==================== fw_loader_xmodem
$ cat config.mk
export PLATFORM = sky130hd
export DESIGN_NAME = fw_loader_xmodem
export DESIGN_NICKNAME = d
export VERILOG_FILES = /design/src/rtl/fw_loader_xmodem.sv
export SDC_FILE = /design/constraint.sdc
export NUM_CORES = 1
export LEC_CHECK = 0
export ABC_AREA = 1
export CAP_MARGIN = 5
export CELL_PAD_IN_SITES_DETAIL_PLACEMENT = 0
export CELL_PAD_IN_SITES_GLOBAL_PLACEMENT = 1
export CORE_MARGIN = 2
export CORE_UTILIZATION = 42
export CTS_CLUSTER_SIZE = 40
export DETAILED_ROUTE_END_ITERATION = 8
export PLACE_DENSITY_LB_ADDON = 0.1
export SETUP_SLACK_MARGIN = 0.4
export SLEW_MARGIN = 20
export SYNTH_ARGS = -nofsm -noshare
export SYNTH_HDL_FRONTEND = slang
export SYNTH_SLANG_ARGS = --single-unit
$ cat constraint.sdc
create_clock -name clk -period 3.9 [get_ports clk]
set_clock_uncertainty 0.15 [all_clocks]
set_input_delay 1.17 -clock clk [delete_from_list [all_inputs] [get_ports clk]]
set_output_delay 1.17 -clock clk [all_outputs]
set_load 0.01 [all_outputs]
$ cat src/rtl/fw_loader_xmodem.sv
// XMODEM firmware loader: pulls blocks from the Rx FIFO, answers through the Tx FIFO
// and writes the payload into IMEM, committing the write pointer only on an ACKed block.
module fw_loader_xmodem #(
  parameter int unsigned NB_DATA         = 8,
  parameter int unsigned NB_INSTRUCTION  = 32,
  parameter int unsigned IMEM_ADDR_WIDTH = 8,
  parameter int unsigned BLOCK_BYTES     = 128,
  parameter int unsigned USE_CRC         = 0,
  parameter int unsigned POLL_PERIOD     = 400_000_000,
  parameter int unsigned BYTE_TIMEOUT    = 100_000_000,
  parameter int unsigned MAX_RETRIES     = 10
) (
  input  logic                       clk,
  input  logic                       i_rst,
  input  logic                       i_rx_valid,
  input  logic [NB_DATA-1:0]         i_rx_data,
  output logic                       o_rx_rd,
  input  logic                       i_tx_full,
  output logic                       o_tx_wr,
  output logic [NB_DATA-1:0]         o_tx_data,
  output logic                       o_imem_wen,
  output logic [IMEM_ADDR_WIDTH-1:0] o_imem_waddr,
  output logic [NB_INSTRUCTION-1:0]  o_imem_data,
  output logic                       o_done,
  output logic                       o_error
);
  localparam int unsigned WB      = NB_INSTRUCTION / 8;
  localparam int unsigned CNT_MAX = (POLL_PERIOD > BYTE_TIMEOUT) ? POLL_PERIOD : BYTE_TIMEOUT;
  localparam int unsigned CNT_W   = $clog2(CNT_MAX + 1);
  localparam int unsigned BB_W    = $clog2(BLOCK_BYTES + 1);
  localparam int unsigned BI_W    = $clog2(WB + 1);
  localparam int unsigned RT_W    = $clog2(MAX_RETRIES + 2);
  localparam int unsigned WP_W    = IMEM_ADDR_WIDTH + 1;

  localparam logic [7:0] SOH = 8'h01;
  localparam logic [7:0] EOT = 8'h04;
  localparam logic [7:0] ACK = 8'h06;
  localparam logic [7:0] NAK = 8'h15;
  localparam logic [7:0] CAN = 8'h18;
  localparam logic [7:0] POLL_BYTE = (USE_CRC != 0) ? 8'h43 : NAK;

  typedef enum logic [3:0] {
    S_IDLE, S_BLK, S_NBLK, S_DATA, S_CK_HI, S_CK_LO, S_RESP, S_DONE, S_ABORT
  } state_t;

  state_t                    r_state, w_next;
  logic [CNT_W-1:0]          r_cnt;
  logic [7:0]                r_blk, r_last_ok, r_sum, r_ck_hi, r_resp;
  logic [15:0]               r_crc;
  logic [BB_W-1:0]           r_bytes;
  logic [BI_W-1:0]           r_bidx;
  logic [RT_W-1:0]           r_retries;
  logic [WP_W-1:0]           r_wptr, r_base;
  logic [NB_INSTRUCTION-1:0] r_word;
  logic [1:0]                r_can_cnt;
  logic                      r_any_ok, r_dup, r_eot, r_ovf, r_done, r_error;
  logic                      r_imem_wen;
  logic [IMEM_ADDR_WIDTH-1:0] r_imem_waddr;
  logic [NB_INSTRUCTION-1:0] r_imem_data;

  logic                      w_rx_rd, w_tx_wr, w_poll, w_fail, w_pass;
  logic                      w_timeout, w_last_byte, w_ck_ok;
  logic [7:0]                w_tx_data, w_expect;
  logic [NB_INSTRUCTION-1:0] w_word;

  function automatic logic [15:0] crc_step(input logic [15:0] c, input logic [7:0] b);
    logic [15:0] x;
    x = c ^ {b, 8'h00};
    for (int unsigned i = 0; i < 8; i++)
      x = x[15] ? ((x << 1) ^ 16'h1021) : (x << 1);
    return x;
  endfunction

  assign w_timeout   = (r_cnt == CNT_W'(BYTE_TIMEOUT));
  assign w_expect    = r_last_ok + 8'd1;
  assign w_last_byte = (r_bytes == BB_W'(BLOCK_BYTES - 1));
  assign w_ck_ok     = (USE_CRC != 0) ? ({r_ck_hi, i_rx_data} == r_crc) : (i_rx_data == r_sum);
  // First received byte of a word ends up in the low byte after WB shifts.
  assign w_word      = (r_word >> 8) | (NB_INSTRUCTION'(i_rx_data) << (NB_INSTRUCTION - 8));

  always_ff @(posedge clk) begin
    if (i_rst) r_state <= S_IDLE;
    else       r_state <= w_next;
  end

  always_comb begin
    w_next    = r_state;
    w_rx_rd   = 1'b0;
    w_tx_wr   = 1'b0;
    w_tx_data = r_resp;
    w_poll    = 1'b0;
    w_fail    = 1'b0;
    w_pass    = 1'b0;
    unique case (r_state)
      S_IDLE: begin
        w_rx_rd = i_rx_valid;
        if (r_cnt == CNT_W'(POLL_PERIOD - 1)) begin
          w_poll    = 1'b1;
          w_tx_wr   = ~i_tx_full;
          w_tx_data = POLL_BYTE;
        end
        if (i_rx_valid) begin
          if (i_rx_data == SOH)                  w_next = S_BLK;
          else if (i_rx_data == EOT && r_any_ok) w_next = S_RESP;
          else if (i_rx_data == CAN)             w_next = S_ABORT;
        end
      end
      S_BLK, S_NBLK, S_DATA, S_CK_HI, S_CK_LO: begin
        if (w_timeout) begin
          w_fail = 1'b1;
        end else if (i_rx_valid) begin
          w_rx_rd = 1'b1;
          case (r_state)
            S_BLK:   w_next = S_NBLK;
            S_NBLK: begin
              if (i_rx_data != ~r_blk)                                    w_fail = 1'b1;
              else if (r_blk == w_expect || (r_any_ok && r_blk == r_last_ok)) w_next = S_DATA;
              else                                                        w_next = S_ABORT;
            end
            S_DATA:  if (w_last_byte) w_next = (USE_CRC != 0) ? S_CK_HI : S_CK_LO;
            S_CK_HI: w_next = S_CK_LO;
            default: begin
              if (r_ovf)        w_next = S_ABORT;
              else if (w_ck_ok) begin w_pass = 1'b1; w_next = S_RESP; end
              else              w_fail = 1'b1;
            end
          endcase
        end
        if (w_fail) w_next = (r_retries == RT_W'(MAX_RETRIES)) ? S_ABORT : S_RESP;
      end
      S_RESP: begin
        w_tx_wr = ~i_tx_full;
        if (!i_tx_full) w_next = r_eot ? S_DONE : S_IDLE;
      end
      S_DONE: w_rx_rd = i_rx_valid;
      S_ABORT: begin
        w_rx_rd = i_rx_valid;
        if (r_can_cnt != 2'd2) begin
          w_tx_wr   = ~i_tx_full;
          w_tx_data = CAN;
        end
      end
      default: w_next = S_IDLE;
    endcase
  end

  always_ff @(posedge clk) begin
    if (i_rst) begin
      r_cnt <= '0;  r_blk <= '0;  r_last_ok <= '0; r_sum <= '0; r_ck_hi <= '0;
      r_resp <= '0; r_crc <= '0;  r_bytes <= '0;   r_bidx <= '0; r_retries <= '0;
      r_wptr <= '0; r_base <= '0; r_word <= '0;    r_can_cnt <= '0;
      r_any_ok <= 1'b0; r_dup <= 1'b0; r_eot <= 1'b0; r_ovf <= 1'b0;
      r_done <= 1'b0; r_error <= 1'b0;
      r_imem_wen <= 1'b0; r_imem_waddr <= '0; r_imem_data <= '0;
    end else begin
      r_imem_wen <= 1'b0;
      if (w_poll || w_rx_rd || w_next != r_state) r_cnt <= '0;
      else                                        r_cnt <= r_cnt + CNT_W'(1);
      if (r_state == S_IDLE && w_rx_rd && i_rx_data == SOH) begin
        r_sum <= '0; r_crc <= '0; r_bytes <= '0; r_bidx <= '0; r_ovf <= 1'b0;
      end
      if (r_state == S_IDLE && w_next == S_RESP) begin
        r_resp <= ACK;
        r_eot  <= 1'b1;
      end
      if (r_state == S_BLK && w_rx_rd)   r_blk <= i_rx_data;
      if (r_state == S_NBLK && w_rx_rd)  r_dup <= (r_blk != w_expect);
      if (r_state == S_CK_HI && w_rx_rd) r_ck_hi <= i_rx_data;
      if (r_state == S_DATA && w_rx_rd) begin
        r_sum   <= r_sum + i_rx_data;
        r_crc   <= crc_step(r_crc, i_rx_data);
        r_bytes <= r_bytes + BB_W'(1);
        if (!r_dup) begin
          r_word <= w_word;
          if (r_bidx == BI_W'(WB - 1)) begin
            r_bidx <= '0;
            // The extra wptr bit marks "past the top of IMEM"; such writes are dropped.
            if (r_wptr[IMEM_ADDR_WIDTH]) begin
              r_ovf <= 1'b1;
            end else begin
              r_imem_wen   <= 1'b1;
              r_imem_waddr <= r_wptr[IMEM_ADDR_WIDTH-1:0];
              r_imem_data  <= w_word;
              r_wptr       <= r_wptr + WP_W'(WB);
            end
          end else begin
            r_bidx <= r_bidx + BI_W'(1);
          end
        end
      end
      if (w_pass) begin
        r_last_ok <= r_blk;
        r_any_ok  <= 1'b1;
        r_base    <= r_wptr;
        r_retries <= '0;
        r_resp    <= ACK;
        r_eot     <= 1'b0;
      end
      if (w_fail) begin
        r_wptr    <= r_base;
        r_retries <= r_retries + RT_W'(1);
        r_resp    <= NAK;
        r_eot     <= 1'b0;
      end
      if (r_state == S_RESP && w_tx_wr && r_eot) r_done <= 1'b1;
      if (r_state == S_ABORT && w_tx_wr) begin
        r_can_cnt <= r_can_cnt + 2'd1;
        r_error   <= 1'b1;
      end
    end
  end

  assign o_rx_rd      = w_rx_rd & ~i_rst;
  assign o_tx_wr      = w_tx_wr & ~i_rst;
  assign o_tx_data    = w_tx_data;
  assign o_imem_wen   = r_imem_wen;
  assign o_imem_waddr = r_imem_waddr;
  assign o_imem_data  = r_imem_data;
  assign o_done       = r_done  | (r_state == S_RESP  && r_eot && o_tx_wr);
  assign o_error      = r_error | (r_state == S_ABORT && o_tx_wr);

endmodule

==================== ch0re_ifetch
## src/rtl/ch0re_ifetch.sv

```systemverilog
// Instruction fetch stage: owns the PC, issues credit-limited word fetches and
// queues in-order responses as {pc, instr} pairs for the decoder.
module ch0re_ifetch #(
    parameter int          DEPTH     = 4,
    parameter logic [63:0] BOOT_ADDR = 64'h0000_0000_8000_0000
) (
    input  logic        clk,
    input  logic        rst,
    output logic        o_imem_req,
    output logic [63:0] o_imem_addr,
    input  logic        i_imem_ready,
    input  logic        i_imem_rvalid,
    input  logic [31:0] i_imem_rdata,
    input  logic        i_redirect,
    input  logic [63:0] i_redirect_pc,
    output logic        o_valid,
    input  logic        i_ready,
    output logic [31:0] o_instr,
    output logic [63:0] o_pc
);
    localparam int PW = $clog2(DEPTH);
    localparam int CW = PW + 1;

    typedef struct packed {
        logic [63:0] pc;
        logic [31:0] instr;
    } entry_t;

    entry_t        q [DEPTH];
    logic [PW-1:0] wr_ptr, rd_ptr;
    logic [CW-1:0] count, outstanding, drop_cnt;
    logic [63:0]   pc, rsp_pc, redir_pc;
    logic [CW:0]   credit;
    logic          issue, drop, push, pop;

    // Requests in flight plus queued entries never exceed DEPTH, so every
    // response is guaranteed a slot and memory is never back-pressured.
    assign credit     = {1'b0, outstanding} + {1'b0, count};
    assign o_imem_req = ~rst & ~i_redirect & (credit < (CW+1)'(DEPTH));
    assign issue      = o_imem_req & i_imem_ready;
    assign drop       = i_imem_rvalid & (drop_cnt != '0);
    assign push       = i_imem_rvalid & ~drop & ~i_redirect;
    assign pop        = o_valid & i_ready;
    assign redir_pc   = i_redirect_pc & ~64'h3;

    assign o_imem_addr = pc;
    assign o_valid     = (count != '0);
    assign o_instr     = q[rd_ptr].instr;
    assign o_pc        = q[rd_ptr].pc;

    always_ff @(posedge clk or posedge rst) begin
        if (rst) begin
            pc          <= BOOT_ADDR;
            rsp_pc      <= BOOT_ADDR;
            wr_ptr      <= '0;
            rd_ptr      <= '0;
            count       <= '0;
            outstanding <= '0;
            drop_cnt    <= '0;
        end else if (i_redirect) begin
            // Everything still in flight belongs to the old stream; the response
            // landing this cycle is discarded here, so it is not counted again.
            pc          <= redir_pc;
            rsp_pc      <= redir_pc;
            wr_ptr      <= '0;
            rd_ptr      <= '0;
            count       <= '0;
            outstanding <= outstanding - CW'(i_imem_rvalid);
            drop_cnt    <= outstanding - CW'(i_imem_rvalid);
        end else begin
            if (issue) pc <= pc + 64'd4;
            outstanding <= outstanding + CW'(issue) - CW'(i_imem_rvalid);
            if (drop) drop_cnt <= drop_cnt - CW'(1);
            if (push) begin
                wr_ptr <= wr_ptr + PW'(1);
                rsp_pc <= rsp_pc + 64'd4;
            end
            if (pop) rd_ptr <= rd_ptr + PW'(1);
            count <= count + CW'(push) - CW'(pop);
        end
    end

    always_ff @(posedge clk) begin
        if (push) q[wr_ptr] <= '{pc: rsp_pc, instr: i_imem_rdata};
    end

    a_drop_le_outstanding: assert property (@(posedge clk) disable iff (rst)
        drop_cnt <= outstanding);

endmodule

```

## config.mk

```make
export PLATFORM = sky130hd
export DESIGN_NAME = ch0re_ifetch
export DESIGN_NICKNAME = d
export VERILOG_FILES = /design/src/rtl/ch0re_ifetch.sv
export SDC_FILE = /design/constraint.sdc
export NUM_CORES = 1
export LEC_CHECK = 0
export ABC_AREA = 0
export CAP_MARGIN = 20
export CORE_UTILIZATION = 25
export DETAILED_ROUTE_END_ITERATION = 16
export MAX_ROUTING_LAYER = met4
export PLACE_DENSITY = 0.44
export SYNTH_ARGS = -nofsm -noshare
export SYNTH_HDL_FRONTEND = slang
export SYNTH_SLANG_ARGS = --single-unit
export TNS_END_PERCENT = 10
```

## constraint.sdc

```tcl
create_clock -name clk -period 5.1 [get_ports clk]
set_input_delay 0.51 -clock clk [delete_from_list [all_inputs] [get_ports clk]]
set_output_delay 0.51 -clock clk [all_outputs]
set_load 0.1 [all_outputs]
```

==================== score_digit_scheduler
===== config.mk =====
export PLATFORM = sky130hd
export DESIGN_NAME = score_digit_scheduler
export DESIGN_NICKNAME = d
export VERILOG_FILES = /design/src/rtl/score_digit_scheduler.sv
export SDC_FILE = /design/constraint.sdc
export NUM_CORES = 1
export LEC_CHECK = 0
export CORE_MARGIN = 8
export CORE_UTILIZATION = 60
export CTS_BUF_LIST = sky130_fd_sc_hd__clkbuf_8
export CTS_CLUSTER_DIAMETER = 100
export DETAILED_ROUTE_END_ITERATION = 10
export GPL_ROUTABILITY_DRIVEN = 0
export HOLD_SLACK_MARGIN = 0.05
export PLACE_DENSITY_LB_ADDON = 0.08
export SLEW_MARGIN = 5
export SYNTH_ARGS = -nofsm -noshare
export SYNTH_HDL_FRONTEND = slang
export SYNTH_SLANG_ARGS = --single-unit

===== constraint.sdc =====
create_clock -name clock -period 11.55 [get_ports clock]
set_clock_uncertainty 0.15 [all_clocks]
set_input_delay 1.7325 -clock clock [delete_from_list [all_inputs] [get_ports clock]]
set_output_delay 1.7325 -clock clock [all_outputs]
set_load 0.01 [all_outputs]

===== src/rtl/score_digit_scheduler.sv =====
// Time-shared decimal digit extractor for two score sources (player, high score).
// Round-robin scheduling from a refresh tick or requests; digits published atomically.
module score_digit_scheduler #(
  parameter int DIGITS         = 5,
  parameter int REFRESH_CYCLES = 50000000
) (
  input  logic                clock,
  input  logic                reset,
  input  logic [31:0]         score0,
  input  logic [31:0]         score1,
  input  logic [1:0]          req,
  output logic [4*DIGITS-1:0] digits0,
  output logic [4*DIGITS-1:0] digits1,
  output logic [1:0]          valid,
  output logic [1:0]          overflow,
  output logic                busy,
  output logic                done
);

  localparam int DW   = 4 * DIGITS;
  localparam int IDXW = (DIGITS > 1) ? $clog2(DIGITS) : 1;
  localparam int CW   = $clog2(REFRESH_CYCLES);

  function automatic logic [31:0] max_value(input int n);
    logic [31:0] p;
    p = 32'd1;
    for (int k = 0; k < n; k++) p = p * 32'd10;
    return p - 32'd1;
  endfunction

  localparam logic [31:0]     MAX_VAL  = max_value(DIGITS);
  localparam logic [CW-1:0]   CNT_LAST = CW'(REFRESH_CYCLES - 1);
  localparam logic [IDXW-1:0] IDX_LAST = IDXW'(DIGITS - 1);

  typedef enum logic [1:0] {S_IDLE, S_LOAD, S_CONVERT, S_COMMIT} state_t;

  state_t          state_q, state_d;
  logic            grant_q, grant_d;
  logic            last_grant_q, last_grant_d;
  logic [1:0]      pending_q, pending_d;
  logic [CW-1:0]   cnt_q, cnt_d;
  logic [31:0]     work_q, work_d;
  logic [DW-1:0]   sr_q, sr_d;
  logic [IDXW-1:0] idx_q, idx_d;
  logic            ovf_q, ovf_d;
  logic [DW-1:0]   digits0_q, digits0_d;
  logic [DW-1:0]   digits1_q, digits1_d;
  logic [1:0]      valid_q, valid_d;
  logic [1:0]      ovf_out_q, ovf_out_d;

  logic            tick;
  logic [1:0]      clear;
  logic [31:0]     sel_score;
  logic [31:0]     quot;
  logic [3:0]      rem_digit;

  assign tick      = (cnt_q == CNT_LAST);
  assign sel_score = grant_q ? score1 : score0;
  assign quot      = work_q / 32'd10;
  assign rem_digit = 4'(work_q % 32'd10);

  always_comb begin
    cnt_d = tick ? '0 : cnt_q + CW'(1);
  end

  always_comb begin
    state_d      = state_q;
    grant_d      = grant_q;
    last_grant_d = last_grant_q;
    work_d       = work_q;
    sr_d         = sr_q;
    idx_d        = idx_q;
    ovf_d        = ovf_q;
    digits0_d    = digits0_q;
    digits1_d    = digits1_q;
    valid_d      = valid_q;
    ovf_out_d    = ovf_out_q;
    clear        = 2'b00;

    unique case (state_q)
      S_IDLE: begin
        if (pending_q != 2'b00) begin
          // With both pending, the source that did not win last time goes next
          grant_d      = (pending_q == 2'b11) ? ~last_grant_q : pending_q[1];
          last_grant_d = grant_d;
          state_d      = S_LOAD;
        end
      end
      S_LOAD: begin
        clear[grant_q] = 1'b1;
        work_d         = sel_score;
        idx_d          = '0;
        if (sel_score > MAX_VAL) begin
          ovf_d = 1'b1;
          sr_d  = {DIGITS{4'h9}};
        end else begin
          ovf_d = 1'b0;
          sr_d  = '0;
        end
        state_d = S_CONVERT;
      end
      S_CONVERT: begin
        if (!ovf_q) begin
          for (int i = 0; i < DIGITS; i++) begin
            if (idx_q == IDXW'(i)) sr_d[4*i +: 4] = rem_digit;
          end
          work_d = quot;
        end
        idx_d = idx_q + IDXW'(1);
        if (idx_q == IDX_LAST) state_d = S_COMMIT;
      end
      S_COMMIT: begin
        if (grant_q) digits1_d = sr_q;
        else         digits0_d = sr_q;
        valid_d[grant_q]   = 1'b1;
        ovf_out_d[grant_q] = ovf_q;
        state_d            = S_IDLE;
      end
      default: state_d = S_IDLE;
    endcase

    // A same-cycle set beats the LOAD clear
    pending_d = (pending_q & ~clear) | req | {2{tick}};
  end

  always_ff @(posedge clock or posedge reset) begin
    if (reset) begin
      state_q      <= S_IDLE;
      grant_q      <= 1'b0;
      last_grant_q <= 1'b1;
      pending_q    <= 2'b00;
      cnt_q        <= '0;
      work_q       <= '0;
      sr_q         <= '0;
      idx_q        <= '0;
      ovf_q        <= 1'b0;
      digits0_q    <= '0;
      digits1_q    <= '0;
      valid_q      <= 2'b00;
      ovf_out_q    <= 2'b00;
    end else begin
      state_q      <= state_d;
      grant_q      <= grant_d;
      last_grant_q <= last_grant_d;
      pending_q    <= pending_d;
      cnt_q        <= cnt_d;
      work_q       <= work_d;
      sr_q         <= sr_d;
      idx_q        <= idx_d;
      ovf_q        <= ovf_d;
      digits0_q    <= digits0_d;
      digits1_q    <= digits1_d;
      valid_q      <= valid_d;
      ovf_out_q    <= ovf_out_d;
    end
  end

  assign digits0  = digits0_q;
  assign digits1  = digits1_q;
  assign valid    = valid_q;
  assign overflow = ovf_out_q;
  assign busy     = (state_q != S_IDLE);
  assign done     = (state_q == S_COMMIT);

endmodule


==================== pll_lock_sequencer
**src/rtl/pll_seq_pkg.sv**
```systemverilog
// -----------------------------------------------------------------------------
// pll_seq_pkg
//   Shared types and helpers for the PLL lock sequencer.
//   - pll_state_e : sequencer state encoding (2 bits)
//   - cnt_width() : width of the single shared cycle counter, sized from the
//                   largest of the three cycle-count parameters
// -----------------------------------------------------------------------------
package pll_seq_pkg;

   typedef enum logic [1:0] {
      PLL_RST   = 2'b00,
      WAIT_LOCK = 2'b01,
      STABILIZE = 2'b10,
      RUN       = 2'b11
   } pll_state_e;

   // The counter only ever needs to reach (cycles - 1), so $clog2 of the
   // largest cycle count is enough. Clamp to 1 bit so a degenerate
   // configuration still yields a legal vector.
   function automatic int unsigned cnt_width(input int unsigned reset_cycles,
                                             input int unsigned timeout_cycles,
                                             input int unsigned stable_cycles);
      int unsigned max_cycles;
      max_cycles = reset_cycles;
      if (timeout_cycles > max_cycles) max_cycles = timeout_cycles;
      if (stable_cycles  > max_cycles) max_cycles = stable_cycles;
      if (max_cycles < 2) return 1;
      return $clog2(max_cycles);
   endfunction

endpackage : pll_seq_pkg

```
**src/rtl/sync_2ff.sv**
```systemverilog
// -----------------------------------------------------------------------------
// sync_2ff
//   Generic two-flop synchroniser for signals arriving asynchronously to i_clk.
//   Both flops reset asynchronously to 0. Only single-bit signals (or bits
//   that are independent of one another) may be passed through it.
//
// Ports
//   i_clk    destination clock
//   i_rst    asynchronous active-high reset
//   i_async  [WIDTH-1:0] asynchronous input
//   o_sync   [WIDTH-1:0] synchronised output, two i_clk edges behind i_async
// -----------------------------------------------------------------------------
module sync_2ff #(
   parameter int unsigned WIDTH = 1
) (
   input  logic             i_clk,
   input  logic             i_rst,
   input  logic [WIDTH-1:0] i_async,
   output logic [WIDTH-1:0] o_sync
);

   logic [WIDTH-1:0] r_meta;
   logic [WIDTH-1:0] r_sync;

   // NOTE: sequential state uses non-blocking assignments so that r_sync
   // picks up the previous r_meta, giving a true two-stage pipeline.
   always_ff @(posedge i_clk or posedge i_rst) begin
      if (i_rst) begin
         r_meta <= '0;
         r_sync <= '0;
      end else begin
         r_meta <= i_async;
         r_sync <= r_meta;
      end
   end

   assign o_sync = r_sync;

endmodule : sync_2ff

```
**src/rtl/pll_lock_sequencer.sv**
```systemverilog
// -----------------------------------------------------------------------------
// pll_lock_sequencer
//   Power-up and lock supervision for the iCE40 PLL (12 MHz -> 48 MHz).
//   Holds the PLL in reset for a fixed time, waits for a synchronised LOCK,
//   requires LOCK to stay high for a qualification window before releasing
//   the capture core, and re-sequences the PLL on lock loss or on timeout.
//
// Ports
//   clock        12 MHz oscillator clock (the only clock of the block)
//   reset        asynchronous active-high reset
//   locked       raw PLL LOCK, asynchronous to clock
//   restart      one-cycle request to re-sequence the PLL from any state
//   pll_resetb   PLL RESETB pin; 0 holds the PLL in reset
//   core_reset   active-high reset for the capture core
//   ready        1 only while running with a qualified lock
//   lock_lost    sticky flag: lock dropped while running
//   retry_count  [RETRY_WIDTH-1:0] saturating count of lock timeouts
// -----------------------------------------------------------------------------
module pll_lock_sequencer
   import pll_seq_pkg::*;
#(
   parameter int unsigned PLL_RESET_CYCLES    = 16,
   parameter int unsigned LOCK_TIMEOUT_CYCLES = 12000,
   parameter int unsigned LOCK_STABLE_CYCLES  = 1200,
   parameter int unsigned RETRY_WIDTH         = 4
) (
   input  logic                   clock,
   input  logic                   reset,
   input  logic                   locked,
   input  logic                   restart,
   output logic                   pll_resetb,
   output logic                   core_reset,
   output logic                   ready,
   output logic                   lock_lost,
   output logic [RETRY_WIDTH-1:0] retry_count
);

   localparam int unsigned CNT_W =
      cnt_width(PLL_RESET_CYCLES, LOCK_TIMEOUT_CYCLES, LOCK_STABLE_CYCLES);

   // Terminal counts: each phase ends on the cycle the counter reaches N-1.
   localparam logic [CNT_W-1:0] RST_LAST     = CNT_W'(PLL_RESET_CYCLES - 1);
   localparam logic [CNT_W-1:0] TIMEOUT_LAST = CNT_W'(LOCK_TIMEOUT_CYCLES - 1);
   localparam logic [CNT_W-1:0] STABLE_LAST  = CNT_W'(LOCK_STABLE_CYCLES - 1);

   // Reject configurations that cannot work at elaboration time.
   if (PLL_RESET_CYCLES < 2) begin : g_bad_reset_cycles
      $error("PLL_RESET_CYCLES must be at least 2");
   end
   if (LOCK_TIMEOUT_CYCLES < 1 || LOCK_STABLE_CYCLES < 1) begin : g_bad_cycles
      $error("LOCK_TIMEOUT_CYCLES and LOCK_STABLE_CYCLES must be non-zero");
   end
   if (RETRY_WIDTH < 1) begin : g_bad_retry_width
      $error("RETRY_WIDTH must be at least 1");
   end

   // --------------------------------------------------------------------------
   // Lock synchroniser
   // --------------------------------------------------------------------------
   logic w_lock_s;

   sync_2ff #(
      .WIDTH (1)
   ) u_lock_sync (
      .i_clk   (clock),
      .i_rst   (reset),
      .i_async (locked),
      .o_sync  (w_lock_s)
   );

   // --------------------------------------------------------------------------
   // State, counter and status registers
   // --------------------------------------------------------------------------
   pll_state_e             r_state;
   logic [CNT_W-1:0]       r_cnt;
   logic [RETRY_WIDTH-1:0] r_retry_count;
   logic                   r_lock_lost;
   logic                   r_pll_resetb;
   logic                   r_core_reset;
   logic                   r_ready;

   pll_state_e             w_next_state;
   logic [CNT_W-1:0]       w_next_cnt;
   logic [RETRY_WIDTH-1:0] w_next_retry;
   logic                   w_next_lock_lost;
   logic                   w_cnt_inc;
   logic                   w_retry_inc;
   logic                   w_lock_lost_set;

   // --------------------------------------------------------------------------
   // Next-state logic
   // --------------------------------------------------------------------------
   // NOTE: every signal written here gets a default first; a path that left
   // one unassigned would infer a latch.
   always_comb begin
      w_next_state    = r_state;
      w_cnt_inc       = 1'b0;
      w_retry_inc     = 1'b0;
      w_lock_lost_set = 1'b0;

      case (r_state)
         PLL_RST: begin
            if (r_cnt == RST_LAST) w_next_state = WAIT_LOCK;
            else                   w_cnt_inc    = 1'b1;
         end

         WAIT_LOCK: begin
            if (w_lock_s) begin
               w_next_state = STABILIZE;
            end else if (r_cnt == TIMEOUT_LAST) begin
               w_next_state = PLL_RST;
               w_retry_inc  = 1'b1;
            end else begin
               w_cnt_inc = 1'b1;
            end
         end

         STABILIZE: begin
            // A drop here is a glitch, not a timeout: re-enter WAIT_LOCK with
            // a fresh timeout window and leave retry_count alone.
            if (!w_lock_s)                  w_next_state = WAIT_LOCK;
            else if (r_cnt == STABLE_LAST)  w_next_state = RUN;
            else                            w_cnt_inc    = 1'b1;
         end

         RUN: begin
            if (!w_lock_s) begin
               w_next_state    = PLL_RST;
               w_lock_lost_set = 1'b1;
            end
         end

         default: w_next_state = PLL_RST;
      endcase

      // restart overrides everything decided above, and the events it
      // pre-empts (timeout, lock loss) are dropped rather than recorded.
      if (restart) begin
         w_next_state    = PLL_RST;
         w_cnt_inc       = 1'b0;
         w_retry_inc     = 1'b0;
         w_lock_lost_set = 1'b0;
      end
   end

   // Counter and status next values.
   always_comb begin
      w_next_cnt       = r_cnt;
      w_next_retry     = r_retry_count;
      w_next_lock_lost = r_lock_lost;

      // Single counter shared by all phases, cleared on any state change.
      if (restart || (w_next_state != r_state)) w_next_cnt = '0;
      else if (w_cnt_inc)                       w_next_cnt = r_cnt + CNT_W'(1);

      if (restart)
         w_next_retry = '0;
      else if (w_retry_inc && (r_retry_count != '1))
         w_next_retry = r_retry_count + RETRY_WIDTH'(1);

      if (restart)              w_next_lock_lost = 1'b0;
      else if (w_lock_lost_set) w_next_lock_lost = 1'b1;
   end

   // --------------------------------------------------------------------------
   // Registers
   // --------------------------------------------------------------------------
   // Outputs are registered decodes of the next state, so they track the
   // state register exactly and are glitch-free flop outputs.
   always_ff @(posedge clock or posedge reset) begin
      if (reset) begin
         r_state       <= PLL_RST;
         r_cnt         <= '0;
         r_retry_count <= '0;
         r_lock_lost   <= 1'b0;
         r_pll_resetb  <= 1'b0;
         r_core_reset  <= 1'b1;
         r_ready       <= 1'b0;
      end else begin
         r_state       <= w_next_state;
         r_cnt         <= w_next_cnt;
         r_retry_count <= w_next_retry;
         r_lock_lost   <= w_next_lock_lost;
         r_pll_resetb  <= (w_next_state != PLL_RST);
         r_core_reset  <= (w_next_state != RUN);
         r_ready       <= (w_next_state == RUN);
      end
   end

   assign pll_resetb  = r_pll_resetb;
   assign core_reset  = r_core_reset;
   assign ready       = r_ready;
   assign lock_lost   = r_lock_lost;
   assign retry_count = r_retry_count;

endmodule : pll_lock_sequencer

```
**config.mk**
```make
export PLATFORM = sky130hd
export DESIGN_NAME = pll_lock_sequencer
export DESIGN_NICKNAME = d
export VERILOG_FILES = /design/src/rtl/pll_seq_pkg.sv /design/src/rtl/sync_2ff.sv /design/src/rtl/pll_lock_sequencer.sv
export SDC_FILE = /design/constraint.sdc
export NUM_CORES = 1
export LEC_CHECK = 0
export ABC_AREA = 0
export CORE_ASPECT_RATIO = 0.8
export CORE_MARGIN = 10
export CORE_UTILIZATION = 50
export DETAILED_ROUTE_END_ITERATION = 8
export PLACE_DENSITY = 0.7
export SETUP_SLACK_MARGIN = 0.02
export SLEW_MARGIN = 10
export SYNTH_ARGS = -nofsm -noshare
export SYNTH_HDL_FRONTEND = slang
export SYNTH_SLANG_ARGS = --single-unit
```
**constraint.sdc**
```tcl
create_clock -name clock -period 2.3 [get_ports clock]
set_input_delay 0.23 -clock clock [delete_from_list [all_inputs] [get_ports clock]]
set_output_delay 0.23 -clock clock [all_outputs]
set_load 0.02 [all_outputs]
```
Fig. 1: score_digit_scheduler, cell outlines without signal wires
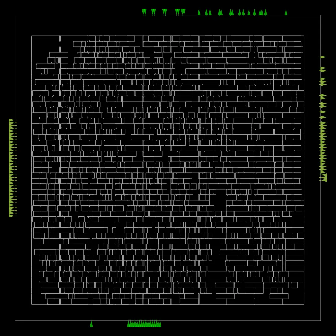
number of rows in the core area: 49
non-filler instance count after layout: 1644

==> results.ini, score_digit_scheduler <==
[global_routing]
antenna_found_initial=0

[routing]
routed_wirelength_mm=31.8
drt-initial-drc-count=1148
wl_per_cell_um=19.4

[worst_hold_path]
hold_path_depth=1
hold_class=reg2reg

[sta]
setup_viol=0
finalSetupTns_ns=0
final.hold.worst_slack_ns=0.318

[worst_setup_path]
path_class=reg2reg
endpoint_of_the_lowest_slack_register_to_register_path=sr_q[6]$_DFFE_PP0P_
crit_path_start_kind=register
reg2reg_from=work_q[28]$_DFFE_PP0P_
crit_start=work_q[28]$_DFFE_PP0P_
slack_of_the_worst_reg_to_reg_path_ns=0.39
timing.critical_path.slowest_stage_cell=or4_1

[place]
portBuffers=113

[logic_synthesis]
numSynthFlops=132
post_synth_main_area_contributors=dfrtp_1 (30%), nand2_1 (4.9%), mux2_2 (4.9%)
synth_dominant_cell_count=nand2_1
synth.top_cell.area_share=0.296
syn-mean-instance-area_um2=8.41
synth.net_count=1393
count_of_different_cell_masters_after_synthesis=120

[final_layout]
flow.area_growth_from_synthesis_pct=18.8
number_of_flip_flops_under_the_largest_register_name=32
postLayoutCoreUtil=0.729
num-clock-buffers=18
comb_area_frac=0.567
filler_cell_count=1364
largest-register=work_q
design.seq.count=132
final_cell_mix=nand2_1 (142), dfrtp_1 (126), clkdlybuf4s50_1 (113), nor2_1 (100), o21ai_0 (84)

[clocking]
cts.reportedPaths.clkPinSlew_ns=0.09
cts_resized=2

[run_status]
outcome=completed

-- score_digit_scheduler: cell families (layout without fill, tap and decap cells) --
kind of cell | after synthesis | after routing | synth area share
mux | 88 | 88 | 0.0890
simple gates | 463 | 463 | 0.207
flops | 132 | 132 | 0.299
xor+xnor | 35 | 35 | 0.0318
compound gates | 447 | 449 | 0.307
buf+inv | 138 | 236 | 0.0529
fa+ha+maj | 12 | 12 | 0.0131
-- score_digit_scheduler: per-layer routing --
layer / part of all wire / wire, um / track usage
met3: 0.086 / 2730 / 0.0526
met4: 0.024 / 758 / 0.0867
met2: 0.47 / 14800 / 0.431
met5: 0 / 0 / 0
met1: 0.43 / 13500 / 0.361
-- score_digit_scheduler: critical path: cells and delay by family (launching register included) --
family	cells	cell delay, ns
adder cells (fa/ha/maj)	1	0.39
multiplexers	1	0.54
flip-flops	1	0.59
XOR/XNOR	3	0.45
AND-OR/OR-AND	20	5.92
AND/OR/NAND/NOR	11	2.99
Fig. 2: ch0re_ifetch, cells colored by class
Bar = 100 um. Fill, decap, tap and diode cells in gray.
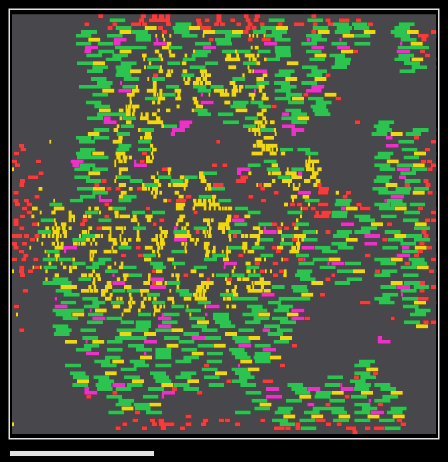
Green stands for registers, cells 513, share of their area 56%. Yellow stands for remaining logic cells, cells 843, share of their area 26%. Red stands for remaining buffers and delay cells, cells 282, share of their area 11%. Magenta stands for clock drivers and dummy loads, cells 109, share of their area 7.4%.

Fig. 3: ch0re_ifetch, signal wires on met4
Bar = 100 um.
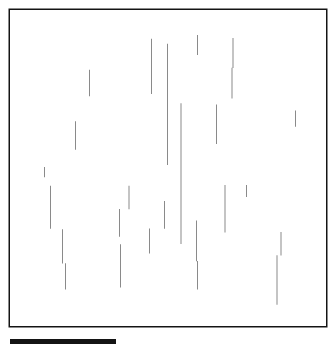
The wires run mostly vertical. The layer holds 1.4% of the routed length. 7 nets have wire on it. The layer carries 905 um of wire. The longest straight run is 132 um.
Total Wirelength: 65.2 mm
Via Count: 13.6k

==> results.ini, ch0re_ifetch <==
[sta]
timing.final.hold_violations=0
worstMarginPinSlew_ns=1.20
setup_viol=0
slew_headroom=0.199

[final_layout]
design.seq.count=513
signal_buffer_area_fraction=0.104
non_clock_buffer_count=282
drive_gt1_frac=0.139
inverters_excl_clock=29
final_cell_mix=edfxtp_1 (376), clkdlybuf4s50_1 (255), dfrtp_1 (133), nand2_1 (125), mux4_2 (94)

[die]
chipHeight_um=297
io-pin-count=264
die.size.x_um=297

[worst_hold_path]
hold_class=in2reg

[routing]
amount_of_wire_on_met2_after_detailed_routing_mm=29.4
route.met3.wl_mm=4.24
top_signal_layer_used=met4
wl_per_cell_um=22.5

[global_routing]
globalRouteMet2Util=0.224
antenna_found_initial=7

[worst_setup_path]
critPathRequiredTime_ns=4.59
crit_path_arrival_time_ns=3.54
critical_path.endpoint=o_instr[19]

[clocking]
clockBufferDepth=3
clock_sink_count=513
cts_root_buffer=clkbuf_16

[logic_synthesis]
edf_count=376
count_of_different_cell_masters_after_synthesis=63
post_synth_main_area_contributors=edfxtp_1 (52%), dfrtp_1 (16%), mux4_2 (9.7%)
top_cells_by_count=edfxtp_1 (376), dfrtp_1 (135), nand2_1 (125)

[place]
dpl.hpwl_mm=44.2

[run_status]
outcome=completed

[ch0re_ifetch: per-stage QoR]
| step | area [um2] | worst slack (ns) |
|---|---|---|
| final | 27700 | 1.05 |
| after global routing | 27700 | 0.853 |
| after CTS | 27700 | 0.896 |
| after detailed placement | 25700 | 1.59 |
| after global placement | 25700 | 1.57 |
| after floorplan | 21700 | 0.0713 |
[ch0re_ifetch: kinds of logic after synthesis]
logic type                 share of synthesized area
xor gates and xnor gates                      0.0298
and+or+nand+nor                                0.104
muxes                                          0.104
AOI/OAI and AO/OA                             0.0543
adders and majority gates                     0.0111
other                                       0.000173
DFF                                            0.678
buffers and inverters                         0.0194
[ch0re_ifetch: state kept, by name, summed over array words and instances, names as in the netlist]
signal       flops
wr_ptr           2
drop_cnt         3
q              376
count            3
rd_ptr           2
o_imem_addr     62
rsp_pc          62
outstanding      3
[ch0re_ifetch: critical path: stages (launching register included)]
cell	delay, ns
dfrtp_4	0.81
buf_12	0.34
buf_4	0.33
mux4_2	0.25
clkdlybuf4s50_1	1.13
Fig. 4: pll_lock_sequencer, sequential cells grouped by signal name
Bar = 20 um.
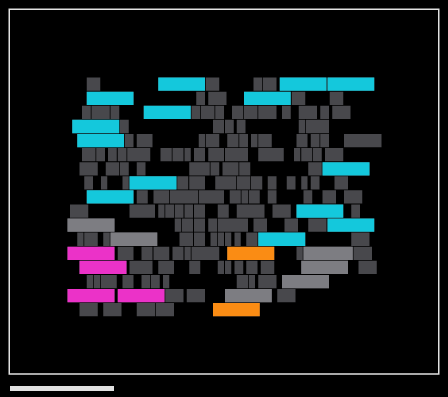
Magenta stands for retry_count, placed flops 4, where south-west. Orange stands for r_state, placed flops 2. Cyan stands for r_cnt, placed flops 14.
Another 6 sequential cells are not colored.
final core utilization: 0.586
sequential share of cell area: 0.366
combined flip-flop and latch cell area: 652 um2

Fig. 5: pll_lock_sequencer, routed metal, one color a layer
Bar = 20 um.
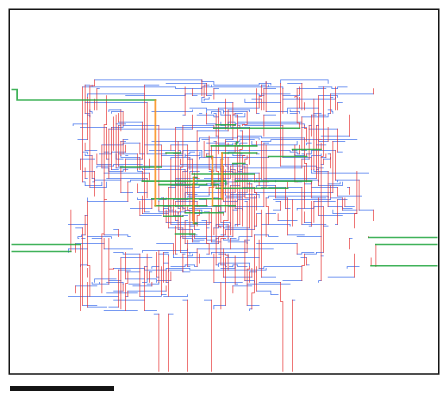
Orange stands for M4, wire length 47.6 um. Blue stands for M1, wire length 1650 um. Red stands for M2, wire length 1570 um. Green stands for M3, wire length 267 um.
All-Layer GR Usage: 0.130
Via Count: 1349
Total Wirelength: 3.53 mm

==> results.ini, pll_lock_sequencer <==
[clocking]
cts.reportedPaths.clkPinSlew_ns=0.09
cts_root_buffer=clkbuf_8
cts_post_setup_buffers_inserted=0
clk_latency_ns=0.27
clockBufferDepth=2
cts_resized=0

[logic_synthesis]
synthCells=167
share_of_flip_flops_with_an_asynchronous_set_or_reset=1.00
synth-main-ff-cell=dfrtp_1
synth.top_cell.area_share=0.399
post_synth_xor_area_fraction=0.0168
syn-mean-instance-area_um2=9.39
ys_sh_aoi=0.111
numSynthFlops=26
post_synth_main_area_contributors=dfrtp_1 (40%), mux2i_1 (7.0%), nand3_1 (6.4%)
syn-cell-area_um2=1570
synth.cellmix.simpleShare=0.326
top_cells_by_count=dfrtp_1 (25), nand3_1 (20), nand2_1 (12)

[sta]
final.hold.worst_slack_ns=0.312
worstMarginPinSlew_ns=0.432
timing.final.hold_violations=0
fin_skew_ns=0.00412
min_period_over_period=0.918
clock.fmax_mhz=474

[worst_setup_path]
critical_path.endpoint=r_cnt[13]$_DFFE_PP0P_
crit_start=r_cnt[0]$_DFFE_PP0P_
crit_path_arrival_time_ns=2.31
critPathCaptureType=register
critPathRequiredTime_ns=2.50
maximum_fanout_along_the_worst_path=6
slack_of_the_worst_reg_to_reg_path_ns=0.19

[final_layout]
filler_cell_count=274
drive_gt1_frac=0.112
number_of_flip_flops_under_the_largest_register_name=14
layout_top_cell_excl_fill_tap=dfrtp_1

[global_routing]
grt_overflow_total=0
antenna_found_initial=0
grt_first_pass_wirelength_mm=6.13

[routing]
drcViolationCount=0
wl_per_cell_um=16.2
drt_pass1_iterations=4

[run_status]
outcome=completed

[die]
die.size.x_um=82.6
core_util_floorplan=0.516
core_region_area_um2=3040

[place]
final_estimated_routing_congestion_in_global_placement=0.998
dpl.hpwl_mm=2.64

[flow_run]
cap_viol_max_count=0

==> pll_lock_sequencer: layer usage <==
| layer | track usage | up-vias | part of all wire |
|---|---|---|---|
| met1 | 0.183 | 645 | 0.47 |
| met4 | 0.0334 | 0 | 0.013 |
| met3 | 0.0371 | 8 | 0.075 |
| met2 | 0.187 | 52 | 0.44 |
| li1 | - | 644 | - |
| met5 | 0 | - | 0 |
==> pll_lock_sequencer: cell type report <==
class | instances | share of cell area
tap | 40 | 0.0281
sequential | 26 | 0.366
inverter | 4 | 0.00842
timing repair buffer | 17 | 0.0940
multi-input combinational | 127 | 0.479
clock buffer | 4 | 0.0253
==> pll_lock_sequencer: stage by stage <==
step                      instances  setup WS [ns]  instance area (um2)   util
after floorplan                 167          0.326                 1570      -
after global placement          214          0.310                 1740  0.572
after detailed placement        214          0.224                 1740  0.572
after CTS                       218          0.210                 1780  0.586
after global routing            218         0.0479                 1780  0.586
final                           218          0.189                 1780  0.586
Fig. 6: fw_loader_xmodem, cells colored by class
Bar = 50 um. Fill, decap, tap and diode cells in gray.
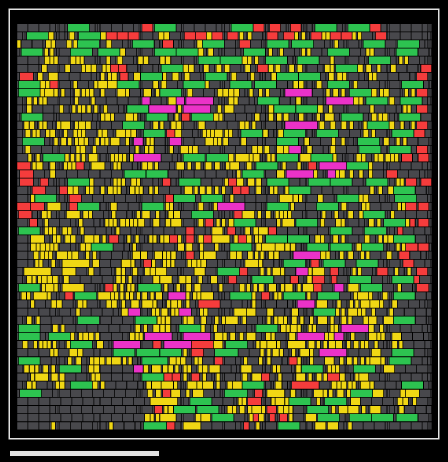
Green stands for registers, cells 166, share of their area 34%. Magenta stands for clock drivers and dummy loads, cells 32, share of their area 6.2%. Red stands for remaining buffers and delay cells, cells 117, share of their area 11%. Yellow stands for remaining logic cells, cells 940, share of their area 49%.

Fig. 7: fw_loader_xmodem, cell outlines without signal wires
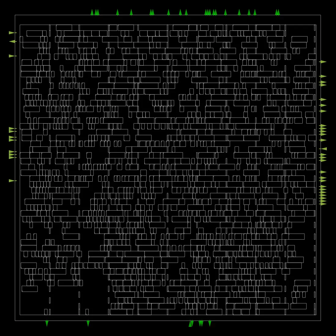
sequential share of cell area: 0.330
fill count: 1970
final core utilization: 0.534

==> results.ini, fw_loader_xmodem <==
[clocking]
clockBufferDepth=2
cts.reportedPaths.clkPinSlew_ns=0.07

[logic_synthesis]
synth-area-yosys_um2=8150
post_synth_main_area_contributors=dfxtp_1 (41%), nand2_1 (10%), nor2_1 (7.1%)
synth.top_cell.area_share=0.408
seq_area_frac_synth=0.408
edf_count=0
cell_count_listed_in_synth_stat_txt=1152
mux_area_frac=0

[worst_hold_path]
min_from=r_bidx[2]$_SDFF_PP0_

[routing]
route.vias.total=7502
detail-route-antenna-nets=0
route.met3.wl_um=778
top_signal_layer_used=met4
drt-initial-drc-count=488

[worst_setup_path]
critical_path_buf_inv_count=1
crit_path_start_kind=register
endpoint_of_the_lowest_slack_register_to_register_path=o_imem_data[25]$_SDFFE_PP0P_
path_class=reg2out
timing.critical_path.slowest_stage_cell=dfxtp_2
reg2reg_from=r_cnt[1]$_SDFF_PP0_

[die]
core_region_area_um2=18900

[global_routing]
globalRouteMet2Util=0.336
grt_usage=0.212

[run_status]
outcome=completed

[final_layout]
flop_area_um2=3330
layout.area.comb_um2=4230
number_of_nets_in_the_final_layout=1271

[place]
dpl.hpwl_mm=14.9
portBuffers=61
final_estimated_routing_congestion_in_global_placement=0.819

[sta]
slew_headroom=0.496
report.final.slew_viol_count=0

-- fw_loader_xmodem: registers in the layout, indices dropped and copies added (netlist names), 2 cells and up --
register      cells
r_cnt            29
r_resp            3
r_can_cnt         2
r_sum             8
r_word           24
r_last_ok         8
r_wptr            9
o_imem_waddr      8
r_retries         4
r_bytes           8
o_imem_data      32
r_state           4
r_bidx            3
r_base            9
r_blk             8
-- fw_loader_xmodem: cell type report --
type,count,share of cell area
clock buffers,17,0.0422
well taps,260,0.0322
flip-flops and latches,166,0.330
diodes,1,0.000248
multi-input cells,803,0.420
clock inverters,15,0.0175
repair buffers,117,0.107
inverters,137,0.0515
-- fw_loader_xmodem: cells by family after synthesis --
kind of cell,count (synthesis)
AOI/OAI and AO/OA,213
DFF,166
other,1
buffers and inverters,185
xor gates and xnor gates,39
adders and majority gates,17
and+or+nand+nor,531
-- fw_loader_xmodem: stage by stage --
stage,setup slack (ns),setup TNS (ns),instance area [um2],utilization
floorplan,0.544,0,8160,-
global placement,-0.122,-0.202,9160,0.485
detailed placement,-0.143,-0.354,9160,0.485
CTS,0.275,0,9880,0.523
global route,0.284,0,10100,0.534
finish,0.447,0,10100,0.534

==================== glitch_reset_monitor
--- config.mk ---
export PLATFORM = sky130hd
export DESIGN_NAME = glitch_reset_monitor
export DESIGN_NICKNAME = d
export VERILOG_FILES = /design/src/rtl/glitch_reset_monitor.sv
export SDC_FILE = /design/constraint.sdc
export NUM_CORES = 1
export LEC_CHECK = 0
export ABC_AREA = 1
export CORE_ASPECT_RATIO = 0.75
export CORE_MARGIN = 1.5
export CORE_UTILIZATION = 50
export CTS_CLUSTER_SIZE = 8
export DETAILED_ROUTE_END_ITERATION = 10
export GPL_ROUTABILITY_DRIVEN = 0
export PLACE_DENSITY = 0.77
export SLEW_MARGIN = 15
export SYNTH_ARGS = -nofsm -noshare
export SYNTH_HDL_FRONTEND = slang
export SYNTH_SLANG_ARGS = --single-unit
export TNS_END_PERCENT = 50
--- constraint.sdc ---
create_clock -name clk_in -period 1.7 [get_ports clk_in]
set_input_delay 0.255 -clock clk_in [delete_from_list [all_inputs] [get_ports clk_in]]
set_output_delay 0.255 -clock clk_in [all_outputs]
set_load 0.01 [all_outputs]
--- src/rtl/glitch_reset_monitor.sv ---
// Glitch reset monitor: watches a target's active-low reset line, measures
// each low pulse, rejects glitches shorter than min_width, and fires a single
// trigger pulse a programmable number of cycles after an accepted release.
module glitch_reset_monitor #(
   parameter int SYNC_STAGES = 2,
   parameter int CNT_W       = 16
) (
   input  logic             clk_in,
   input  logic             rst,
   input  logic             rst_sense,
   input  logic             arm,
   input  logic             abort,
   input  logic [7:0]       min_width,
   input  logic [CNT_W-1:0] delay,
   output logic             trigger,
   output logic             busy,
   output logic [CNT_W-1:0] pulse_width,
   output logic             width_valid
);

   typedef enum logic [1:0] {
      S_IDLE     = 2'd0,
      S_WAIT_LOW = 2'd1,
      S_LOW      = 2'd2,
      S_DELAY    = 2'd3
   } state_t;

   localparam logic [CNT_W-1:0] CNT_ZERO = {CNT_W{1'b0}};
   localparam logic [CNT_W-1:0] CNT_ONE  = {{(CNT_W-1){1'b0}}, 1'b1};
   localparam logic [CNT_W-1:0] CNT_MAX  = {CNT_W{1'b1}};
   // Compare width against min_width at a width that holds both operands.
   localparam int CMP_W = (CNT_W > 8) ? CNT_W : 8;

   logic [SYNC_STAGES-1:0] sync_q;
   logic                   rs_sync;

   state_t           state_q,  state_d;
   logic [CNT_W-1:0] width_q,  width_d;
   logic [CNT_W-1:0] dly_q,    dly_d;
   logic [CNT_W-1:0] pw_q,     pw_d;
   logic             trig_q,   trig_d;
   logic             wv_q,     wv_d;
   logic             busy_q,   busy_d;

   logic [CMP_W-1:0] width_ext;
   logic [CMP_W-1:0] minw_ext;
   logic             width_ok;

   assign rs_sync   = sync_q[SYNC_STAGES-1];
   assign width_ext = CMP_W'(width_q);
   assign minw_ext  = CMP_W'(min_width);
   // min_width of 0 or 1 accepts any pulse, since a counted pulse is >= 1.
   assign width_ok  = (width_ext >= minw_ext);

   // Synchronizer for the asynchronous target reset; idles high (released).
   always_ff @(posedge clk_in) begin
      if (rst) begin
         sync_q <= {SYNC_STAGES{1'b1}};
      end else begin
         sync_q <= {sync_q[SYNC_STAGES-2:0], rst_sense};
      end
   end

   // FSM state, counters and registered outputs.
   always_ff @(posedge clk_in) begin
      if (rst) begin
         state_q <= S_IDLE;
         width_q <= CNT_ZERO;
         dly_q   <= CNT_ZERO;
         pw_q    <= CNT_ZERO;
         trig_q  <= 1'b0;
         wv_q    <= 1'b0;
         busy_q  <= 1'b0;
      end else begin
         state_q <= state_d;
         width_q <= width_d;
         dly_q   <= dly_d;
         pw_q    <= pw_d;
         trig_q  <= trig_d;
         wv_q    <= wv_d;
         busy_q  <= busy_d;
      end
   end

   // Next-state logic: pulse measurement, glitch rejection and delay count.
   always_comb begin
      state_d = state_q;
      width_d = width_q;
      dly_d   = dly_q;
      pw_d    = pw_q;
      trig_d  = 1'b0;
      wv_d    = 1'b0;

      if (abort) begin
         // Abort dominates everything, including arm in IDLE; pulse_width is kept.
         state_d = S_IDLE;
         width_d = CNT_ZERO;
         dly_d   = CNT_ZERO;
      end else begin
         case (state_q)
            S_IDLE: begin
               if (arm) begin
                  state_d = S_WAIT_LOW;
               end else begin
                  state_d = S_IDLE;
               end
            end
            S_WAIT_LOW: begin
               if (!rs_sync) begin
                  state_d = S_LOW;
                  width_d = CNT_ONE;
               end else begin
                  state_d = S_WAIT_LOW;
               end
            end
            S_LOW: begin
               if (!rs_sync) begin
                  // Saturate rather than wrap on very long pulses.
                  if (width_q != CNT_MAX) begin
                     width_d = width_q + CNT_ONE;
                  end else begin
                     width_d = width_q;
                  end
               end else if (!width_ok) begin
                  // Glitch: discard and keep waiting for a real reset.
                  state_d = S_WAIT_LOW;
                  width_d = CNT_ZERO;
               end else begin
                  pw_d    = width_q;
                  wv_d    = 1'b1;
                  width_d = CNT_ZERO;
                  if (delay == CNT_ZERO) begin
                     trig_d  = 1'b1;
                     state_d = S_IDLE;
                  end else begin
                     state_d = S_DELAY;
                     dly_d   = CNT_ONE;
                  end
               end
            end
            S_DELAY: begin
               if (dly_q == delay) begin
                  trig_d  = 1'b1;
                  state_d = S_IDLE;
                  dly_d   = CNT_ZERO;
               end else begin
                  dly_d = dly_q + CNT_ONE;
               end
            end
            default: begin
               state_d = S_IDLE;
               width_d = CNT_ZERO;
               dly_d   = CNT_ZERO;
            end
         endcase
      end

      // busy follows the registered state exactly.
      busy_d = (state_d != S_IDLE);
   end

   assign trigger     = trig_q;
   assign busy        = busy_q;
   assign pulse_width = pw_q;
   assign width_valid = wv_q;

endmodule

==================== param_sync_fifo
`src/rtl/param_sync_fifo.sv`:
```
// Single-clock FIFO with programmable thresholds, occupancy, sticky errors and optional FWFT read.
// Read latency is 1 cycle (standard) or 0 (FWFT head visible); full rejects writes, empty rejects reads.
module param_sync_fifo #(
  parameter int DATA_W    = 4,
  parameter int DEPTH     = 8,
  parameter int AFULL_TH  = 6,
  parameter int AEMPTY_TH = 2,
  parameter int FWFT      = 0
) (
  input  logic                       clk,
  input  logic                       rst,
  input  logic                       wr_en,
  input  logic [DATA_W-1:0]          wr_data,
  input  logic                       rd_en,
  output logic [DATA_W-1:0]          rd_data,
  output logic                       rd_valid,
  output logic                       full,
  output logic                       empty,
  output logic                       almost_full,
  output logic                       almost_empty,
  output logic [$clog2(DEPTH):0]     level,
  output logic                       overflow,
  output logic                       underflow,
  input  logic                       clr_err
);

  localparam int AW = $clog2(DEPTH);
  localparam int LW = AW + 1;
  localparam logic [LW-1:0] DEPTH_L = LW'(DEPTH);
  localparam logic [LW-1:0] AF_L    = LW'(AFULL_TH);
  localparam logic [LW-1:0] AE_L    = LW'(AEMPTY_TH);

  logic [DATA_W-1:0] mem [DEPTH];
  logic [AW-1:0]     wptr;
  logic [AW-1:0]     rptr;
  logic [LW-1:0]     level_q;
  logic              wr_acc;
  logic              rd_acc;

  assign full         = (level_q == DEPTH_L);
  assign empty        = (level_q == '0);
  assign almost_full  = (level_q >= AF_L);
  assign almost_empty = (level_q <= AE_L);
  assign level        = level_q;

  assign wr_acc = wr_en & ~full;
  assign rd_acc = rd_en & ~empty;

  // Gated by rst so a write racing an asserted reset never lands in memory.
  always_ff @(posedge clk) begin
    if (wr_acc && !rst) begin
      mem[wptr] <= wr_data;
    end
  end

  always_ff @(posedge clk or posedge rst) begin
    if (rst) begin
      wptr    <= '0;
      rptr    <= '0;
      level_q <= '0;
    end else begin
      if (wr_acc) wptr <= wptr + 1'b1;
      if (rd_acc) rptr <= rptr + 1'b1;
      if (wr_acc && !rd_acc)      level_q <= level_q + 1'b1;
      else if (rd_acc && !wr_acc) level_q <= level_q - 1'b1;
    end
  end

  // Set beats clear when both happen in the same cycle.
  always_ff @(posedge clk or posedge rst) begin
    if (rst) begin
      overflow  <= 1'b0;
      underflow <= 1'b0;
    end else begin
      if (wr_en && full) overflow <= 1'b1;
      else if (clr_err)  overflow <= 1'b0;
      if (rd_en && empty) underflow <= 1'b1;
      else if (clr_err)   underflow <= 1'b0;
    end
  end

  generate
    if (FWFT != 0) begin : g_fwft
      // Masking to zero when empty keeps rd_data defined out of reset.
      assign rd_data  = empty ? '0 : mem[rptr];
      assign rd_valid = ~empty;
    end else begin : g_std
      logic [DATA_W-1:0] rd_data_q;
      logic              rd_valid_q;

      always_ff @(posedge clk or posedge rst) begin
        if (rst) begin
          rd_data_q  <= '0;
          rd_valid_q <= 1'b0;
        end else begin
          rd_valid_q <= rd_acc;
          if (rd_acc) rd_data_q <= mem[rptr];
        end
      end

      assign rd_data  = rd_data_q;
      assign rd_valid = rd_valid_q;
    end
  endgenerate

endmodule

```
`config.mk`:
```
export PLATFORM = sky130hd
export DESIGN_NAME = param_sync_fifo
export DESIGN_NICKNAME = d
export VERILOG_FILES = /design/src/rtl/param_sync_fifo.sv
export SDC_FILE = /design/constraint.sdc
export NUM_CORES = 1
export LEC_CHECK = 0
export CAP_MARGIN = 5
export CELL_PAD_IN_SITES_DETAIL_PLACEMENT = 1
export CELL_PAD_IN_SITES_GLOBAL_PLACEMENT = 1
export CORE_MARGIN = 3
export CORE_UTILIZATION = 36
export CTS_BUF_LIST = sky130_fd_sc_hd__clkbuf_8
export DETAILED_ROUTE_END_ITERATION = 7
export PLACE_DENSITY_LB_ADDON = 0.1
export RECOVER_POWER = 100
export SYNTH_ARGS = -nofsm -noshare
export SYNTH_HDL_FRONTEND = slang
export SYNTH_SLANG_ARGS = --single-unit
```
`constraint.sdc`:
```
create_clock -name clk -period 3.4 [get_ports clk]
set_clock_uncertainty 0.2 [all_clocks]
set_input_delay 0.34 -clock clk [delete_from_list [all_inputs] [get_ports clk]]
set_output_delay 0.34 -clock clk [all_outputs]
set_load 0.01 [all_outputs]
```
==================== bit_deserializer
==> config.mk <==
export PLATFORM = sky130hd
export DESIGN_NAME = bit_deserializer
export DESIGN_NICKNAME = d
export VERILOG_FILES = /design/src/rtl/bit_deserializer.sv
export SDC_FILE = /design/constraint.sdc
export NUM_CORES = 1
export LEC_CHECK = 0
export CELL_PAD_IN_SITES_DETAIL_PLACEMENT = 1
export CELL_PAD_IN_SITES_GLOBAL_PLACEMENT = 2
export CORE_AREA = 2 2 55 83
export CTS_CLUSTER_SIZE = 20
export DETAILED_ROUTE_END_ITERATION = 10
export DIE_AREA = 0 0 57 85
export PLACE_DENSITY = 0.81
export RECOVER_POWER = 25
export SYNTH_ARGS = -nofsm -noshare
export SYNTH_HDL_FRONTEND = slang
export SYNTH_SLANG_ARGS = --single-unit
==> constraint.sdc <==
create_clock -name clk -period 1.39 [get_ports clk]
set_input_delay 0.139 -clock clk [delete_from_list [all_inputs] [get_ports clk]]
set_output_delay 0.139 -clock clk [all_outputs]
set_load 0.02 [all_outputs]
==> src/rtl/bit_deserializer.sv <==
// Serial-to-parallel bit collector with valid/ready on both sides; bit_in_last closes a word early (zero-padded).
// Optional running parity on the output word is built when BIT_DESERIALIZER_PARITY_EN is defined.
module bit_deserializer #(
  parameter int unsigned WordWidth = 8,
  parameter bit          MsbFirst  = 1'b0
) (
  input  logic                               clk,
  input  logic                               rst,
  input  logic                               bit_in,
  input  logic                               bit_in_last,
  input  logic                               bit_in_valid,
  output logic                               bit_in_ready,
  output logic [WordWidth-1:0]               word_out,
  output logic [$clog2(WordWidth+1)-1:0]     word_out_bits,
  output logic                               word_out_valid,
  input  logic                               word_out_ready,
  output logic                               word_out_parity
);

  localparam int unsigned CntW  = $clog2(WordWidth);
  localparam int unsigned BitsW = $clog2(WordWidth + 1);

  logic [CntW-1:0]      cnt;
  logic [CntW-1:0]      pos;
  logic [WordWidth-1:0] acc;
  logic [WordWidth-1:0] merged;
  logic                 cand;
  logic                 in_xfer;
  logic                 complete;
  logic                 out_xfer;

  // Only a completing bit can stall; partial bits keep filling acc while a word waits.
  always_comb begin
    cand         = (cnt == CntW'(WordWidth - 1)) | bit_in_last;
    bit_in_ready = ~(cand & word_out_valid & ~word_out_ready);
    in_xfer      = bit_in_valid & bit_in_ready;
    complete     = in_xfer & cand;
    out_xfer     = word_out_valid & word_out_ready;
    pos          = MsbFirst ? (CntW'(WordWidth - 1) - cnt) : cnt;
    merged       = acc;
    merged[pos]  = bit_in;
  end

  always_ff @(posedge clk) begin
    if (rst) begin
      acc            <= '0;
      cnt            <= '0;
      word_out       <= '0;
      word_out_bits  <= '0;
      word_out_valid <= 1'b0;
    end else if (complete) begin
      word_out       <= merged;
      word_out_bits  <= BitsW'(cnt) + BitsW'(1);
      word_out_valid <= 1'b1;
      acc            <= '0;
      cnt            <= '0;
    end else begin
      if (out_xfer) begin
        word_out_valid <= 1'b0;
      end
      if (in_xfer) begin
        acc <= merged;
        cnt <= cnt + CntW'(1);
      end
    end
  end

`ifdef BIT_DESERIALIZER_PARITY_EN
  logic par;

  always_ff @(posedge clk) begin
    if (rst) begin
      par             <= 1'b0;
      word_out_parity <= 1'b0;
    end else if (complete) begin
      par             <= 1'b0;
      word_out_parity <= par ^ bit_in;
    end else if (in_xfer) begin
      par <= par ^ bit_in;
    end
  end
`else
  assign word_out_parity = 1'b0;
`endif

endmodule

==================== ps2_rx_fifo
$ cat config.mk
export PLATFORM = sky130hd
export DESIGN_NAME = ps2_rx_fifo
export DESIGN_NICKNAME = d
export VERILOG_FILES = /design/src/rtl/ps2_pkg.sv /design/src/rtl/ps2_rx_fifo_mem.sv /design/src/rtl/ps2_rx_fifo.sv
export SDC_FILE = /design/constraint.sdc
export NUM_CORES = 1
export LEC_CHECK = 0
export CAP_MARGIN = 20
export CELL_PAD_IN_SITES_DETAIL_PLACEMENT = 0
export CELL_PAD_IN_SITES_GLOBAL_PLACEMENT = 2
export CORE_ASPECT_RATIO = 1.2
export CORE_MARGIN = 1.5
export CORE_UTILIZATION = 41
export CTS_CLUSTER_DIAMETER = 120
export DETAILED_ROUTE_END_ITERATION = 10
export DONT_BUFFER_PORTS = 1
export HOLD_SLACK_MARGIN = 0.1
export PLACE_DENSITY = 0.76
export SETUP_SLACK_MARGIN = 0.2
export SLEW_MARGIN = 20
export SYNTH_ARGS = -nofsm -noshare
export SYNTH_HDL_FRONTEND = slang
export SYNTH_SLANG_ARGS = --single-unit
$ cat constraint.sdc
create_clock -name clk -period 2.5 [get_ports clk]
set_input_delay 0.25 -clock clk [delete_from_list [all_inputs] [get_ports clk]]
set_output_delay 0.25 -clock clk [all_outputs]
set_load 0.005 [all_outputs]
$ cat src/rtl/ps2_pkg.sv
// Shared types and frame constants for the PS/2 receive path.
// Imported by the receiver top and its FIFO.
package ps2_pkg;

   typedef enum logic [1:0] {
      ST_IDLE,
      ST_DATA,
      ST_PARITY,
      ST_STOP
   } ps2_rx_state_t;

   localparam int PS2_DATA_BITS  = 8;
   localparam int PS2_FRAME_BITS = 11;

   typedef struct packed {
      logic                     err;
      logic [PS2_DATA_BITS-1:0] data;
   } ps2_rx_entry_t;

endpackage

$ cat src/rtl/ps2_rx_fifo_mem.sv
// First-word fall-through FIFO of received PS/2 entries.
// A push while full is only accepted when a pop frees a slot that cycle.
module ps2_rx_fifo_mem
   import ps2_pkg::*;
#(
   parameter int DEPTH = 8
) (
   input  logic                     clk,
   input  logic                     rst_n,
   input  logic                     push,
   input  logic                     pop,
   input  ps2_rx_entry_t            wdata,
   output ps2_rx_entry_t            rdata,
   output logic [$clog2(DEPTH):0]   count,
   output logic                     full,
   output logic                     empty
);

   localparam int AW = $clog2(DEPTH);

   ps2_rx_entry_t  mem [DEPTH];
   logic [AW-1:0]  wr_ptr;
   logic [AW-1:0]  rd_ptr;
   logic           do_pop;
   logic           do_push;

   assign empty   = (count == '0);
   assign full    = (count == (AW+1)'(DEPTH));
   assign do_pop  = pop && !empty;
   assign do_push = push && (!full || do_pop);
   assign rdata   = mem[rd_ptr];

   always_ff @(posedge clk) begin
      if (do_push) begin
         mem[wr_ptr] <= wdata;
      end
   end

   always_ff @(posedge clk or negedge rst_n) begin
      if (!rst_n) begin
         wr_ptr <= '0;
         rd_ptr <= '0;
         count  <= '0;
      end else begin
         if (do_push) begin
            wr_ptr <= wr_ptr + 1'b1;
         end
         if (do_pop) begin
            rd_ptr <= rd_ptr + 1'b1;
         end
         case ({do_push, do_pop})
            2'b10:   count <= count + 1'b1;
            2'b01:   count <= count - 1'b1;
            default: count <= count;
         endcase
      end
   end

endmodule

$ cat src/rtl/ps2_rx_fifo.sv
// PS/2 device-to-host receiver: pin sync, clock glitch filter,
// frame decoder with stall timeout, and an output byte FIFO.
module ps2_rx_fifo
   import ps2_pkg::*;
#(
   parameter int FILTER_LEN     = 4,
   parameter int TIMEOUT_CYCLES = 100000,
   parameter int FIFO_DEPTH     = 8
) (
   input  logic                          clk,
   input  logic                          rst_n,
   input  logic                          ps2_clk,
   input  logic                          ps2_data,
   output logic [7:0]                    rx_data,
   output logic                          rx_err,
   output logic                          rx_valid,
   input  logic                          rx_ready,
   output logic                          overflow,
   input  logic                          overflow_clr,
   output logic                          frame_abort,
   output logic                          busy,
   output logic [$clog2(FIFO_DEPTH):0]   fifo_count
);

   localparam int FW = $clog2(FILTER_LEN + 1);
   localparam int TW = $clog2(TIMEOUT_CYCLES + 1);

   logic [1:0]    clk_sync;
   logic [1:0]    data_sync;
   logic          s_clk;
   logic          s_data;
   logic          filt;
   logic          filt_d;
   logic [FW-1:0] flt_cnt;
   logic          fall;

   assign s_clk  = clk_sync[1];
   assign s_data = data_sync[1];
   assign fall   = filt_d && !filt;

   always_ff @(posedge clk or negedge rst_n) begin
      if (!rst_n) begin
         clk_sync  <= 2'b11;
         data_sync <= 2'b11;
      end else begin
         clk_sync  <= {clk_sync[0], ps2_clk};
         data_sync <= {data_sync[0], ps2_data};
      end
   end

   // Level flips only after FILTER_LEN consecutive disagreeing samples.
   always_ff @(posedge clk or negedge rst_n) begin
      if (!rst_n) begin
         filt    <= 1'b1;
         filt_d  <= 1'b1;
         flt_cnt <= '0;
      end else begin
         filt_d <= filt;
         if (s_clk == filt) begin
            flt_cnt <= '0;
         end else if (flt_cnt == FW'(FILTER_LEN - 1)) begin
            filt    <= s_clk;
            flt_cnt <= '0;
         end else begin
            flt_cnt <= flt_cnt + 1'b1;
         end
      end
   end

   ps2_rx_state_t state;
   ps2_rx_state_t state_n;
   logic [2:0]    bit_idx;
   logic [2:0]    idx_n;
   logic [7:0]    shreg;
   logic [7:0]    sh_n;
   logic          acc;
   logic          acc_n;
   logic          perr;
   logic          perr_n;
   logic [TW-1:0] tcnt;
   logic [TW-1:0] tcnt_n;
   logic          abort_n;
   logic          push;

   always_ff @(posedge clk or negedge rst_n) begin
      if (!rst_n) begin
         state       <= ST_IDLE;
         bit_idx     <= '0;
         shreg       <= '0;
         acc         <= 1'b1;
         perr        <= 1'b0;
         tcnt        <= '0;
         frame_abort <= 1'b0;
      end else begin
         state       <= state_n;
         bit_idx     <= idx_n;
         shreg       <= sh_n;
         acc         <= acc_n;
         perr        <= perr_n;
         tcnt        <= tcnt_n;
         frame_abort <= abort_n;
      end
   end

   always_comb begin
      state_n = state;
      idx_n   = bit_idx;
      sh_n    = shreg;
      acc_n   = acc;
      perr_n  = perr;
      abort_n = 1'b0;
      push    = 1'b0;
      tcnt_n  = (state == ST_IDLE || fall) ? '0 : tcnt + 1'b1;
      case (state)
         ST_IDLE: begin
            if (fall && !s_data) begin
               state_n = ST_DATA;
               idx_n   = '0;
               acc_n   = 1'b1;
               perr_n  = 1'b0;
            end
         end
         ST_DATA: begin
            if (fall) begin
               sh_n[bit_idx] = s_data;
               acc_n         = acc ^ s_data;
               idx_n         = bit_idx + 1'b1;
               if (bit_idx == 3'(PS2_DATA_BITS - 1)) begin
                  state_n = ST_PARITY;
               end
            end
         end
         ST_PARITY: begin
            if (fall) begin
               perr_n  = (s_data != acc);
               state_n = ST_STOP;
            end
         end
         ST_STOP: begin
            if (fall) begin
               push    = 1'b1;
               state_n = ST_IDLE;
            end
         end
         default: state_n = ST_IDLE;
      endcase
      // Stalled frame: abort registers together with the return to IDLE.
      if (state != ST_IDLE && !fall && tcnt == TW'(TIMEOUT_CYCLES - 1)) begin
         state_n = ST_IDLE;
         abort_n = 1'b1;
         tcnt_n  = '0;
      end
   end

   ps2_rx_entry_t wdata;
   ps2_rx_entry_t head;
   logic          full;
   logic          empty;
   logic          pop;

   assign wdata.err  = perr || !s_data;
   assign wdata.data = shreg;
   assign pop        = rx_valid && rx_ready;

   ps2_rx_fifo_mem #(
      .DEPTH (FIFO_DEPTH)
   ) u_mem (
      .clk   (clk),
      .rst_n (rst_n),
      .push  (push),
      .pop   (pop),
      .wdata (wdata),
      .rdata (head),
      .count (fifo_count),
      .full  (full),
      .empty (empty)
   );

   assign rx_valid = !empty;
   assign rx_data  = empty ? 8'h00 : head.data;
   assign rx_err   = !empty && head.err;
   assign busy     = (state != ST_IDLE);

   always_ff @(posedge clk or negedge rst_n) begin
      if (!rst_n) begin
         overflow <= 1'b0;
      end else begin
         overflow <= (push && full && !pop) || (overflow && !overflow_clr);
      end
   end

endmodule

==================== fetch
[src/rtl/fetch.sv]
// 6502 instruction fetch: reads opcode plus 0-2 operand bytes over a byte-wide port and hands decode one assembled instruction.
// Optional opcode legality flag enabled by defining FETCH_ILLEGAL_DETECT_EN.
module fetch #(
  parameter int MEM_ADDR_SIZE = 16,
  parameter int DATA_W        = 8
) (
  input  logic                     clk,
  input  logic                     rst,
  input  logic [MEM_ADDR_SIZE-1:0] pc_i,
  output logic                     pc_adv_o,
  output logic [1:0]               pc_adv_len_o,
  input  logic                     flush_i,
  output logic                     mem_req_o,
  output logic [MEM_ADDR_SIZE-1:0] mem_addr_o,
  input  logic                     mem_gnt_i,
  input  logic                     mem_rvalid_i,
  input  logic [DATA_W-1:0]        mem_rdata_i,
  output logic                     instr_valid_o,
  input  logic                     instr_ready_i,
  output logic [DATA_W-1:0]        instr_opcode_o,
  output logic [2*DATA_W-1:0]      instr_operand_o,
  output logic [1:0]               instr_len_o,
  output logic [MEM_ADDR_SIZE-1:0] instr_pc_o,
  output logic                     illegal_o
);

  typedef enum logic [2:0] {S_OP, S_OPR1, S_OPR2, S_OUT, S_DRAIN} state_t;

  state_t                   state_q, state_d;
  logic                     req_en_q;
  logic                     out_q;
  logic [MEM_ADDR_SIZE-1:0] base_q;
  logic [DATA_W-1:0]        opcode_q;
  logic [DATA_W-1:0]        byte1_q;
  logic [DATA_W-1:0]        byte2_q;
  logic [1:0]               len_q;
  logic                     rsp;
  logic                     grant;

  function automatic logic [1:0] len_of(input logic [7:0] op);
    logic [1:0] l;
    case (op[3:0])
      4'h0: begin
        if (op == 8'h20) l = 2'd3;
        else if (op == 8'h00 || op == 8'h40 || op == 8'h60) l = 2'd1;
        else l = 2'd2;
      end
      4'h1, 4'h4, 4'h5, 4'h6: l = 2'd2;
      4'h2:                   l = (op == 8'hA2) ? 2'd2 : 2'd1;
      4'h8, 4'hA:             l = 2'd1;
      4'h9:                   l = op[4] ? 2'd3 : 2'd2;
      4'hC, 4'hD, 4'hE:       l = 2'd3;
      default:                l = 2'd1;
    endcase
    return l;
  endfunction

  // Response only counts when a granted read is outstanding; stray rvalids are ignored.
  assign rsp   = out_q && mem_rvalid_i;
  assign grant = mem_req_o && mem_gnt_i;

  always_ff @(posedge clk or posedge rst) begin
    if (rst) begin
      state_q  <= S_OP;
      req_en_q <= 1'b0;
      out_q    <= 1'b0;
    end else begin
      state_q  <= state_d;
      req_en_q <= 1'b1;
      if (grant)    out_q <= 1'b1;
      else if (rsp) out_q <= 1'b0;
    end
  end

  always_comb begin
    state_d       = state_q;
    mem_req_o     = 1'b0;
    mem_addr_o    = '0;
    instr_valid_o = 1'b0;
    pc_adv_o      = 1'b0;
    pc_adv_len_o  = 2'd0;

    if (req_en_q && !out_q) begin
      case (state_q)
        S_OP: begin
          mem_req_o  = 1'b1;
          mem_addr_o = pc_i;
        end
        S_OPR1: begin
          mem_req_o  = 1'b1;
          mem_addr_o = base_q + MEM_ADDR_SIZE'(1);
        end
        S_OPR2: begin
          mem_req_o  = 1'b1;
          mem_addr_o = base_q + MEM_ADDR_SIZE'(2);
        end
        default: ;
      endcase
    end

    case (state_q)
      S_OP:    if (rsp) state_d = (len_of(mem_rdata_i) == 2'd1) ? S_OUT : S_OPR1;
      S_OPR1:  if (rsp) state_d = (len_q == 2'd2) ? S_OUT : S_OPR2;
      S_OPR2:  if (rsp) state_d = S_OUT;
      S_OUT: begin
        instr_valid_o = 1'b1;
        if (instr_ready_i) begin
          pc_adv_o     = 1'b1;
          pc_adv_len_o = len_q;
          state_d      = S_OP;
        end
      end
      S_DRAIN: if (rsp) state_d = S_OP;
      default: state_d = S_OP;
    endcase

    // A granted read whose data has not returned must be drained before refetching.
    if (flush_i) begin
      pc_adv_o     = 1'b0;
      pc_adv_len_o = 2'd0;
      state_d      = ((out_q && !mem_rvalid_i) || grant) ? S_DRAIN : S_OP;
    end
  end

  always_ff @(posedge clk or posedge rst) begin
    if (rst) begin
      base_q   <= '0;
      opcode_q <= '0;
      byte1_q  <= '0;
      byte2_q  <= '0;
      len_q    <= 2'd0;
    end else if (flush_i) begin
      opcode_q <= '0;
      byte1_q  <= '0;
      byte2_q  <= '0;
      len_q    <= 2'd0;
    end else begin
      if (state_q == S_OP && grant) base_q <= pc_i;
      if (rsp) begin
        case (state_q)
          S_OP: begin
            opcode_q <= mem_rdata_i;
            len_q    <= len_of(mem_rdata_i);
          end
          S_OPR1:  byte1_q <= mem_rdata_i;
          S_OPR2:  byte2_q <= mem_rdata_i;
          default: ;
        endcase
      end
      if (state_q == S_OUT && instr_ready_i) begin
        byte1_q <= '0;
        byte2_q <= '0;
      end
    end
  end

`ifdef FETCH_ILLEGAL_DETECT_EN
  logic illegal_q;

  function automatic logic illegal_of(input logic [7:0] op);
    logic il;
    case (op[3:0])
      4'h3, 4'h7, 4'hB, 4'hF: il = 1'b1;
      4'h2:                   il = (op != 8'hA2);
      default:                il = 1'b0;
    endcase
    return il;
  endfunction

  always_ff @(posedge clk or posedge rst) begin
    if (rst)                          illegal_q <= 1'b0;
    else if (flush_i)                 illegal_q <= 1'b0;
    else if (rsp && state_q == S_OP)  illegal_q <= illegal_of(mem_rdata_i);
  end

  assign illegal_o = illegal_q;
`else
  assign illegal_o = 1'b0;
`endif

  assign instr_opcode_o  = opcode_q;
  assign instr_operand_o = {byte2_q, byte1_q};
  assign instr_len_o     = len_q;
  assign instr_pc_o      = base_q;

endmodule

[config.mk]
export PLATFORM = sky130hd
export DESIGN_NAME = fetch
export DESIGN_NICKNAME = d
export VERILOG_FILES = /design/src/rtl/fetch.sv
export SDC_FILE = /design/constraint.sdc
export NUM_CORES = 1
export LEC_CHECK = 0
export CAP_MARGIN = 10
export CORE_ASPECT_RATIO = 1.2
export CORE_UTILIZATION = 43
export CTS_BUF_LIST = sky130_fd_sc_hd__clkbuf_8
export CTS_CLUSTER_DIAMETER = 100
export CTS_CLUSTER_SIZE = 10
export DETAILED_ROUTE_END_ITERATION = 6
export PLACE_DENSITY = 0.81
export SYNTH_ARGS = -nofsm -noshare
export SYNTH_HDL_FRONTEND = slang
export SYNTH_SLANG_ARGS = --single-unit
[constraint.sdc]
create_clock -name clk -period 1.9 [get_ports clk]
set_clock_uncertainty 0.05 [all_clocks]
set_input_delay 0.475 -clock clk [delete_from_list [all_inputs] [get_ports clk]]
set_output_delay 0.475 -clock clk [all_outputs]
set_load 0.005 [all_outputs]
Fig. 8: fetch, signal wires on met4
Bar = 20 um.
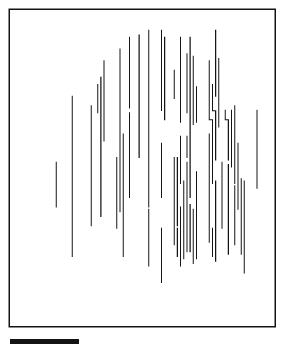
The layer holds 8.4% of the routed length. The wires run mostly vertical. The longest straight run is 51.0 um.

Fig. 9: fetch, logic cells by family
Bar = 20 um.
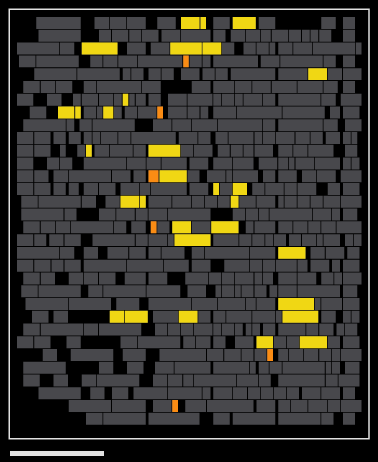
Yellow stands for nor cells, cells 30. Orange stands for inv cells, cells 6, most used inv_1.
most frequently placed logic cell in the final layout: buf_4
Comb/total area: 0.350
non-filler instance count after layout: 586

==> results.ini, fetch <==
[run_status]
outcome=finished, violations left
violations_in_the_final_reports=negative setup slack

[final_layout]
flop_area_um2=1190
drive_gt1_frac=0.559
dominant_cells=buffers
final_cell_mix=buf_4 (98), clkdlybuf4s50_1 (54), buf_6 (49), dfrtp_1 (38), a22o_1 (29)
non_clock_buffer_count=242

[routing]
route.vias.total=3626
top_signal_layer_used=met4
route.met3.wl_mm=1.13
drcViolationCount=0

[worst_hold_path]
holdPathEnd=byte2_q[6]$_DFFE_PP0P_

[worst_setup_path]
critical_path_buf_inv_count=2
rr_worst_depth=10
critPathCaptureType=output port
stages_on_the_worst_setup_path=8

[logic_synthesis]
seq_area_frac_synth=0.413
post_synth_fa_ha_maj_area_fraction=0.0123
synth-area-yosys_um2=2850
count_of_different_cell_masters_after_synthesis=57

[global_routing]
groute.layer.met1.usage=0.365

[place]
worst_case_setup_slack_after_placement_ns=-0.705
detailed_place.area_um2=4400

[sta]
setup_viol=47
final.hold.worst_slack_ns=0.461
timing.final.hold_violations=0
setup_slack_ns=-0.796

[clocking]
tritoncts.num_buffers=5
cts_root_buffer=clkbuf_8
cts_tree=built

[power]
report.power.total_mw=5.57

==> fetch: how the worst max path moves through the flow <==
| stage | start | endpoint | slack, ns |
|---|---|---|---|
| 6_report | instr_pc_o[1]$_DFFE_PP0P_ | mem_addr_o[13] | -0.80 |
| 3_3_place_gp | instr_pc_o[1]$_DFFE_PP0P_ | mem_addr_o[15] | -0.64 |
| 3_5_place_dp | instr_pc_o[3]$_DFFE_PP0P_ | mem_addr_o[14] | -0.70 |
| 5_1_grt | instr_pc_o[1]$_DFFE_PP0P_ | mem_addr_o[13] | -0.84 |
| 4_1_cts | instr_pc_o[1]$_DFFE_PP0P_ | mem_addr_o[15] | -0.62 |
| 2_1_floorplan | instr_pc_o[4]$_DFFE_PP0P_ | mem_addr_o[14] | -0.13 |
==> fetch: state kept, by name (all words and copies together) (netlist names) <==
signal / count
instr_pc_o: 16
byte1_q: 8
byte2_q: 8
instr_opcode_o: 8
state_q: 3
instr_len_o: 2
out_q: 1
req_en_q: 1
==> fetch: report_power, final <==
group | leakage (nW) | switching, mW | internal [mW]
clock | 0.0502 | 0.399 | 0.386
combinational | 2.01 | 1.51 | 1.82
sequential | 0.607 | 0.270 | 1.19
total | 2.67 | 2.18 | 3.39
Fig. 10: bit_deserializer, routed metal, one color a layer
Bar = 20 um.
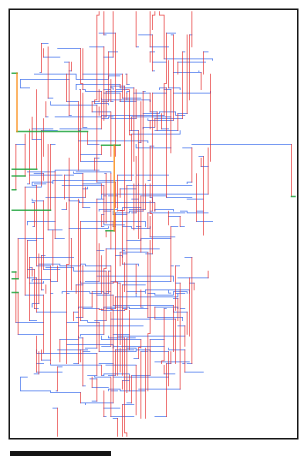
Blue stands for M1, wire length 1210 um. Green stands for M3, wire length 39.6 um. Orange stands for M4, wire length 28.6 um. Red stands for M2, wire length 1800 um.

Fig. 11: bit_deserializer, sequential cells grouped by signal name
Bar = 20 um.
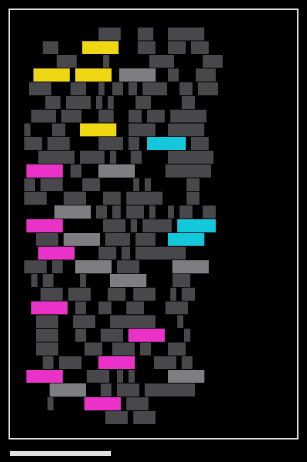
Magenta stands for word_out, placed flops 8. Cyan stands for cnt, placed flops 3. Yellow stands for word_out_bits, placed flops 4.
Another 9 sequential cells are not colored.
power dissipated in sequential cells: 0.754 mW
sequential share of cell area: 0.274
combined flip-flop and latch cell area: 483 um2

==> results.ini, bit_deserializer <==
[run_status]
outcome=finished, violations left
violations_in_the_final_reports=negative setup slack

[place]
portBuffers=19

[logic_synthesis]
synth-area-yosys_um2=1150
post_synth_fa_ha_maj_area_fraction=0.0217
post_synth_main_area_contributors=dfxtp_1 (42%), a211oi_2 (11%), mux2i_1 (8.7%)
syn-cell-area_um2=1150
count_of_different_cell_masters_after_synthesis=27
ys_sh_aoi=0.176

[sta]
timing.final.hold_violations=0
setup_viol=23
setup_slack_ns=-0.155

[final_layout]
layout_top_cell_excl_fill_tap=dfxtp_1
number_of_nets_in_the_final_layout=153

[clocking]
cts_resized=33
cts_post_setup_buffers_inserted=4
cts.reportedPaths.clkPinSlew_ns=0.09

[worst_setup_path]
endpoint_of_the_lowest_slack_register_to_register_path=acc[3]$_SDFFE_PP0P_

[flow_run]
cap_viol_max_count=0

[routing]
wl_per_cell_um=16.2
drcViolationCount=0

[global_routing]
grt_overflow_total=0
grt_peak_use_layer=met2

[worst_hold_path]
min_from=word_out_bits[3]$_SDFFE_PP0P_

[bit_deserializer: worst max-delay path by stage]
stage / slack (ns) / to / depth (start not counted) / startpoint
2_1_floorplan: -0.003 / word_out_bits[1]$_SDFFE_PP0P_ / 8 / cnt[1]$_SDFFE_PP0P_
5_1_grt: -0.22 / acc[3]$_SDFFE_PP0P_ / 8 / cnt[1]$_SDFFE_PP0P_
6_report: -0.15 / acc[3]$_SDFFE_PP0P_ / 8 / cnt[1]$_SDFFE_PP0P_
3_5_place_dp: -0.27 / bit_in_ready / 4 / bit_in_last
3_3_place_gp: -0.26 / bit_in_ready / 4 / bit_in_last
4_1_cts: -0.15 / acc[5]$_SDFFE_PP0P_ / 9 / cnt[0]$_SDFFE_PP0P_
[bit_deserializer: area by class of cell]
cell class                      count  area share
Clock buffer                        4      0.0312
Tap cell                           46      0.0327
Multi-Input combinational cell     79       0.408
Timing Repair Buffer               37       0.254
Sequential cell                    24       0.274
[bit_deserializer: power breakdown]
group	switching (mW)	internal, mW
clock network	0.221	0.253
logic	0.191	0.197
registers	0.0269	0.727
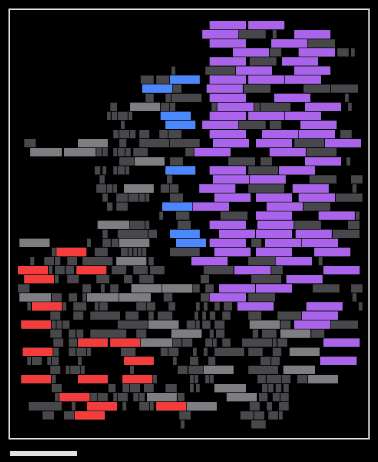
Fig. 12. Sequential cells grouped by signal name (ps2_rx_fifo).
Bar = 20 um.
Blue stands for shreg, placed flops 8. Purple stands for u_mem.mem, placed flops 72. Red stands for tcnt, placed flops 17, where south-west.
power dissipated in sequential cells: 2.95 mW
final core utilization: 0.498
sequential share of cell area: 0.552
combined flip-flop and latch cell area: 3500 um2

==> results.ini, ps2_rx_fifo <==
[power]
irDropWorstVdd_mv=0.642
report.power.total_mw=7.03

[logic_synthesis]
seq_area_frac_synth=0.652
syn-mean-instance-area_um2=14.6
synth-main-ff-cell=edfxtp_1
synth.cellmix.simpleShare=0.114
syn-cell-area_um2=5370
mux_area_frac=0.113
synth.top_cell.area_share=0.403
numSynthFlops=125
synthCells=368
top_area_cell=edfxtp_1
main_combinational_cell_family_by_area_after_synthesis=simple AND/OR/NAND/NOR gates

[global_routing]
grt_met3_use=0.0407
groute.layer.met1.usage=0.196
grt_first_pass_wirelength_mm=16.5
globalRouteMet2Util=0.274
grt_usage=0.160
grt_peak_use_layer=met2
antenna_found_initial=0
first_global_vias=3178

[worst_hold_path]
hold_class=in2reg

[sta]
final.hold.worst_slack_ns=0.204
setup_viol=0
min_period_over_period=0.884
setup_slack_ns=0.291
finalSetupTns_ns=0

[worst_setup_path]
path_class=reg2reg
crit_path_arrival_time_ns=2.50
maximum_fanout_along_the_worst_path=3

[place]
worst_case_setup_slack_after_placement_ns=0.203
portBuffers=0
dpl.hpwl_mm=6.27
detailed_place.area_um2=5650
final_estimated_routing_congestion_in_global_placement=0.718
placedCellCount=533

[clocking]
tritoncts.num_buffers=17
cts.hold.buffers_added=6
clockBufferDepth=2
cts_post_setup_buffers_inserted=0
cts_tree=built
htree_num_levels=4
clk_latency_ns=0.41

[die]
core_region_area_um2=12700
chipHeight_um=128
row_count=45

[routing]
wl_per_cell_um=17.0
drt_pass1_iterations=4
amount_of_wire_on_met2_after_detailed_routing_mm=5.05

[final_layout]
number_of_nets_in_the_final_layout=416
layout_top_cell_excl_fill_tap=edfxtp_1
number_of_flip_flops_under_the_largest_register_name=72
drive_gt1_frac=0.238
largest-register=u_mem.mem

[run_status]
outcome=completed

[flow_run]
cap_viol_max_count=0

[ps2_rx_fifo: report_power, final]
group	internal, mW	switching, mW
clock	1.46	0.887
combinational	0.865	0.866
sequential	2.55	0.400
[ps2_rx_fifo: worst paths after layout]
check	endpoint	slack (ns)	start	cells past startpoint
max in group asynchronous	data_sync[0]$_DFF_PN1_	1.85	rst_n	2
min in group asynchronous	tcnt[15]$_DFF_PN0_	0.35	rst_n	2
hold / removal	u_mem.rd_ptr[0]$_DFFE_PN0P_	0.20	rx_ready	2
setup reg to reg	state[0]$_DFFE_PN0P_	0.29	tcnt[13]$_DFF_PN0_	5
hold reg to reg	data_sync[1]$_DFF_PN1_	0.35	data_sync[0]$_DFF_PN1_	0
setup / recovery	state[0]$_DFFE_PN0P_	0.29	tcnt[13]$_DFF_PN0_	5
[ps2_rx_fifo: area by class of cell]
cell class,count,area share
inverters,12,0.00711
clock inverters,14,0.0233
repair buffers,23,0.0350
well taps,164,0.0324
flip-flops and latches,125,0.552
clock buffers,17,0.0671
multi-input cells,217,0.283
Fig. 13: param_sync_fifo, cell outlines without signal wires
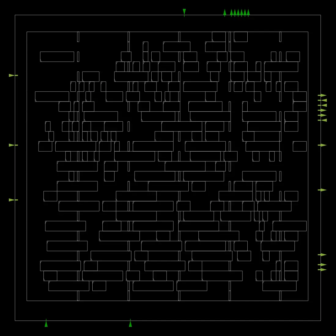
sequential share of cell area: 0.553
non-filler instance count after layout: 248
Core Region: 5640 um2
flip-flop and latch count: 49
fill count: 598

==> results.ini, param_sync_fifo <==
[final_layout]
drive_gt1_frac=0.0852
signal_buffer_area_fraction=0.0979
area_share_clock_buf_inv=0.0364
flow.area_growth_from_synthesis_pct=16.0
inverters_excl_clock=6
postLayoutCoreUtil=0.444
dominant_cells=registers
number_of_nets_in_the_final_layout=190

[sta]
setup_slack_ns=0.206
timing.final.hold_violations=0
time_the_worst_path_needs_with_i_o_delays_and_setup_ns=3.19

[power]
power_switching_share=0.348
irDropWorstVdd_mv=0.305
sequential_power_share=0.483
combinationalPower_mw=0.680
power_frac_comb=0.344
powerSeq_mw=0.954
power_leader=registers
power_density_nw_per_um2=788
report.power.total_mw=1.98

[clocking]
cts_resized=0
cts_root_buffer=clkbuf_8
clk_latency_ns=0.30

[worst_setup_path]
reg2reg_from=level[0]$_DFFE_PP0P_
path_class=reg2reg
critical_path.endpoint=level[3]$_DFFE_PP0P_
critPathRequiredTime_ns=3.37
critPathCaptureType=register

[place]
dpl.hpwl_mm=3.10
placedCellCount=240
final_estimated_routing_congestion_in_global_placement=0.774

[worst_hold_path]
holdPathEnd=rd_data[1]$_DFFE_PP0P_
hold_path_depth=2
min_from=rd_data[1]$_DFFE_PP0P_

[global_routing]
grt_overflow_total=0

[logic_synthesis]
top_cells_by_count=edfxtp_1 (32), nand2_1 (19), dfrtp_1 (17), mux2i_1 (17), xnor2_1 (6)
synth.net_count=162
share_of_flip_flops_with_an_asynchronous_set_or_reset=0.347
ys_sh_aoi=0.0434
mux_area_frac=0.126
post_synth_xor_area_fraction=0.0243

[routing]
drt-met1-wl_mm=1.94
wl_per_cell_um=16.6
drt_pass1_iterations=4
detail-route-antenna-nets=0
top_signal_layer_used=met4
route.met3.wl_um=132

[flow_run]
stage_log_warnings=26

[run_status]
outcome=completed

param_sync_fifo: cell usage in the layout, fill, tap and decap left out, drive strengths merged:
cell           Yosys  final
a2111oi            1      1
dlygate4sd3        0     20
a21o               2      2
nor4b              2      2
clkbuf             2      9
mux4               4      4
nor2b              1      1
ha                 5      5
dfrtp             17     17
nor3               5      5
a211oi             1      1
nor2               5      5
a21oi              1      1
clkdlybuf4s50      0      3
nor4               2      2
nand2             20     20
nand2b             2      2
mux2               1      1
o21ai              7      7
and3               1      1
nand3              1      1
clkinvlp           0      3
inv                6      6
edfxtp            32     32
mux2i             17     17
fa                 1      1
xnor2              6      6
o31ai              1      1
param_sync_fifo: state kept, by name (all words and copies together) (netlist names):
signal and count:
underflow 1, rptr 3, wptr 3, overflow 1, rd_data 4, rd_valid 1
level 4, mem 32
param_sync_fifo: critical path, cell delays in order, from the launching register on:
cell and delay (ns):
dfrtp_1 0.49, nor4b_2 0.41, nand2b_1 0.37, inv_2 0.10, ha_1 0.25, inv_1 0.15
ha_1 0.26, a21o_1 0.20, a2111oi_0 0.49, o31ai_1 0.15
Fig. 14: glitch_reset_monitor, logic cells by family
Bar = 20 um.
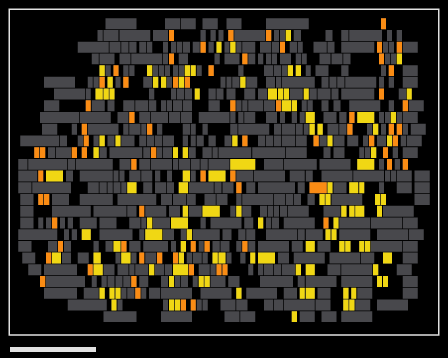
Orange stands for inv cells, cells 72, most used inv_1, where all over the die. Yellow stands for nor cells, cells 112, most used nor2_1, where all over the die.

==> results.ini, glitch_reset_monitor <==
[logic_synthesis]
seq_area_frac_synth=0.316
synth.net_count=599
cell_count_listed_in_synth_stat_txt=560
synthCells=560
count_of_different_cell_masters_after_synthesis=30
synth-area-yosys_um2=3480
synth.top_cell.area_share=0.316

[routing]
route.met3.wl_um=896
drcViolationCount=0
drt-initial-drc-count=390
wl_per_cell_um=14.0
route.vias.total=3953
detail-route-antenna-nets=0
routed_wirelength_mm=10.2
drt-met1-wl_mm=4.76
amount_of_wire_on_met2_after_detailed_routing_mm=4.44

[final_layout]
design.seq.count=55
inverters_excl_clock=72
comb_area_frac=0.489
num-clock-buffers=5
layout_top_cell_excl_fill_tap=nand2_1

[clocking]
cts.reportedPaths.clkPinSlew_ns=0.11
clock_sink_count=55

[power]
powerSeq_mw=1.29
share_clk_of_total_power=0.350
sequential_power_share=0.554
leakagePower_nw=1.98
net_sw_power_mw=0.619
combinationalPower_mw=0.225

[worst_setup_path]
rr_worst_depth=9
critPathCaptureType=register
crit_path_start_kind=register
crit_path_arrival_time_ns=1.96
timing.critical_path.slowest_stage_cell=dfxtp_4
endpoint_of_the_lowest_slack_register_to_register_path=width_ext[2]$_SDFFE_PP0P_

[worst_hold_path]
hold_path_depth=1
holdPathEnd=sync_q[1]$_SDFF_PP1_

[sta]
setup_slack_ns=-0.0189
slew_headroom=0.648
clock.fmax_mhz=582
finalSetupTns_ns=-0.0231
rsz0062_at_grt=yes
final.hold.worst_slack_ns=0.429
setup_viol=2

[run_status]
outcome=finished, violations left
violations_in_the_final_reports=negative setup slack

[flow_run]
cap_viol_max_count=0

[place]
placedCellCount=716
dpl.hpwl_mm=7.25

## glitch_reset_monitor: what timing repair did
item                       CTS  global route
pin swaps                   19            19
cloned                       3             0
setup endpoints to repair   33            46
setup buffers                2             1
gates resized               53            64
## glitch_reset_monitor: kinds of logic (layout without fill, tap and decap cells)
family	after synthesis	in the layout	synth area share
flip-flops	55	55	0.316
buffers and inverters	85	170	0.0995
AND-OR/OR-AND	59	59	0.0956
adder cells (fa/ha/maj)	10	10	0.0359
AND/OR/NAND/NOR	344	345	0.435
XOR/XNOR	7	7	0.0176
## glitch_reset_monitor: layer usage
| metal | up-vias | global-route usage |
|---|---|---|
| li1 | 1949 | - |
| met1 | 1800 | 0.393 |
| met2 | 185 | 0.400 |
| met3 | 19 | 0.0511 |
| met4 | 0 | 0.0626 |
| met5 | - | 0 |
## glitch_reset_monitor: registers in the layout (all words and copies together) (netlist names)
| signal | flops |
|---|---|
| pulse_width | 16 |
| sync_q | 2 |
| dly_q | 16 |
| trigger | 1 |
| state_q | 2 |
| width_valid | 1 |
| width_ext | 16 |
| busy | 1 |

==> notes/layouts.md <==
Pictures saved along the way, in no particular order.

Cells colored by class.
Bar = 20 um. Fill, decap, tap and diode cells in gray.
panel A
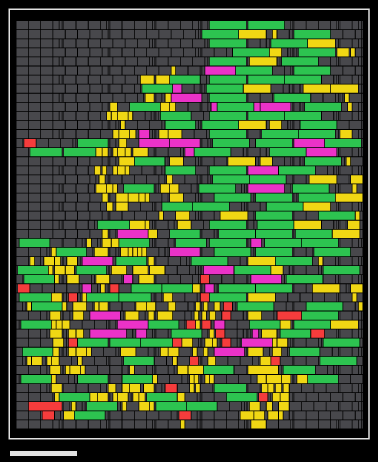
panel B
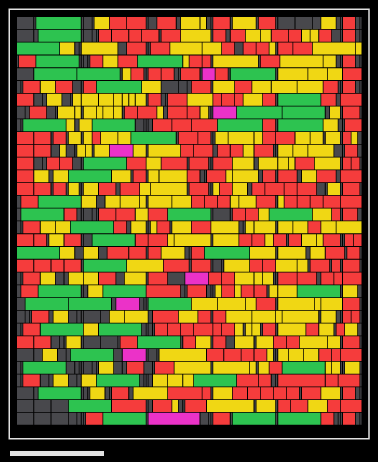
panel C
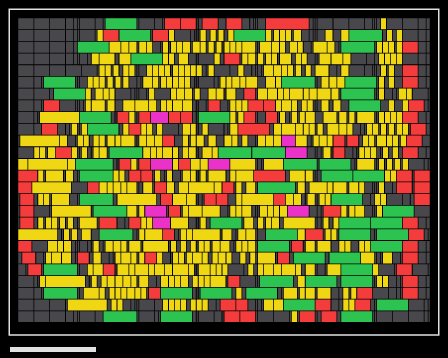
panel D
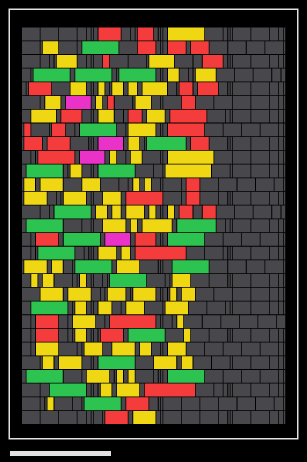
panel E
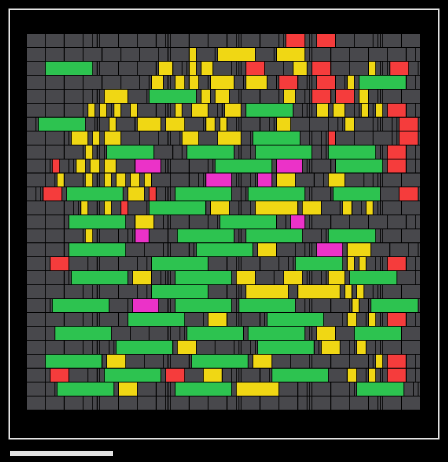
- panel A = ps2_rx_fifo
- panel D = bit_deserializer
- panel B = fetch
- panel E = param_sync_fifo
- panel C = glitch_reset_monitor


==================== eth_mac_rx
$ cat config.mk
export PLATFORM = sky130hd
export DESIGN_NAME = eth_mac_rx
export DESIGN_NICKNAME = d
export VERILOG_FILES = /design/src/rtl/eth_mac_rx.sv
export SDC_FILE = /design/constraint.sdc
export NUM_CORES = 1
export LEC_CHECK = 0
export CAP_MARGIN = 20
export CELL_PAD_IN_SITES_DETAIL_PLACEMENT = 1
export CELL_PAD_IN_SITES_GLOBAL_PLACEMENT = 2
export CORE_ASPECT_RATIO = 1.75
export CORE_MARGIN = 3
export CORE_UTILIZATION = 40
export CTS_BUF_LIST = sky130_fd_sc_hd__clkbuf_8
export DETAILED_ROUTE_END_ITERATION = 6
export GPL_TIMING_DRIVEN = 0
export PLACE_DENSITY = 0.79
export SLEW_MARGIN = 15
export SYNTH_ARGS = -nofsm -noshare
export SYNTH_HDL_FRONTEND = slang
export SYNTH_SLANG_ARGS = --single-unit
$ cat constraint.sdc
create_clock -name clk -period 6.9 [get_ports clk]
set_input_delay 1.725 -clock clk [delete_from_list [all_inputs] [get_ports clk]]
set_output_delay 1.725 -clock clk [all_outputs]
set_load 0.05 [all_outputs]
$ cat src/rtl/eth_mac_rx.sv
// eth_mac_rx: GMII receive MAC front end.
// Strips preamble/SFD, checks the CRC-32 FCS, and packs payload bytes
// little-endian into 36-bit FIFO words. A frame is committed (wr_chk_out)
// when it ends good, or discarded (wr_clr_out) when anything goes wrong.
module eth_mac_rx #(
    parameter int unsigned MAX_LEN = 1518,
    parameter int unsigned MIN_LEN = 64
) (
    input  logic        clk,
    input  logic        rst,
    input  logic [7:0]  eth_rx_d_in,
    input  logic        eth_rx_dv_in,
    input  logic        eth_rx_err_in,
    input  logic        wr_full_in,
    output logic        wr_en_out,
    output logic [35:0] wr_d_out,
    output logic        wr_chk_out,
    output logic        wr_clr_out,
    output logic        frame_ok_out,
    output logic        frame_err_out
);

    typedef enum logic [1:0] {IDLE, PREAMBLE, DATA, DROP} state_t;

    localparam logic [31:0] CRC_INIT    = 32'hFFFF_FFFF;
    // 0xC704DD7B seen through the LSB-first (reflected) shift register.
    localparam logic [31:0] CRC_RESIDUE = 32'hDEBB_20E3;
    localparam logic [15:0] MAX_L       = 16'(MAX_LEN);
    localparam logic [15:0] MIN_L       = 16'(MIN_LEN);

    // One byte through the reflected CRC-32 (poly 0x04C11DB7 -> 0xEDB88320).
    function automatic logic [31:0] crc_byte(input logic [31:0] c, input logic [7:0] d);
        logic [31:0] r;
        r = c;
        for (int i = 0; i < 8; i++)
            r = (r[0] ^ d[i]) ? ((r >> 1) ^ 32'hEDB8_8320) : (r >> 1);
        return r;
    endfunction

    state_t      state, state_nxt;
    logic [7:0]  rx_d;
    logic        rx_dv, rx_err;
    logic [31:0] crc;
    logic [31:0] dly;        // FCS holdback line, oldest byte in [7:0]
    logic [2:0]  dly_cnt;    // bytes held in dly, 0..4
    logic [31:0] word;       // payload word being packed
    logic [2:0]  word_cnt;   // bytes in word, 0..4
    logic [15:0] byte_cnt;   // bytes after SFD, FCS included
    logic        bad;

    logic        frame_start, take_byte, eof, too_long, frame_good;
    logic [2:0]  last_cnt;

    // Input capture: every GMII input is registered once before use.
    always_ff @(posedge clk or posedge rst) begin
        if (rst) begin
            rx_d   <= '0;
            rx_dv  <= 1'b0;
            rx_err <= 1'b0;
        end else begin
            // NOTE: sequential state uses <= so every flop samples pre-edge values.
            rx_d   <= eth_rx_d_in;
            rx_dv  <= eth_rx_dv_in;
            rx_err <= eth_rx_err_in;
        end
    end

    // State register.
    always_ff @(posedge clk or posedge rst) begin
        if (rst) state <= IDLE;
        else     state <= state_nxt;
    end

    // Next-state and per-cycle frame events.
    always_comb begin
        // NOTE: defaults first so no path leaves a signal unassigned (no latches).
        state_nxt   = state;
        frame_start = 1'b0;
        take_byte   = 1'b0;
        eof         = 1'b0;
        too_long    = (byte_cnt >= MAX_L);
        last_cnt    = word_cnt - 3'd1;
        frame_good  = (crc == CRC_RESIDUE) && (byte_cnt >= MIN_L) && !bad &&
                      !wr_full_in && !(wr_en_out && wr_full_in);
        case (state)
            IDLE: begin
                if (rx_dv) state_nxt = (rx_d == 8'h55) ? PREAMBLE : DROP;
            end
            PREAMBLE: begin
                if (!rx_dv)               state_nxt = IDLE;
                else if (rx_d == 8'hD5) begin
                    state_nxt   = DATA;
                    frame_start = 1'b1;
                end
                else if (rx_d != 8'h55)   state_nxt = DROP;
            end
            DATA: begin
                if (!rx_dv) begin
                    eof       = 1'b1;
                    state_nxt = IDLE;
                end else begin
                    take_byte = 1'b1;
                    if (too_long) state_nxt = DROP;
                end
            end
            DROP: begin
                if (!rx_dv) state_nxt = IDLE;
            end
            default: state_nxt = IDLE;
        endcase
    end

    // Datapath: CRC, FCS holdback, word packing, and registered FIFO strobes.
    always_ff @(posedge clk or posedge rst) begin
        if (rst) begin
            crc           <= CRC_INIT;
            dly           <= '0;
            dly_cnt       <= '0;
            word          <= '0;
            word_cnt      <= '0;
            byte_cnt      <= '0;
            bad           <= 1'b0;
            wr_en_out     <= 1'b0;
            wr_d_out      <= '0;
            wr_chk_out    <= 1'b0;
            wr_clr_out    <= 1'b0;
            frame_ok_out  <= 1'b0;
            frame_err_out <= 1'b0;
        end else begin
            wr_en_out     <= 1'b0;
            wr_d_out      <= '0;
            wr_chk_out    <= 1'b0;
            wr_clr_out    <= 1'b0;
            frame_ok_out  <= 1'b0;
            frame_err_out <= 1'b0;
            // A word presented while the FIFO is full is lost.
            if (wr_en_out && wr_full_in) bad <= 1'b1;

            if (frame_start) begin
                crc      <= CRC_INIT;
                dly_cnt  <= '0;
                word_cnt <= '0;
                byte_cnt <= '0;
                bad      <= 1'b0;
            end else if (take_byte) begin
                if (too_long) begin
                    wr_clr_out    <= 1'b1;
                    frame_err_out <= 1'b1;
                end else begin
                    crc      <= crc_byte(crc, rx_d);
                    byte_cnt <= byte_cnt + 16'd1;
                    if (rx_err) bad <= 1'b1;
                    dly      <= {rx_d, dly[31:8]};
                    if (dly_cnt == 3'd4) begin
                        // Oldest byte leaves the holdback line: it is payload.
                        if (word_cnt == 3'd4) begin
                            wr_en_out <= 1'b1;
                            wr_d_out  <= {4'b0000, word};
                            word      <= {24'h0, dly[7:0]};
                            word_cnt  <= 3'd1;
                        end else begin
                            word[{word_cnt[1:0], 3'b000} +: 8] <= dly[7:0];
                            word_cnt <= word_cnt + 3'd1;
                        end
                    end else begin
                        dly_cnt <= dly_cnt + 3'd1;
                    end
                end
            end else if (eof) begin
                if (frame_good) begin
                    wr_en_out    <= 1'b1;
                    wr_d_out     <= {1'b0, last_cnt[1:0], 1'b1, word};
                    wr_chk_out   <= 1'b1;
                    frame_ok_out <= 1'b1;
                end else begin
                    wr_clr_out    <= 1'b1;
                    frame_err_out <= 1'b1;
                end
            end
        end
    end

endmodule

==================== coeff_ram_arbiter
### src/rtl/coeff_ram_arbiter_pkg.sv
// coeff_ram_arbiter_pkg: shared arbiter state encoding, requester indices and log2 helper
package coeff_ram_arbiter_pkg;
  typedef enum logic {IDLE = 1'b0, OWN = 1'b1} arb_state_t;
  localparam int REQ_STP = 0;
  localparam int REQ_EVP = 1;
  localparam int REQ_EVB = 2;
  // ceil(log2(v)); the first i with 2**i >= v
  function automatic int log2(input int v);
    int r;
    r = 0;
    for (int i = 0; i < 31; i++) if ((1 << i) < v) r = i + 1;
    return r;
  endfunction
endpackage

### src/rtl/coeff_ram_arbiter_rr_priority_picker.sv
// rr_priority_picker: first eligible requester scanning upward from i_start, modulo N
// Ports: i_req requests, i_start scan start index, i_excl mask of requesters to skip,
//        o_win one-hot winner (zero if none), o_found any winner
module rr_priority_picker import coeff_ram_arbiter_pkg::*; #(
  parameter int N  = 3,
  parameter int PW = log2(N)
) (
  input  logic [N-1:0]  i_req,
  input  logic [PW-1:0] i_start,
  input  logic [N-1:0]  i_excl,
  output logic [N-1:0]  o_win,
  output logic          o_found
);
  logic [N-1:0]   w_cand, w_sel;
  logic [2*N-1:0] w_dbl, w_back;
  assign w_cand  = i_req & ~i_excl;
  assign o_found = |w_cand;
  // rotate so i_start sits at bit 0, take the lowest set bit, rotate back
  always_comb begin
    w_dbl = {w_cand, w_cand} >> i_start;
    w_sel = '0;
    for (int k = N - 1; k >= 0; k--) if (w_dbl[k]) w_sel = N'(1) << k;
    w_back = {w_sel, w_sel} << i_start;
    o_win  = w_back[2*N-1:N];
  end
endmodule

### src/rtl/coeff_ram_arbiter.sv
// coeff_ram_arbiter: round-robin, burst-locked sharing of one single-port coefficient RAM
// Ports: req/we/addr_in/wdata_in per-requester operands; gnt registered one-hot grant;
//        rd_valid registered read-return strobe; ram_* muxed RAM controls; busy while owned
module coeff_ram_arbiter import coeff_ram_arbiter_pkg::*; #(
  parameter int word_size   = 16,
  parameter int buffer_size = 1024,
  parameter int NUM_REQ     = 3,
  parameter int MAX_BURST   = 8,
  localparam int AW = log2(buffer_size)
) (
  input  logic                         clk,
  input  logic                         rst,
  input  logic [NUM_REQ-1:0]           req,
  input  logic [NUM_REQ-1:0]           we,
  input  logic [NUM_REQ*AW-1:0]        addr_in,
  input  logic [NUM_REQ*word_size-1:0] wdata_in,
  output logic [NUM_REQ-1:0]           gnt,
  output logic [NUM_REQ-1:0]           rd_valid,
  output logic [AW-1:0]                ram_addr,
  output logic [word_size-1:0]         ram_wdata,
  output logic                         ram_wr_en,
  output logic                         ram_rd_en,
  output logic                         busy
);
  localparam int PW = log2(NUM_REQ);
  localparam int BW = log2(MAX_BURST) + 1;
  arb_state_t          r_state, w_state_n;
  logic [NUM_REQ-1:0]  r_gnt, w_gnt_n, r_rd_valid, w_xfer, w_excl, w_win;
  logic [PW-1:0]       r_rr_ptr, w_rr_ptr_n, w_owner, w_owner_inc, w_start;
  logic [BW-1:0]       r_burst_cnt, w_burst_n;
  logic                w_found, w_owner_req, w_release;
  assign w_xfer      = r_gnt & req;
  assign w_owner_req = |w_xfer;
  assign w_owner_inc = (w_owner == PW'(NUM_REQ - 1)) ? '0 : w_owner + 1'b1;
  assign w_release   = ~w_owner_req | (r_burst_cnt == BW'(MAX_BURST - 1));
  // on release the scan restarts just past the owner; a dropped owner is excluded
  assign w_start     = (r_state == OWN) ? w_owner_inc : r_rr_ptr;
  assign w_excl      = (r_state == OWN && !w_owner_req) ? r_gnt : '0;
  rr_priority_picker #(.N(NUM_REQ), .PW(PW)) u_pick (
    .i_req   (req),
    .i_start (w_start),
    .i_excl  (w_excl),
    .o_win   (w_win),
    .o_found (w_found)
  );
  always_comb begin
    w_owner   = '0;
    ram_addr  = '0;
    ram_wdata = '0;
    for (int i = 0; i < NUM_REQ; i++) begin
      if (r_gnt[i]) begin
        w_owner   = PW'(i);
        ram_addr  = addr_in[i*AW +: AW];
        ram_wdata = wdata_in[i*word_size +: word_size];
      end
    end
  end
  always_comb begin
    w_state_n  = r_state;
    w_gnt_n    = r_gnt;
    w_rr_ptr_n = r_rr_ptr;
    w_burst_n  = r_burst_cnt + BW'(w_owner_req);
    if (r_state == IDLE || w_release) begin
      w_rr_ptr_n = w_start;
      w_gnt_n    = w_win;
      w_burst_n  = '0;
      w_state_n  = w_found ? OWN : IDLE;
    end
  end
  always_ff @(posedge clk) begin
    if (rst) begin
      r_state     <= IDLE;
      r_gnt       <= '0;
      r_rd_valid  <= '0;
      r_rr_ptr    <= '0;
      r_burst_cnt <= '0;
    end else begin
      r_state     <= w_state_n;
      r_gnt       <= w_gnt_n;
      r_rd_valid  <= w_xfer & ~we;
      r_rr_ptr    <= w_rr_ptr_n;
      r_burst_cnt <= w_burst_n;
    end
  end
  assign gnt       = r_gnt;
  assign rd_valid  = r_rd_valid;
  assign busy      = (r_state == OWN);
  assign ram_wr_en = |(w_xfer & we);
  assign ram_rd_en = |(w_xfer & ~we);
endmodule

### config.mk
export PLATFORM = sky130hd
export DESIGN_NAME = coeff_ram_arbiter
export DESIGN_NICKNAME = d
export VERILOG_FILES = /design/src/rtl/coeff_ram_arbiter_pkg.sv /design/src/rtl/coeff_ram_arbiter_rr_priority_picker.sv /design/src/rtl/coeff_ram_arbiter.sv
export SDC_FILE = /design/constraint.sdc
export NUM_CORES = 1
export LEC_CHECK = 0
export CORE_MARGIN = 2
export CORE_UTILIZATION = 32
export CTS_BUF_LIST = sky130_fd_sc_hd__clkbuf_8 sky130_fd_sc_hd__clkbuf_16
export DETAILED_ROUTE_END_ITERATION = 8
export PLACE_DENSITY = 0.87
export SLEW_MARGIN = 10
export SYNTH_ARGS = -nofsm -noshare
export SYNTH_HDL_FRONTEND = slang
export SYNTH_SLANG_ARGS = --single-unit
### constraint.sdc
create_clock -name clk -period 3.55 [get_ports clk]
set_input_delay 0.5325 -clock clk [delete_from_list [all_inputs] [get_ports clk]]
set_output_delay 0.5325 -clock clk [all_outputs]
set_load 0.02 [all_outputs]
==================== dft1
$ cat src/rtl/dft1.sv
// 5-bit register/accumulate/count/mix datapath with a three-stage output pipe.
// All 30 flops are mux-D scan cells on two 15-bit chains.
module dft1 (
  input  logic       refclk,
  input  logic       reset,
  input  logic       clk2,
  input  logic       test_mode,
  input  logic       se,
  input  logic       si1,
  input  logic       si2,
  input  logic [4:0] data_in,
  output logic [4:0] data_out,
  output logic       so1,
  output logic       so2
);

  logic [4:0] in_reg_q, in_reg_d;
  logic [4:0] acc_q, acc_d;
  logic [4:0] cnt_q, cnt_d;
  logic [4:0] mix_q, mix_d;
  logic [4:0] dly_q, dly_d;
  logic [4:0] out_reg_q, out_reg_d;

  logic        shift;
  logic [14:0] chain1_q, chain2_q;
  logic [14:0] chain1_sh, chain2_sh;

  // clk2 exists only for pin compatibility and drives nothing.
  logic unused_clk2;
  assign unused_clk2 = clk2;

  assign shift = test_mode & se;

  // Bit 0 of each chain vector is the cell nearest its scan-in.
  assign chain1_q  = {cnt_q, acc_q, in_reg_q};
  assign chain2_q  = {out_reg_q, dly_q, mix_q};
  assign chain1_sh = {chain1_q[13:0], si1};
  assign chain2_sh = {chain2_q[13:0], si2};

  always_comb begin
    in_reg_d  = data_in;
    acc_d     = acc_q + in_reg_q;
    cnt_d     = cnt_q + 5'd1;
    mix_d     = acc_q ^ cnt_q;
    dly_d     = mix_q;
    out_reg_d = dly_q;
    if (shift) begin
      {cnt_d, acc_d, in_reg_d}    = chain1_sh;
      {out_reg_d, dly_d, mix_d}   = chain2_sh;
    end
  end

  always_ff @(posedge refclk) begin
    if (reset) begin
      in_reg_q  <= 5'd0;
      acc_q     <= 5'd0;
      cnt_q     <= 5'd0;
      mix_q     <= 5'd0;
      dly_q     <= 5'd0;
      out_reg_q <= 5'd0;
    end else begin
      in_reg_q  <= in_reg_d;
      acc_q     <= acc_d;
      cnt_q     <= cnt_d;
      mix_q     <= mix_d;
      dly_q     <= dly_d;
      out_reg_q <= out_reg_d;
    end
  end

  assign data_out = out_reg_q;
  assign so1      = cnt_q[4];
  assign so2      = out_reg_q[4];

endmodule

$ cat config.mk
export PLATFORM = sky130hd
export DESIGN_NAME = dft1
export DESIGN_NICKNAME = d
export VERILOG_FILES = /design/src/rtl/dft1.sv
export SDC_FILE = /design/constraint.sdc
export NUM_CORES = 1
export LEC_CHECK = 0
export CORE_MARGIN = 2
export CORE_UTILIZATION = 40
export CTS_CLUSTER_DIAMETER = 60
export DETAILED_ROUTE_END_ITERATION = 16
export HOLD_SLACK_MARGIN = 0.02
export SYNTH_ARGS = -nofsm -noshare
export SYNTH_HDL_FRONTEND = slang
export SYNTH_SLANG_ARGS = --single-unit
$ cat constraint.sdc
create_clock -name refclk -period 2.4 [get_ports refclk]
set_input_delay 0.48 -clock refclk [delete_from_list [all_inputs] [get_ports refclk]]
set_output_delay 0.48 -clock refclk [all_outputs]
set_load 0.01 [all_outputs]
Fig. 15: coeff_ram_arbiter, cells colored by class
Bar = 20 um. Fill, decap, tap and diode cells in gray.
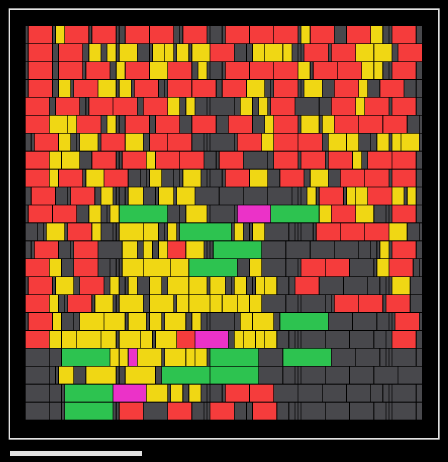
Red stands for remaining buffers and delay cells, cells 123, share of their area 51%. Magenta stands for clock drivers and dummy loads, cells 4, share of their area 1.9%. Green stands for registers, cells 13, share of their area 11%. Yellow stands for remaining logic cells, cells 143, share of their area 36%.
final core utilization: 0.676
sequential share of cell area: 0.107

==> results.ini, coeff_ram_arbiter <==
[logic_synthesis]
yosys_warnings=0
numSynthFlops=13
cell_count_listed_in_synth_stat_txt=175
post_synth_fa_ha_maj_area_fraction=0.0211
seq_area_frac_synth=0.219
synth-main-ff-cell=dfxtp_1
synth_dominant_cell_count=nand2_1
synth.top_cell.area_share=0.219
synthCells=175
top_cells_by_count=nand2_1 (33), o21ai_0 (29), a22oi_1 (26)
synth-area-yosys_um2=1190

[final_layout]
number_of_flip_flops_under_the_largest_register_name=4
post_layout_nonfiller_instances=331
multi_input_comb_cells=138
number_of_nets_in_the_final_layout=372
final_area_um2=2440
filler_cell_count=305
num-clock-buffers=3
comb_area_frac=0.340
layout.area.comb_um2=828
dominant_cells=buffers

[clocking]
cts_resized=0
cts.hold.buffers_added=0
tritoncts.num_buffers=3
cts_tree=built
clockBufferDepth=2

[power]
leakagePower_nw=0.862
internal_power_mw=0.408
combinationalPower_mw=0.309
irDropWorstVdd_mv=0.243
power_leader=combinational logic
share_clk_of_total_power=0.217
sequential_power_share=0.277

[die]
row_count=22
chipHeight_um=64.9
chip_area_um2=4220
io-pin-count=121

[place]
portBuffers=120
placedCellCount=327
worst_case_setup_slack_after_placement_ns=0.820

[worst_setup_path]
crit_path_start_kind=register
crit_path_arrival_time_ns=2.26

[global_routing]
antenna_found_initial=0
first_global_vias=1569
grt_start_max_net_pins=46

[run_status]
outcome=completed

[sta]
setup_slack_ns=0.753
rsz0062_at_grt=no
timing.final.hold_violations=0
finalSetupTns_ns=0
worstMarginPinSlew_ns=0.717

[routing]
wl_per_cell_um=14.1

[flow_run]
stage_log_warnings=26

## coeff_ram_arbiter: critical path, stage by stage (launching register included)
cell	delay [ns]
dfxtp_1	0.67
buf_4	0.36
a22oi_1	0.12
o21ai_0	0.19
clkdlybuf4s50_1	0.66
## coeff_ram_arbiter: worst paths after layout
| path | startpoint | endpoint | slack, ns | cells past startpoint |
|---|---|---|---|---|
| setup / recovery | gnt[1]$_SDFFE_PP0P_ | ram_addr[5] | 0.75 | 4 |
| hold / removal | r_rr_ptr[0]$_SDFFE_PP0P_ | r_rr_ptr[0]$_SDFFE_PP0P_ | 0.52 | 2 |
| setup reg to reg | gnt[1]$_SDFFE_PP0P_ | gnt[1]$_SDFFE_PP0P_ | 1.25 | 5 |
| hold reg to reg | r_rr_ptr[0]$_SDFFE_PP0P_ | r_rr_ptr[0]$_SDFFE_PP0P_ | 0.52 | 2 |
## coeff_ram_arbiter: per-layer routing
metal  global-route usage  share of wire  vias up
li1                     -              -      859
met1                0.245           0.40      799
met2                0.375           0.52       79
met3               0.0503          0.078        4
met4               0.0426         0.0064        0
met5                    0              0        -
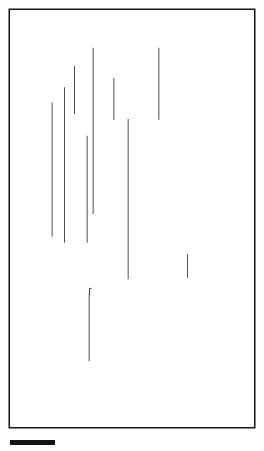
Fig. 16. Signal wires on met4 (eth_mac_rx).
Bar = 20 um.
The layer holds 2.4% of the routed length. The longest straight run is 74.1 um. 5 nets have wire on it.
Via Count: 5114
Total Wirelength: 18.0 mm

Fig. 17: eth_mac_rx, cell outlines without signal wires
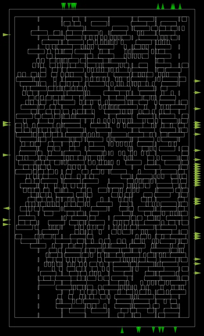
tapcells inserted: 234
sequential share of cell area: 0.482
final core utilization: 0.485
fill count: 2007

==> results.ini, eth_mac_rx <==
[run_status]
outcome=completed

[global_routing]
grt_overflow_total=0
grt_start_max_net_pins=90
antenna_found_initial=0
grt_peak_use_layer=met2
first_global_vias=5593

[final_layout]
layout_top_cell_excl_fill_tap=nand2_1
dominant_cells=registers
number_of_antenna_cells_inserted=0
comb_area_frac=0.327
final_cell_mix=nand2_1 (137), dfrtp_1 (136), nor2_1 (57), clkdlybuf4s50_1 (52), xnor2_1 (48)
final_area_um2=8800
multi_input_comb_cells=461
drive_gt1_frac=0.123
number_of_nets_in_the_final_layout=798
layout.area.comb_um2=2880

[clocking]
htree_num_levels=4
clk_latency_ns=0.46
clock_sink_count=168

[worst_setup_path]
max_stage_delay_ns=0.79
slack_of_the_worst_reg_to_reg_path_ns=4.12

[logic_synthesis]
syn-mean-instance-area_um2=10.6
syn-cell-area_um2=7460
yosys_warnings=0
top_cells_by_count=nand2_1 (137), dfrtp_1 (136), nor2_1 (57)
cell_count_listed_in_synth_stat_txt=704

[die]
core_util_floorplan=0.412
io-pin-count=54

[routing]
drt_pass1_iterations=4
avg_vias_per_cell=4.99

[sta]
time_the_worst_path_needs_with_i_o_delays_and_setup_ns=3.48
setup_slack_ns=3.42
final.hold.worst_slack_ns=0.468

[place]
final_estimated_routing_congestion_in_global_placement=0.907

[worst_hold_path]
holdPathEnd=dly[7]$_DFFE_PP0P_
hold_class=reg2reg

[power]
irDropWorstVdd_mv=0.393
power_density_nw_per_um2=409

## eth_mac_rx: how the worst max path moves through the flow
stage	from	endpoint	slack (ns)	depth (start not counted)
after global routing	frame_err_out$_DFF_PP0_	wr_clr_out	3.33	2
after floorplan	rst	bad$_DFF_PP0_	0.68	1
after detailed placement	wr_full_in	wr_d_out[27]$_DFF_PP0_	2.93	7
after CTS	frame_err_out$_DFF_PP0_	wr_clr_out	3.36	2
after global placement	rst	wr_d_out[28]$_DFF_PP0_	-1.46	2
final	frame_err_out$_DFF_PP0_	wr_clr_out	3.42	2
## eth_mac_rx: power by group
part	total, mW	internal [mW]	switching, mW	leakage [nW]
sequential	1.42	1.23	0.192	2.15
clock	0.829	0.455	0.375	0.231
combinational	1.35	0.603	0.749	1.43
total	3.60	2.29	1.32	3.82
## eth_mac_rx: logic make-up after synthesis
kind of cell    count (synthesis)  share of synthesized area
mux                            37                     0.0498
buf+inv                        75                     0.0469
compound gates                 54                     0.0453
fa+ha+maj                       8                     0.0134
xor+xnor                       78                      0.103
flops                         168                      0.569
other cells                     1                   0.000502
simple gates                  283                      0.172
Fig. 18: dft1, logic cells by family
Bar = 20 um.
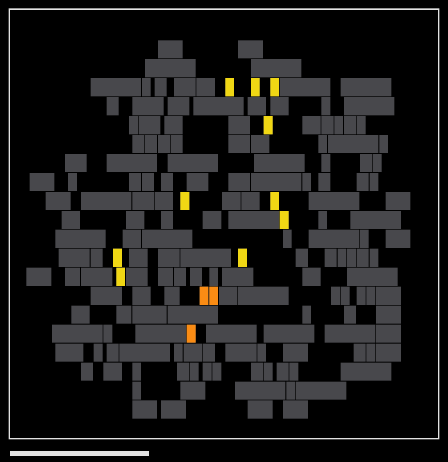
Yellow stands for nor cells, cells 10, most used nor2_1. Orange stands for inv cells, cells 3, most used inv_1.

Fig. 19: dft1, cells colored by class
Bar = 20 um. Fill, decap, tap and diode cells in gray.
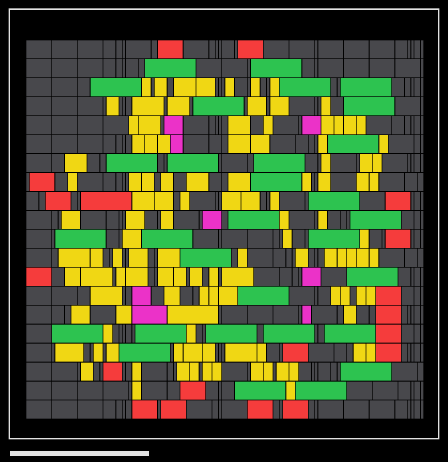
Yellow stands for remaining logic cells, cells 114, share of their area 43%. Green stands for registers, cells 30, share of their area 40%. Magenta stands for clock drivers and dummy loads, cells 8, share of their area 4.0%. Red stands for remaining buffers and delay cells, cells 19, share of their area 13%.
Core Region: 3100 um2
number of rows in the core area: 20
final core utilization: 0.506

==> results.ini, dft1 <==
[run_status]
outcome=completed

[clocking]
clockBufferDepth=2
clock_sink_count=30
tritoncts.num_buffers=5
clk_latency_ns=0.32
cts_post_setup_buffers_inserted=0

[power]
power_frac_comb=0.143
powerSeq_mw=0.566
combinationalPower_mw=0.146
share_clk_of_total_power=0.305
power_leader=registers

[worst_hold_path]
holdPathEnd=data_out[4]$_SDFF_PP0_

[logic_synthesis]
top_cells_by_count=nand2_1 (36), dfxtp_1 (30), a21oi_1 (21)
syn-cell-area_um2=1320
synthCells=155
main_combinational_cell_family_by_area_after_synthesis=simple AND/OR/NAND/NOR gates
seq_area_frac_synth=0.456
cell_count_listed_in_synth_stat_txt=155
synth-main-ff-cell=dfxtp_1
synth.top_cell.area_share=0.456
top_area_cell=dfxtp_1
synth_dominant_cell_count=nand2_1

[place]
worst_case_setup_slack_after_placement_ns=0.569

[final_layout]
drive_gt1_frac=0.0643
flop_area_um2=601
comb_area_frac=0.411
multi_input_comb_cells=111
inverters_excl_clock=3
seq_share=0.382
post_layout_nonfiller_instances=215
non_clock_buffer_count=19

[sta]
min_period_over_period=0.738
fin_skew_ns=0.00468
report.final.slew_viol_count=0
timing.final.hold_violations=0
slew_headroom=0.694
clock.fmax_mhz=565

[die]
chip_area_um2=3770
die.size.x_um=61.4

[routing]
avg_vias_per_cell=5.08
drt-initial-drc-count=31
detail-route-antenna-nets=0

[worst_setup_path]
crit_path_arrival_time_ns=1.98
critical_path.endpoint=acc_q[4]$_SDFF_PP0_
timing.critical_path.max_delay_family=adder cells
crit_path_start_kind=register
crit_start=acc_q[0]$_SDFF_PP0_
endpoint_of_the_lowest_slack_register_to_register_path=acc_q[4]$_SDFF_PP0_

## dft1: layout by cell type, fill, tap and decap left out
cell type        instances
buf_12                   1
a21oi_1                 21
or3_1                    1
o21bai_1                 1
ha_1                     5
a211oi_1                 9
xnor2_1                  7
a21o_1                   2
or2b_1                   1
and3b_1                  2
o211ai_2                 1
o21ai_1                  1
nor2_1                  10
clkbuf_8                 1
nand2b_1                 2
nand2_1                 36
clkdlybuf4s50_1         17
buf_4                    1
o21ai_0                  1
a2111oi_0                1
clkbuf_4                 5
clkinv_2                 1
nand3_1                  5
nand3b_1                 1
dfxtp_1                 30
and2_1                   1
fa_1                     1
inv_1                    3
clkbuf_1                 1
a2111o_1                 1
and2_4                   1
## dft1: metal layers
layer | share of wire | track usage | up-vias | routed length, um
met2 | 0.49 | 0.295 | 19 | 1240
li1 | - | - | 556 | -
met3 | 0.042 | 0.0756 | 5 | 105
met5 | 0 | 0 | - | 0
met4 | 0.018 | 0.0638 | 0 | 45
met1 | 0.45 | 0.176 | 513 | 1130
## dft1: sequential cells by signal, summed over array words and instances, names as in the netlist
register	count
dly_q	5
data_out	5
cnt_q	5
acc_q	5
in_reg_q	5
mix_q	5


==> gallery <==
Signal wires on met4.
Plate I
Bar = 20 um.
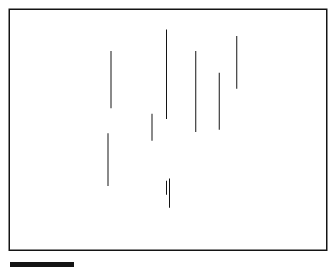
Plate II
Bar = 50 um.
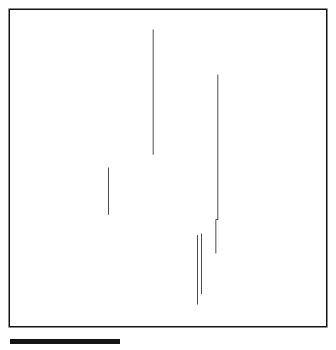
Plate III
Bar = 50 um.
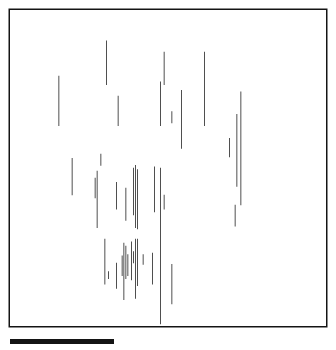
| picture | from |
|---|---|
| Plate III | score_digit_scheduler |
| Plate II | fw_loader_xmodem |
| Plate I | glitch_reset_monitor |
- smallest die: Plate I


==> layout pictures side by side <==
Routed metal, one color a layer.
(a)
Bar = 20 um.
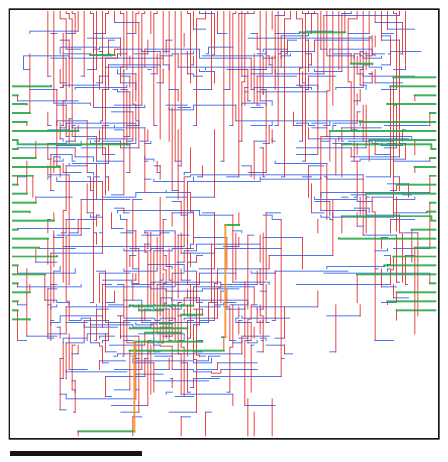
(b)
Bar = 20 um.
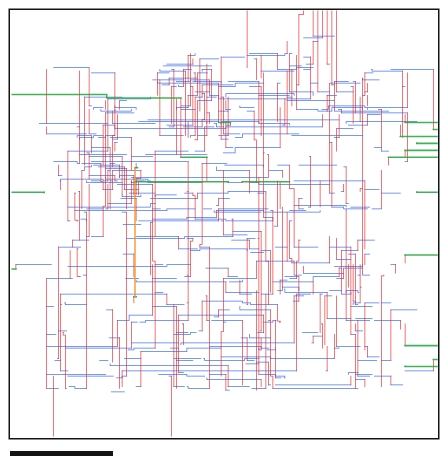
(c)
Bar = 50 um.
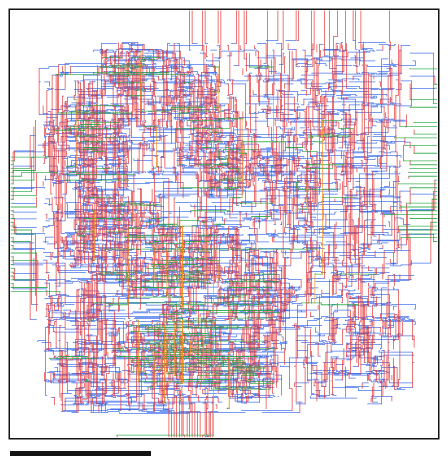
(d)
Bar = 20 um.
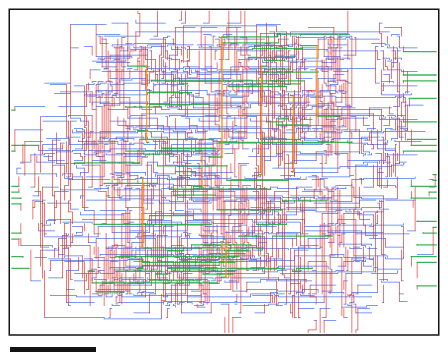
(e)
Bar = 100 um.
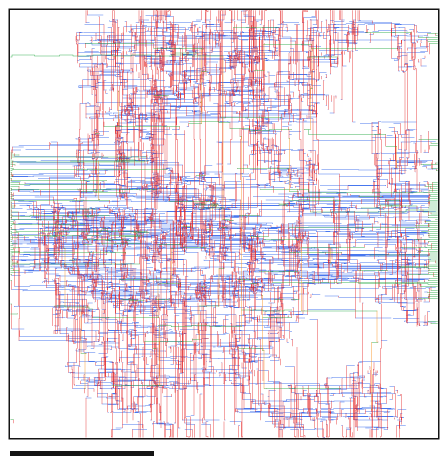
(f)
Bar = 20 um.
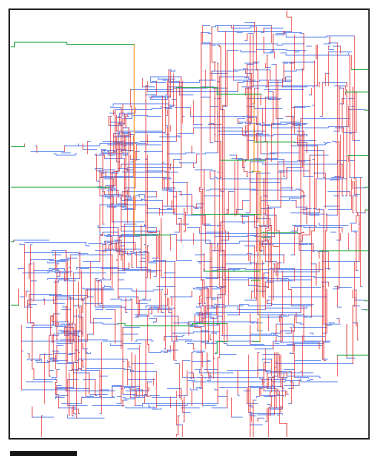
- largest die: (e)
- ch0re_ifetch = (e)
- ps2_rx_fifo = (f)
- param_sync_fifo = (b)
- glitch_reset_monitor = (d)
- coeff_ram_arbiter = (a)
- score_digit_scheduler = (c)

Power is estimated from default activity; no workload was simulated.
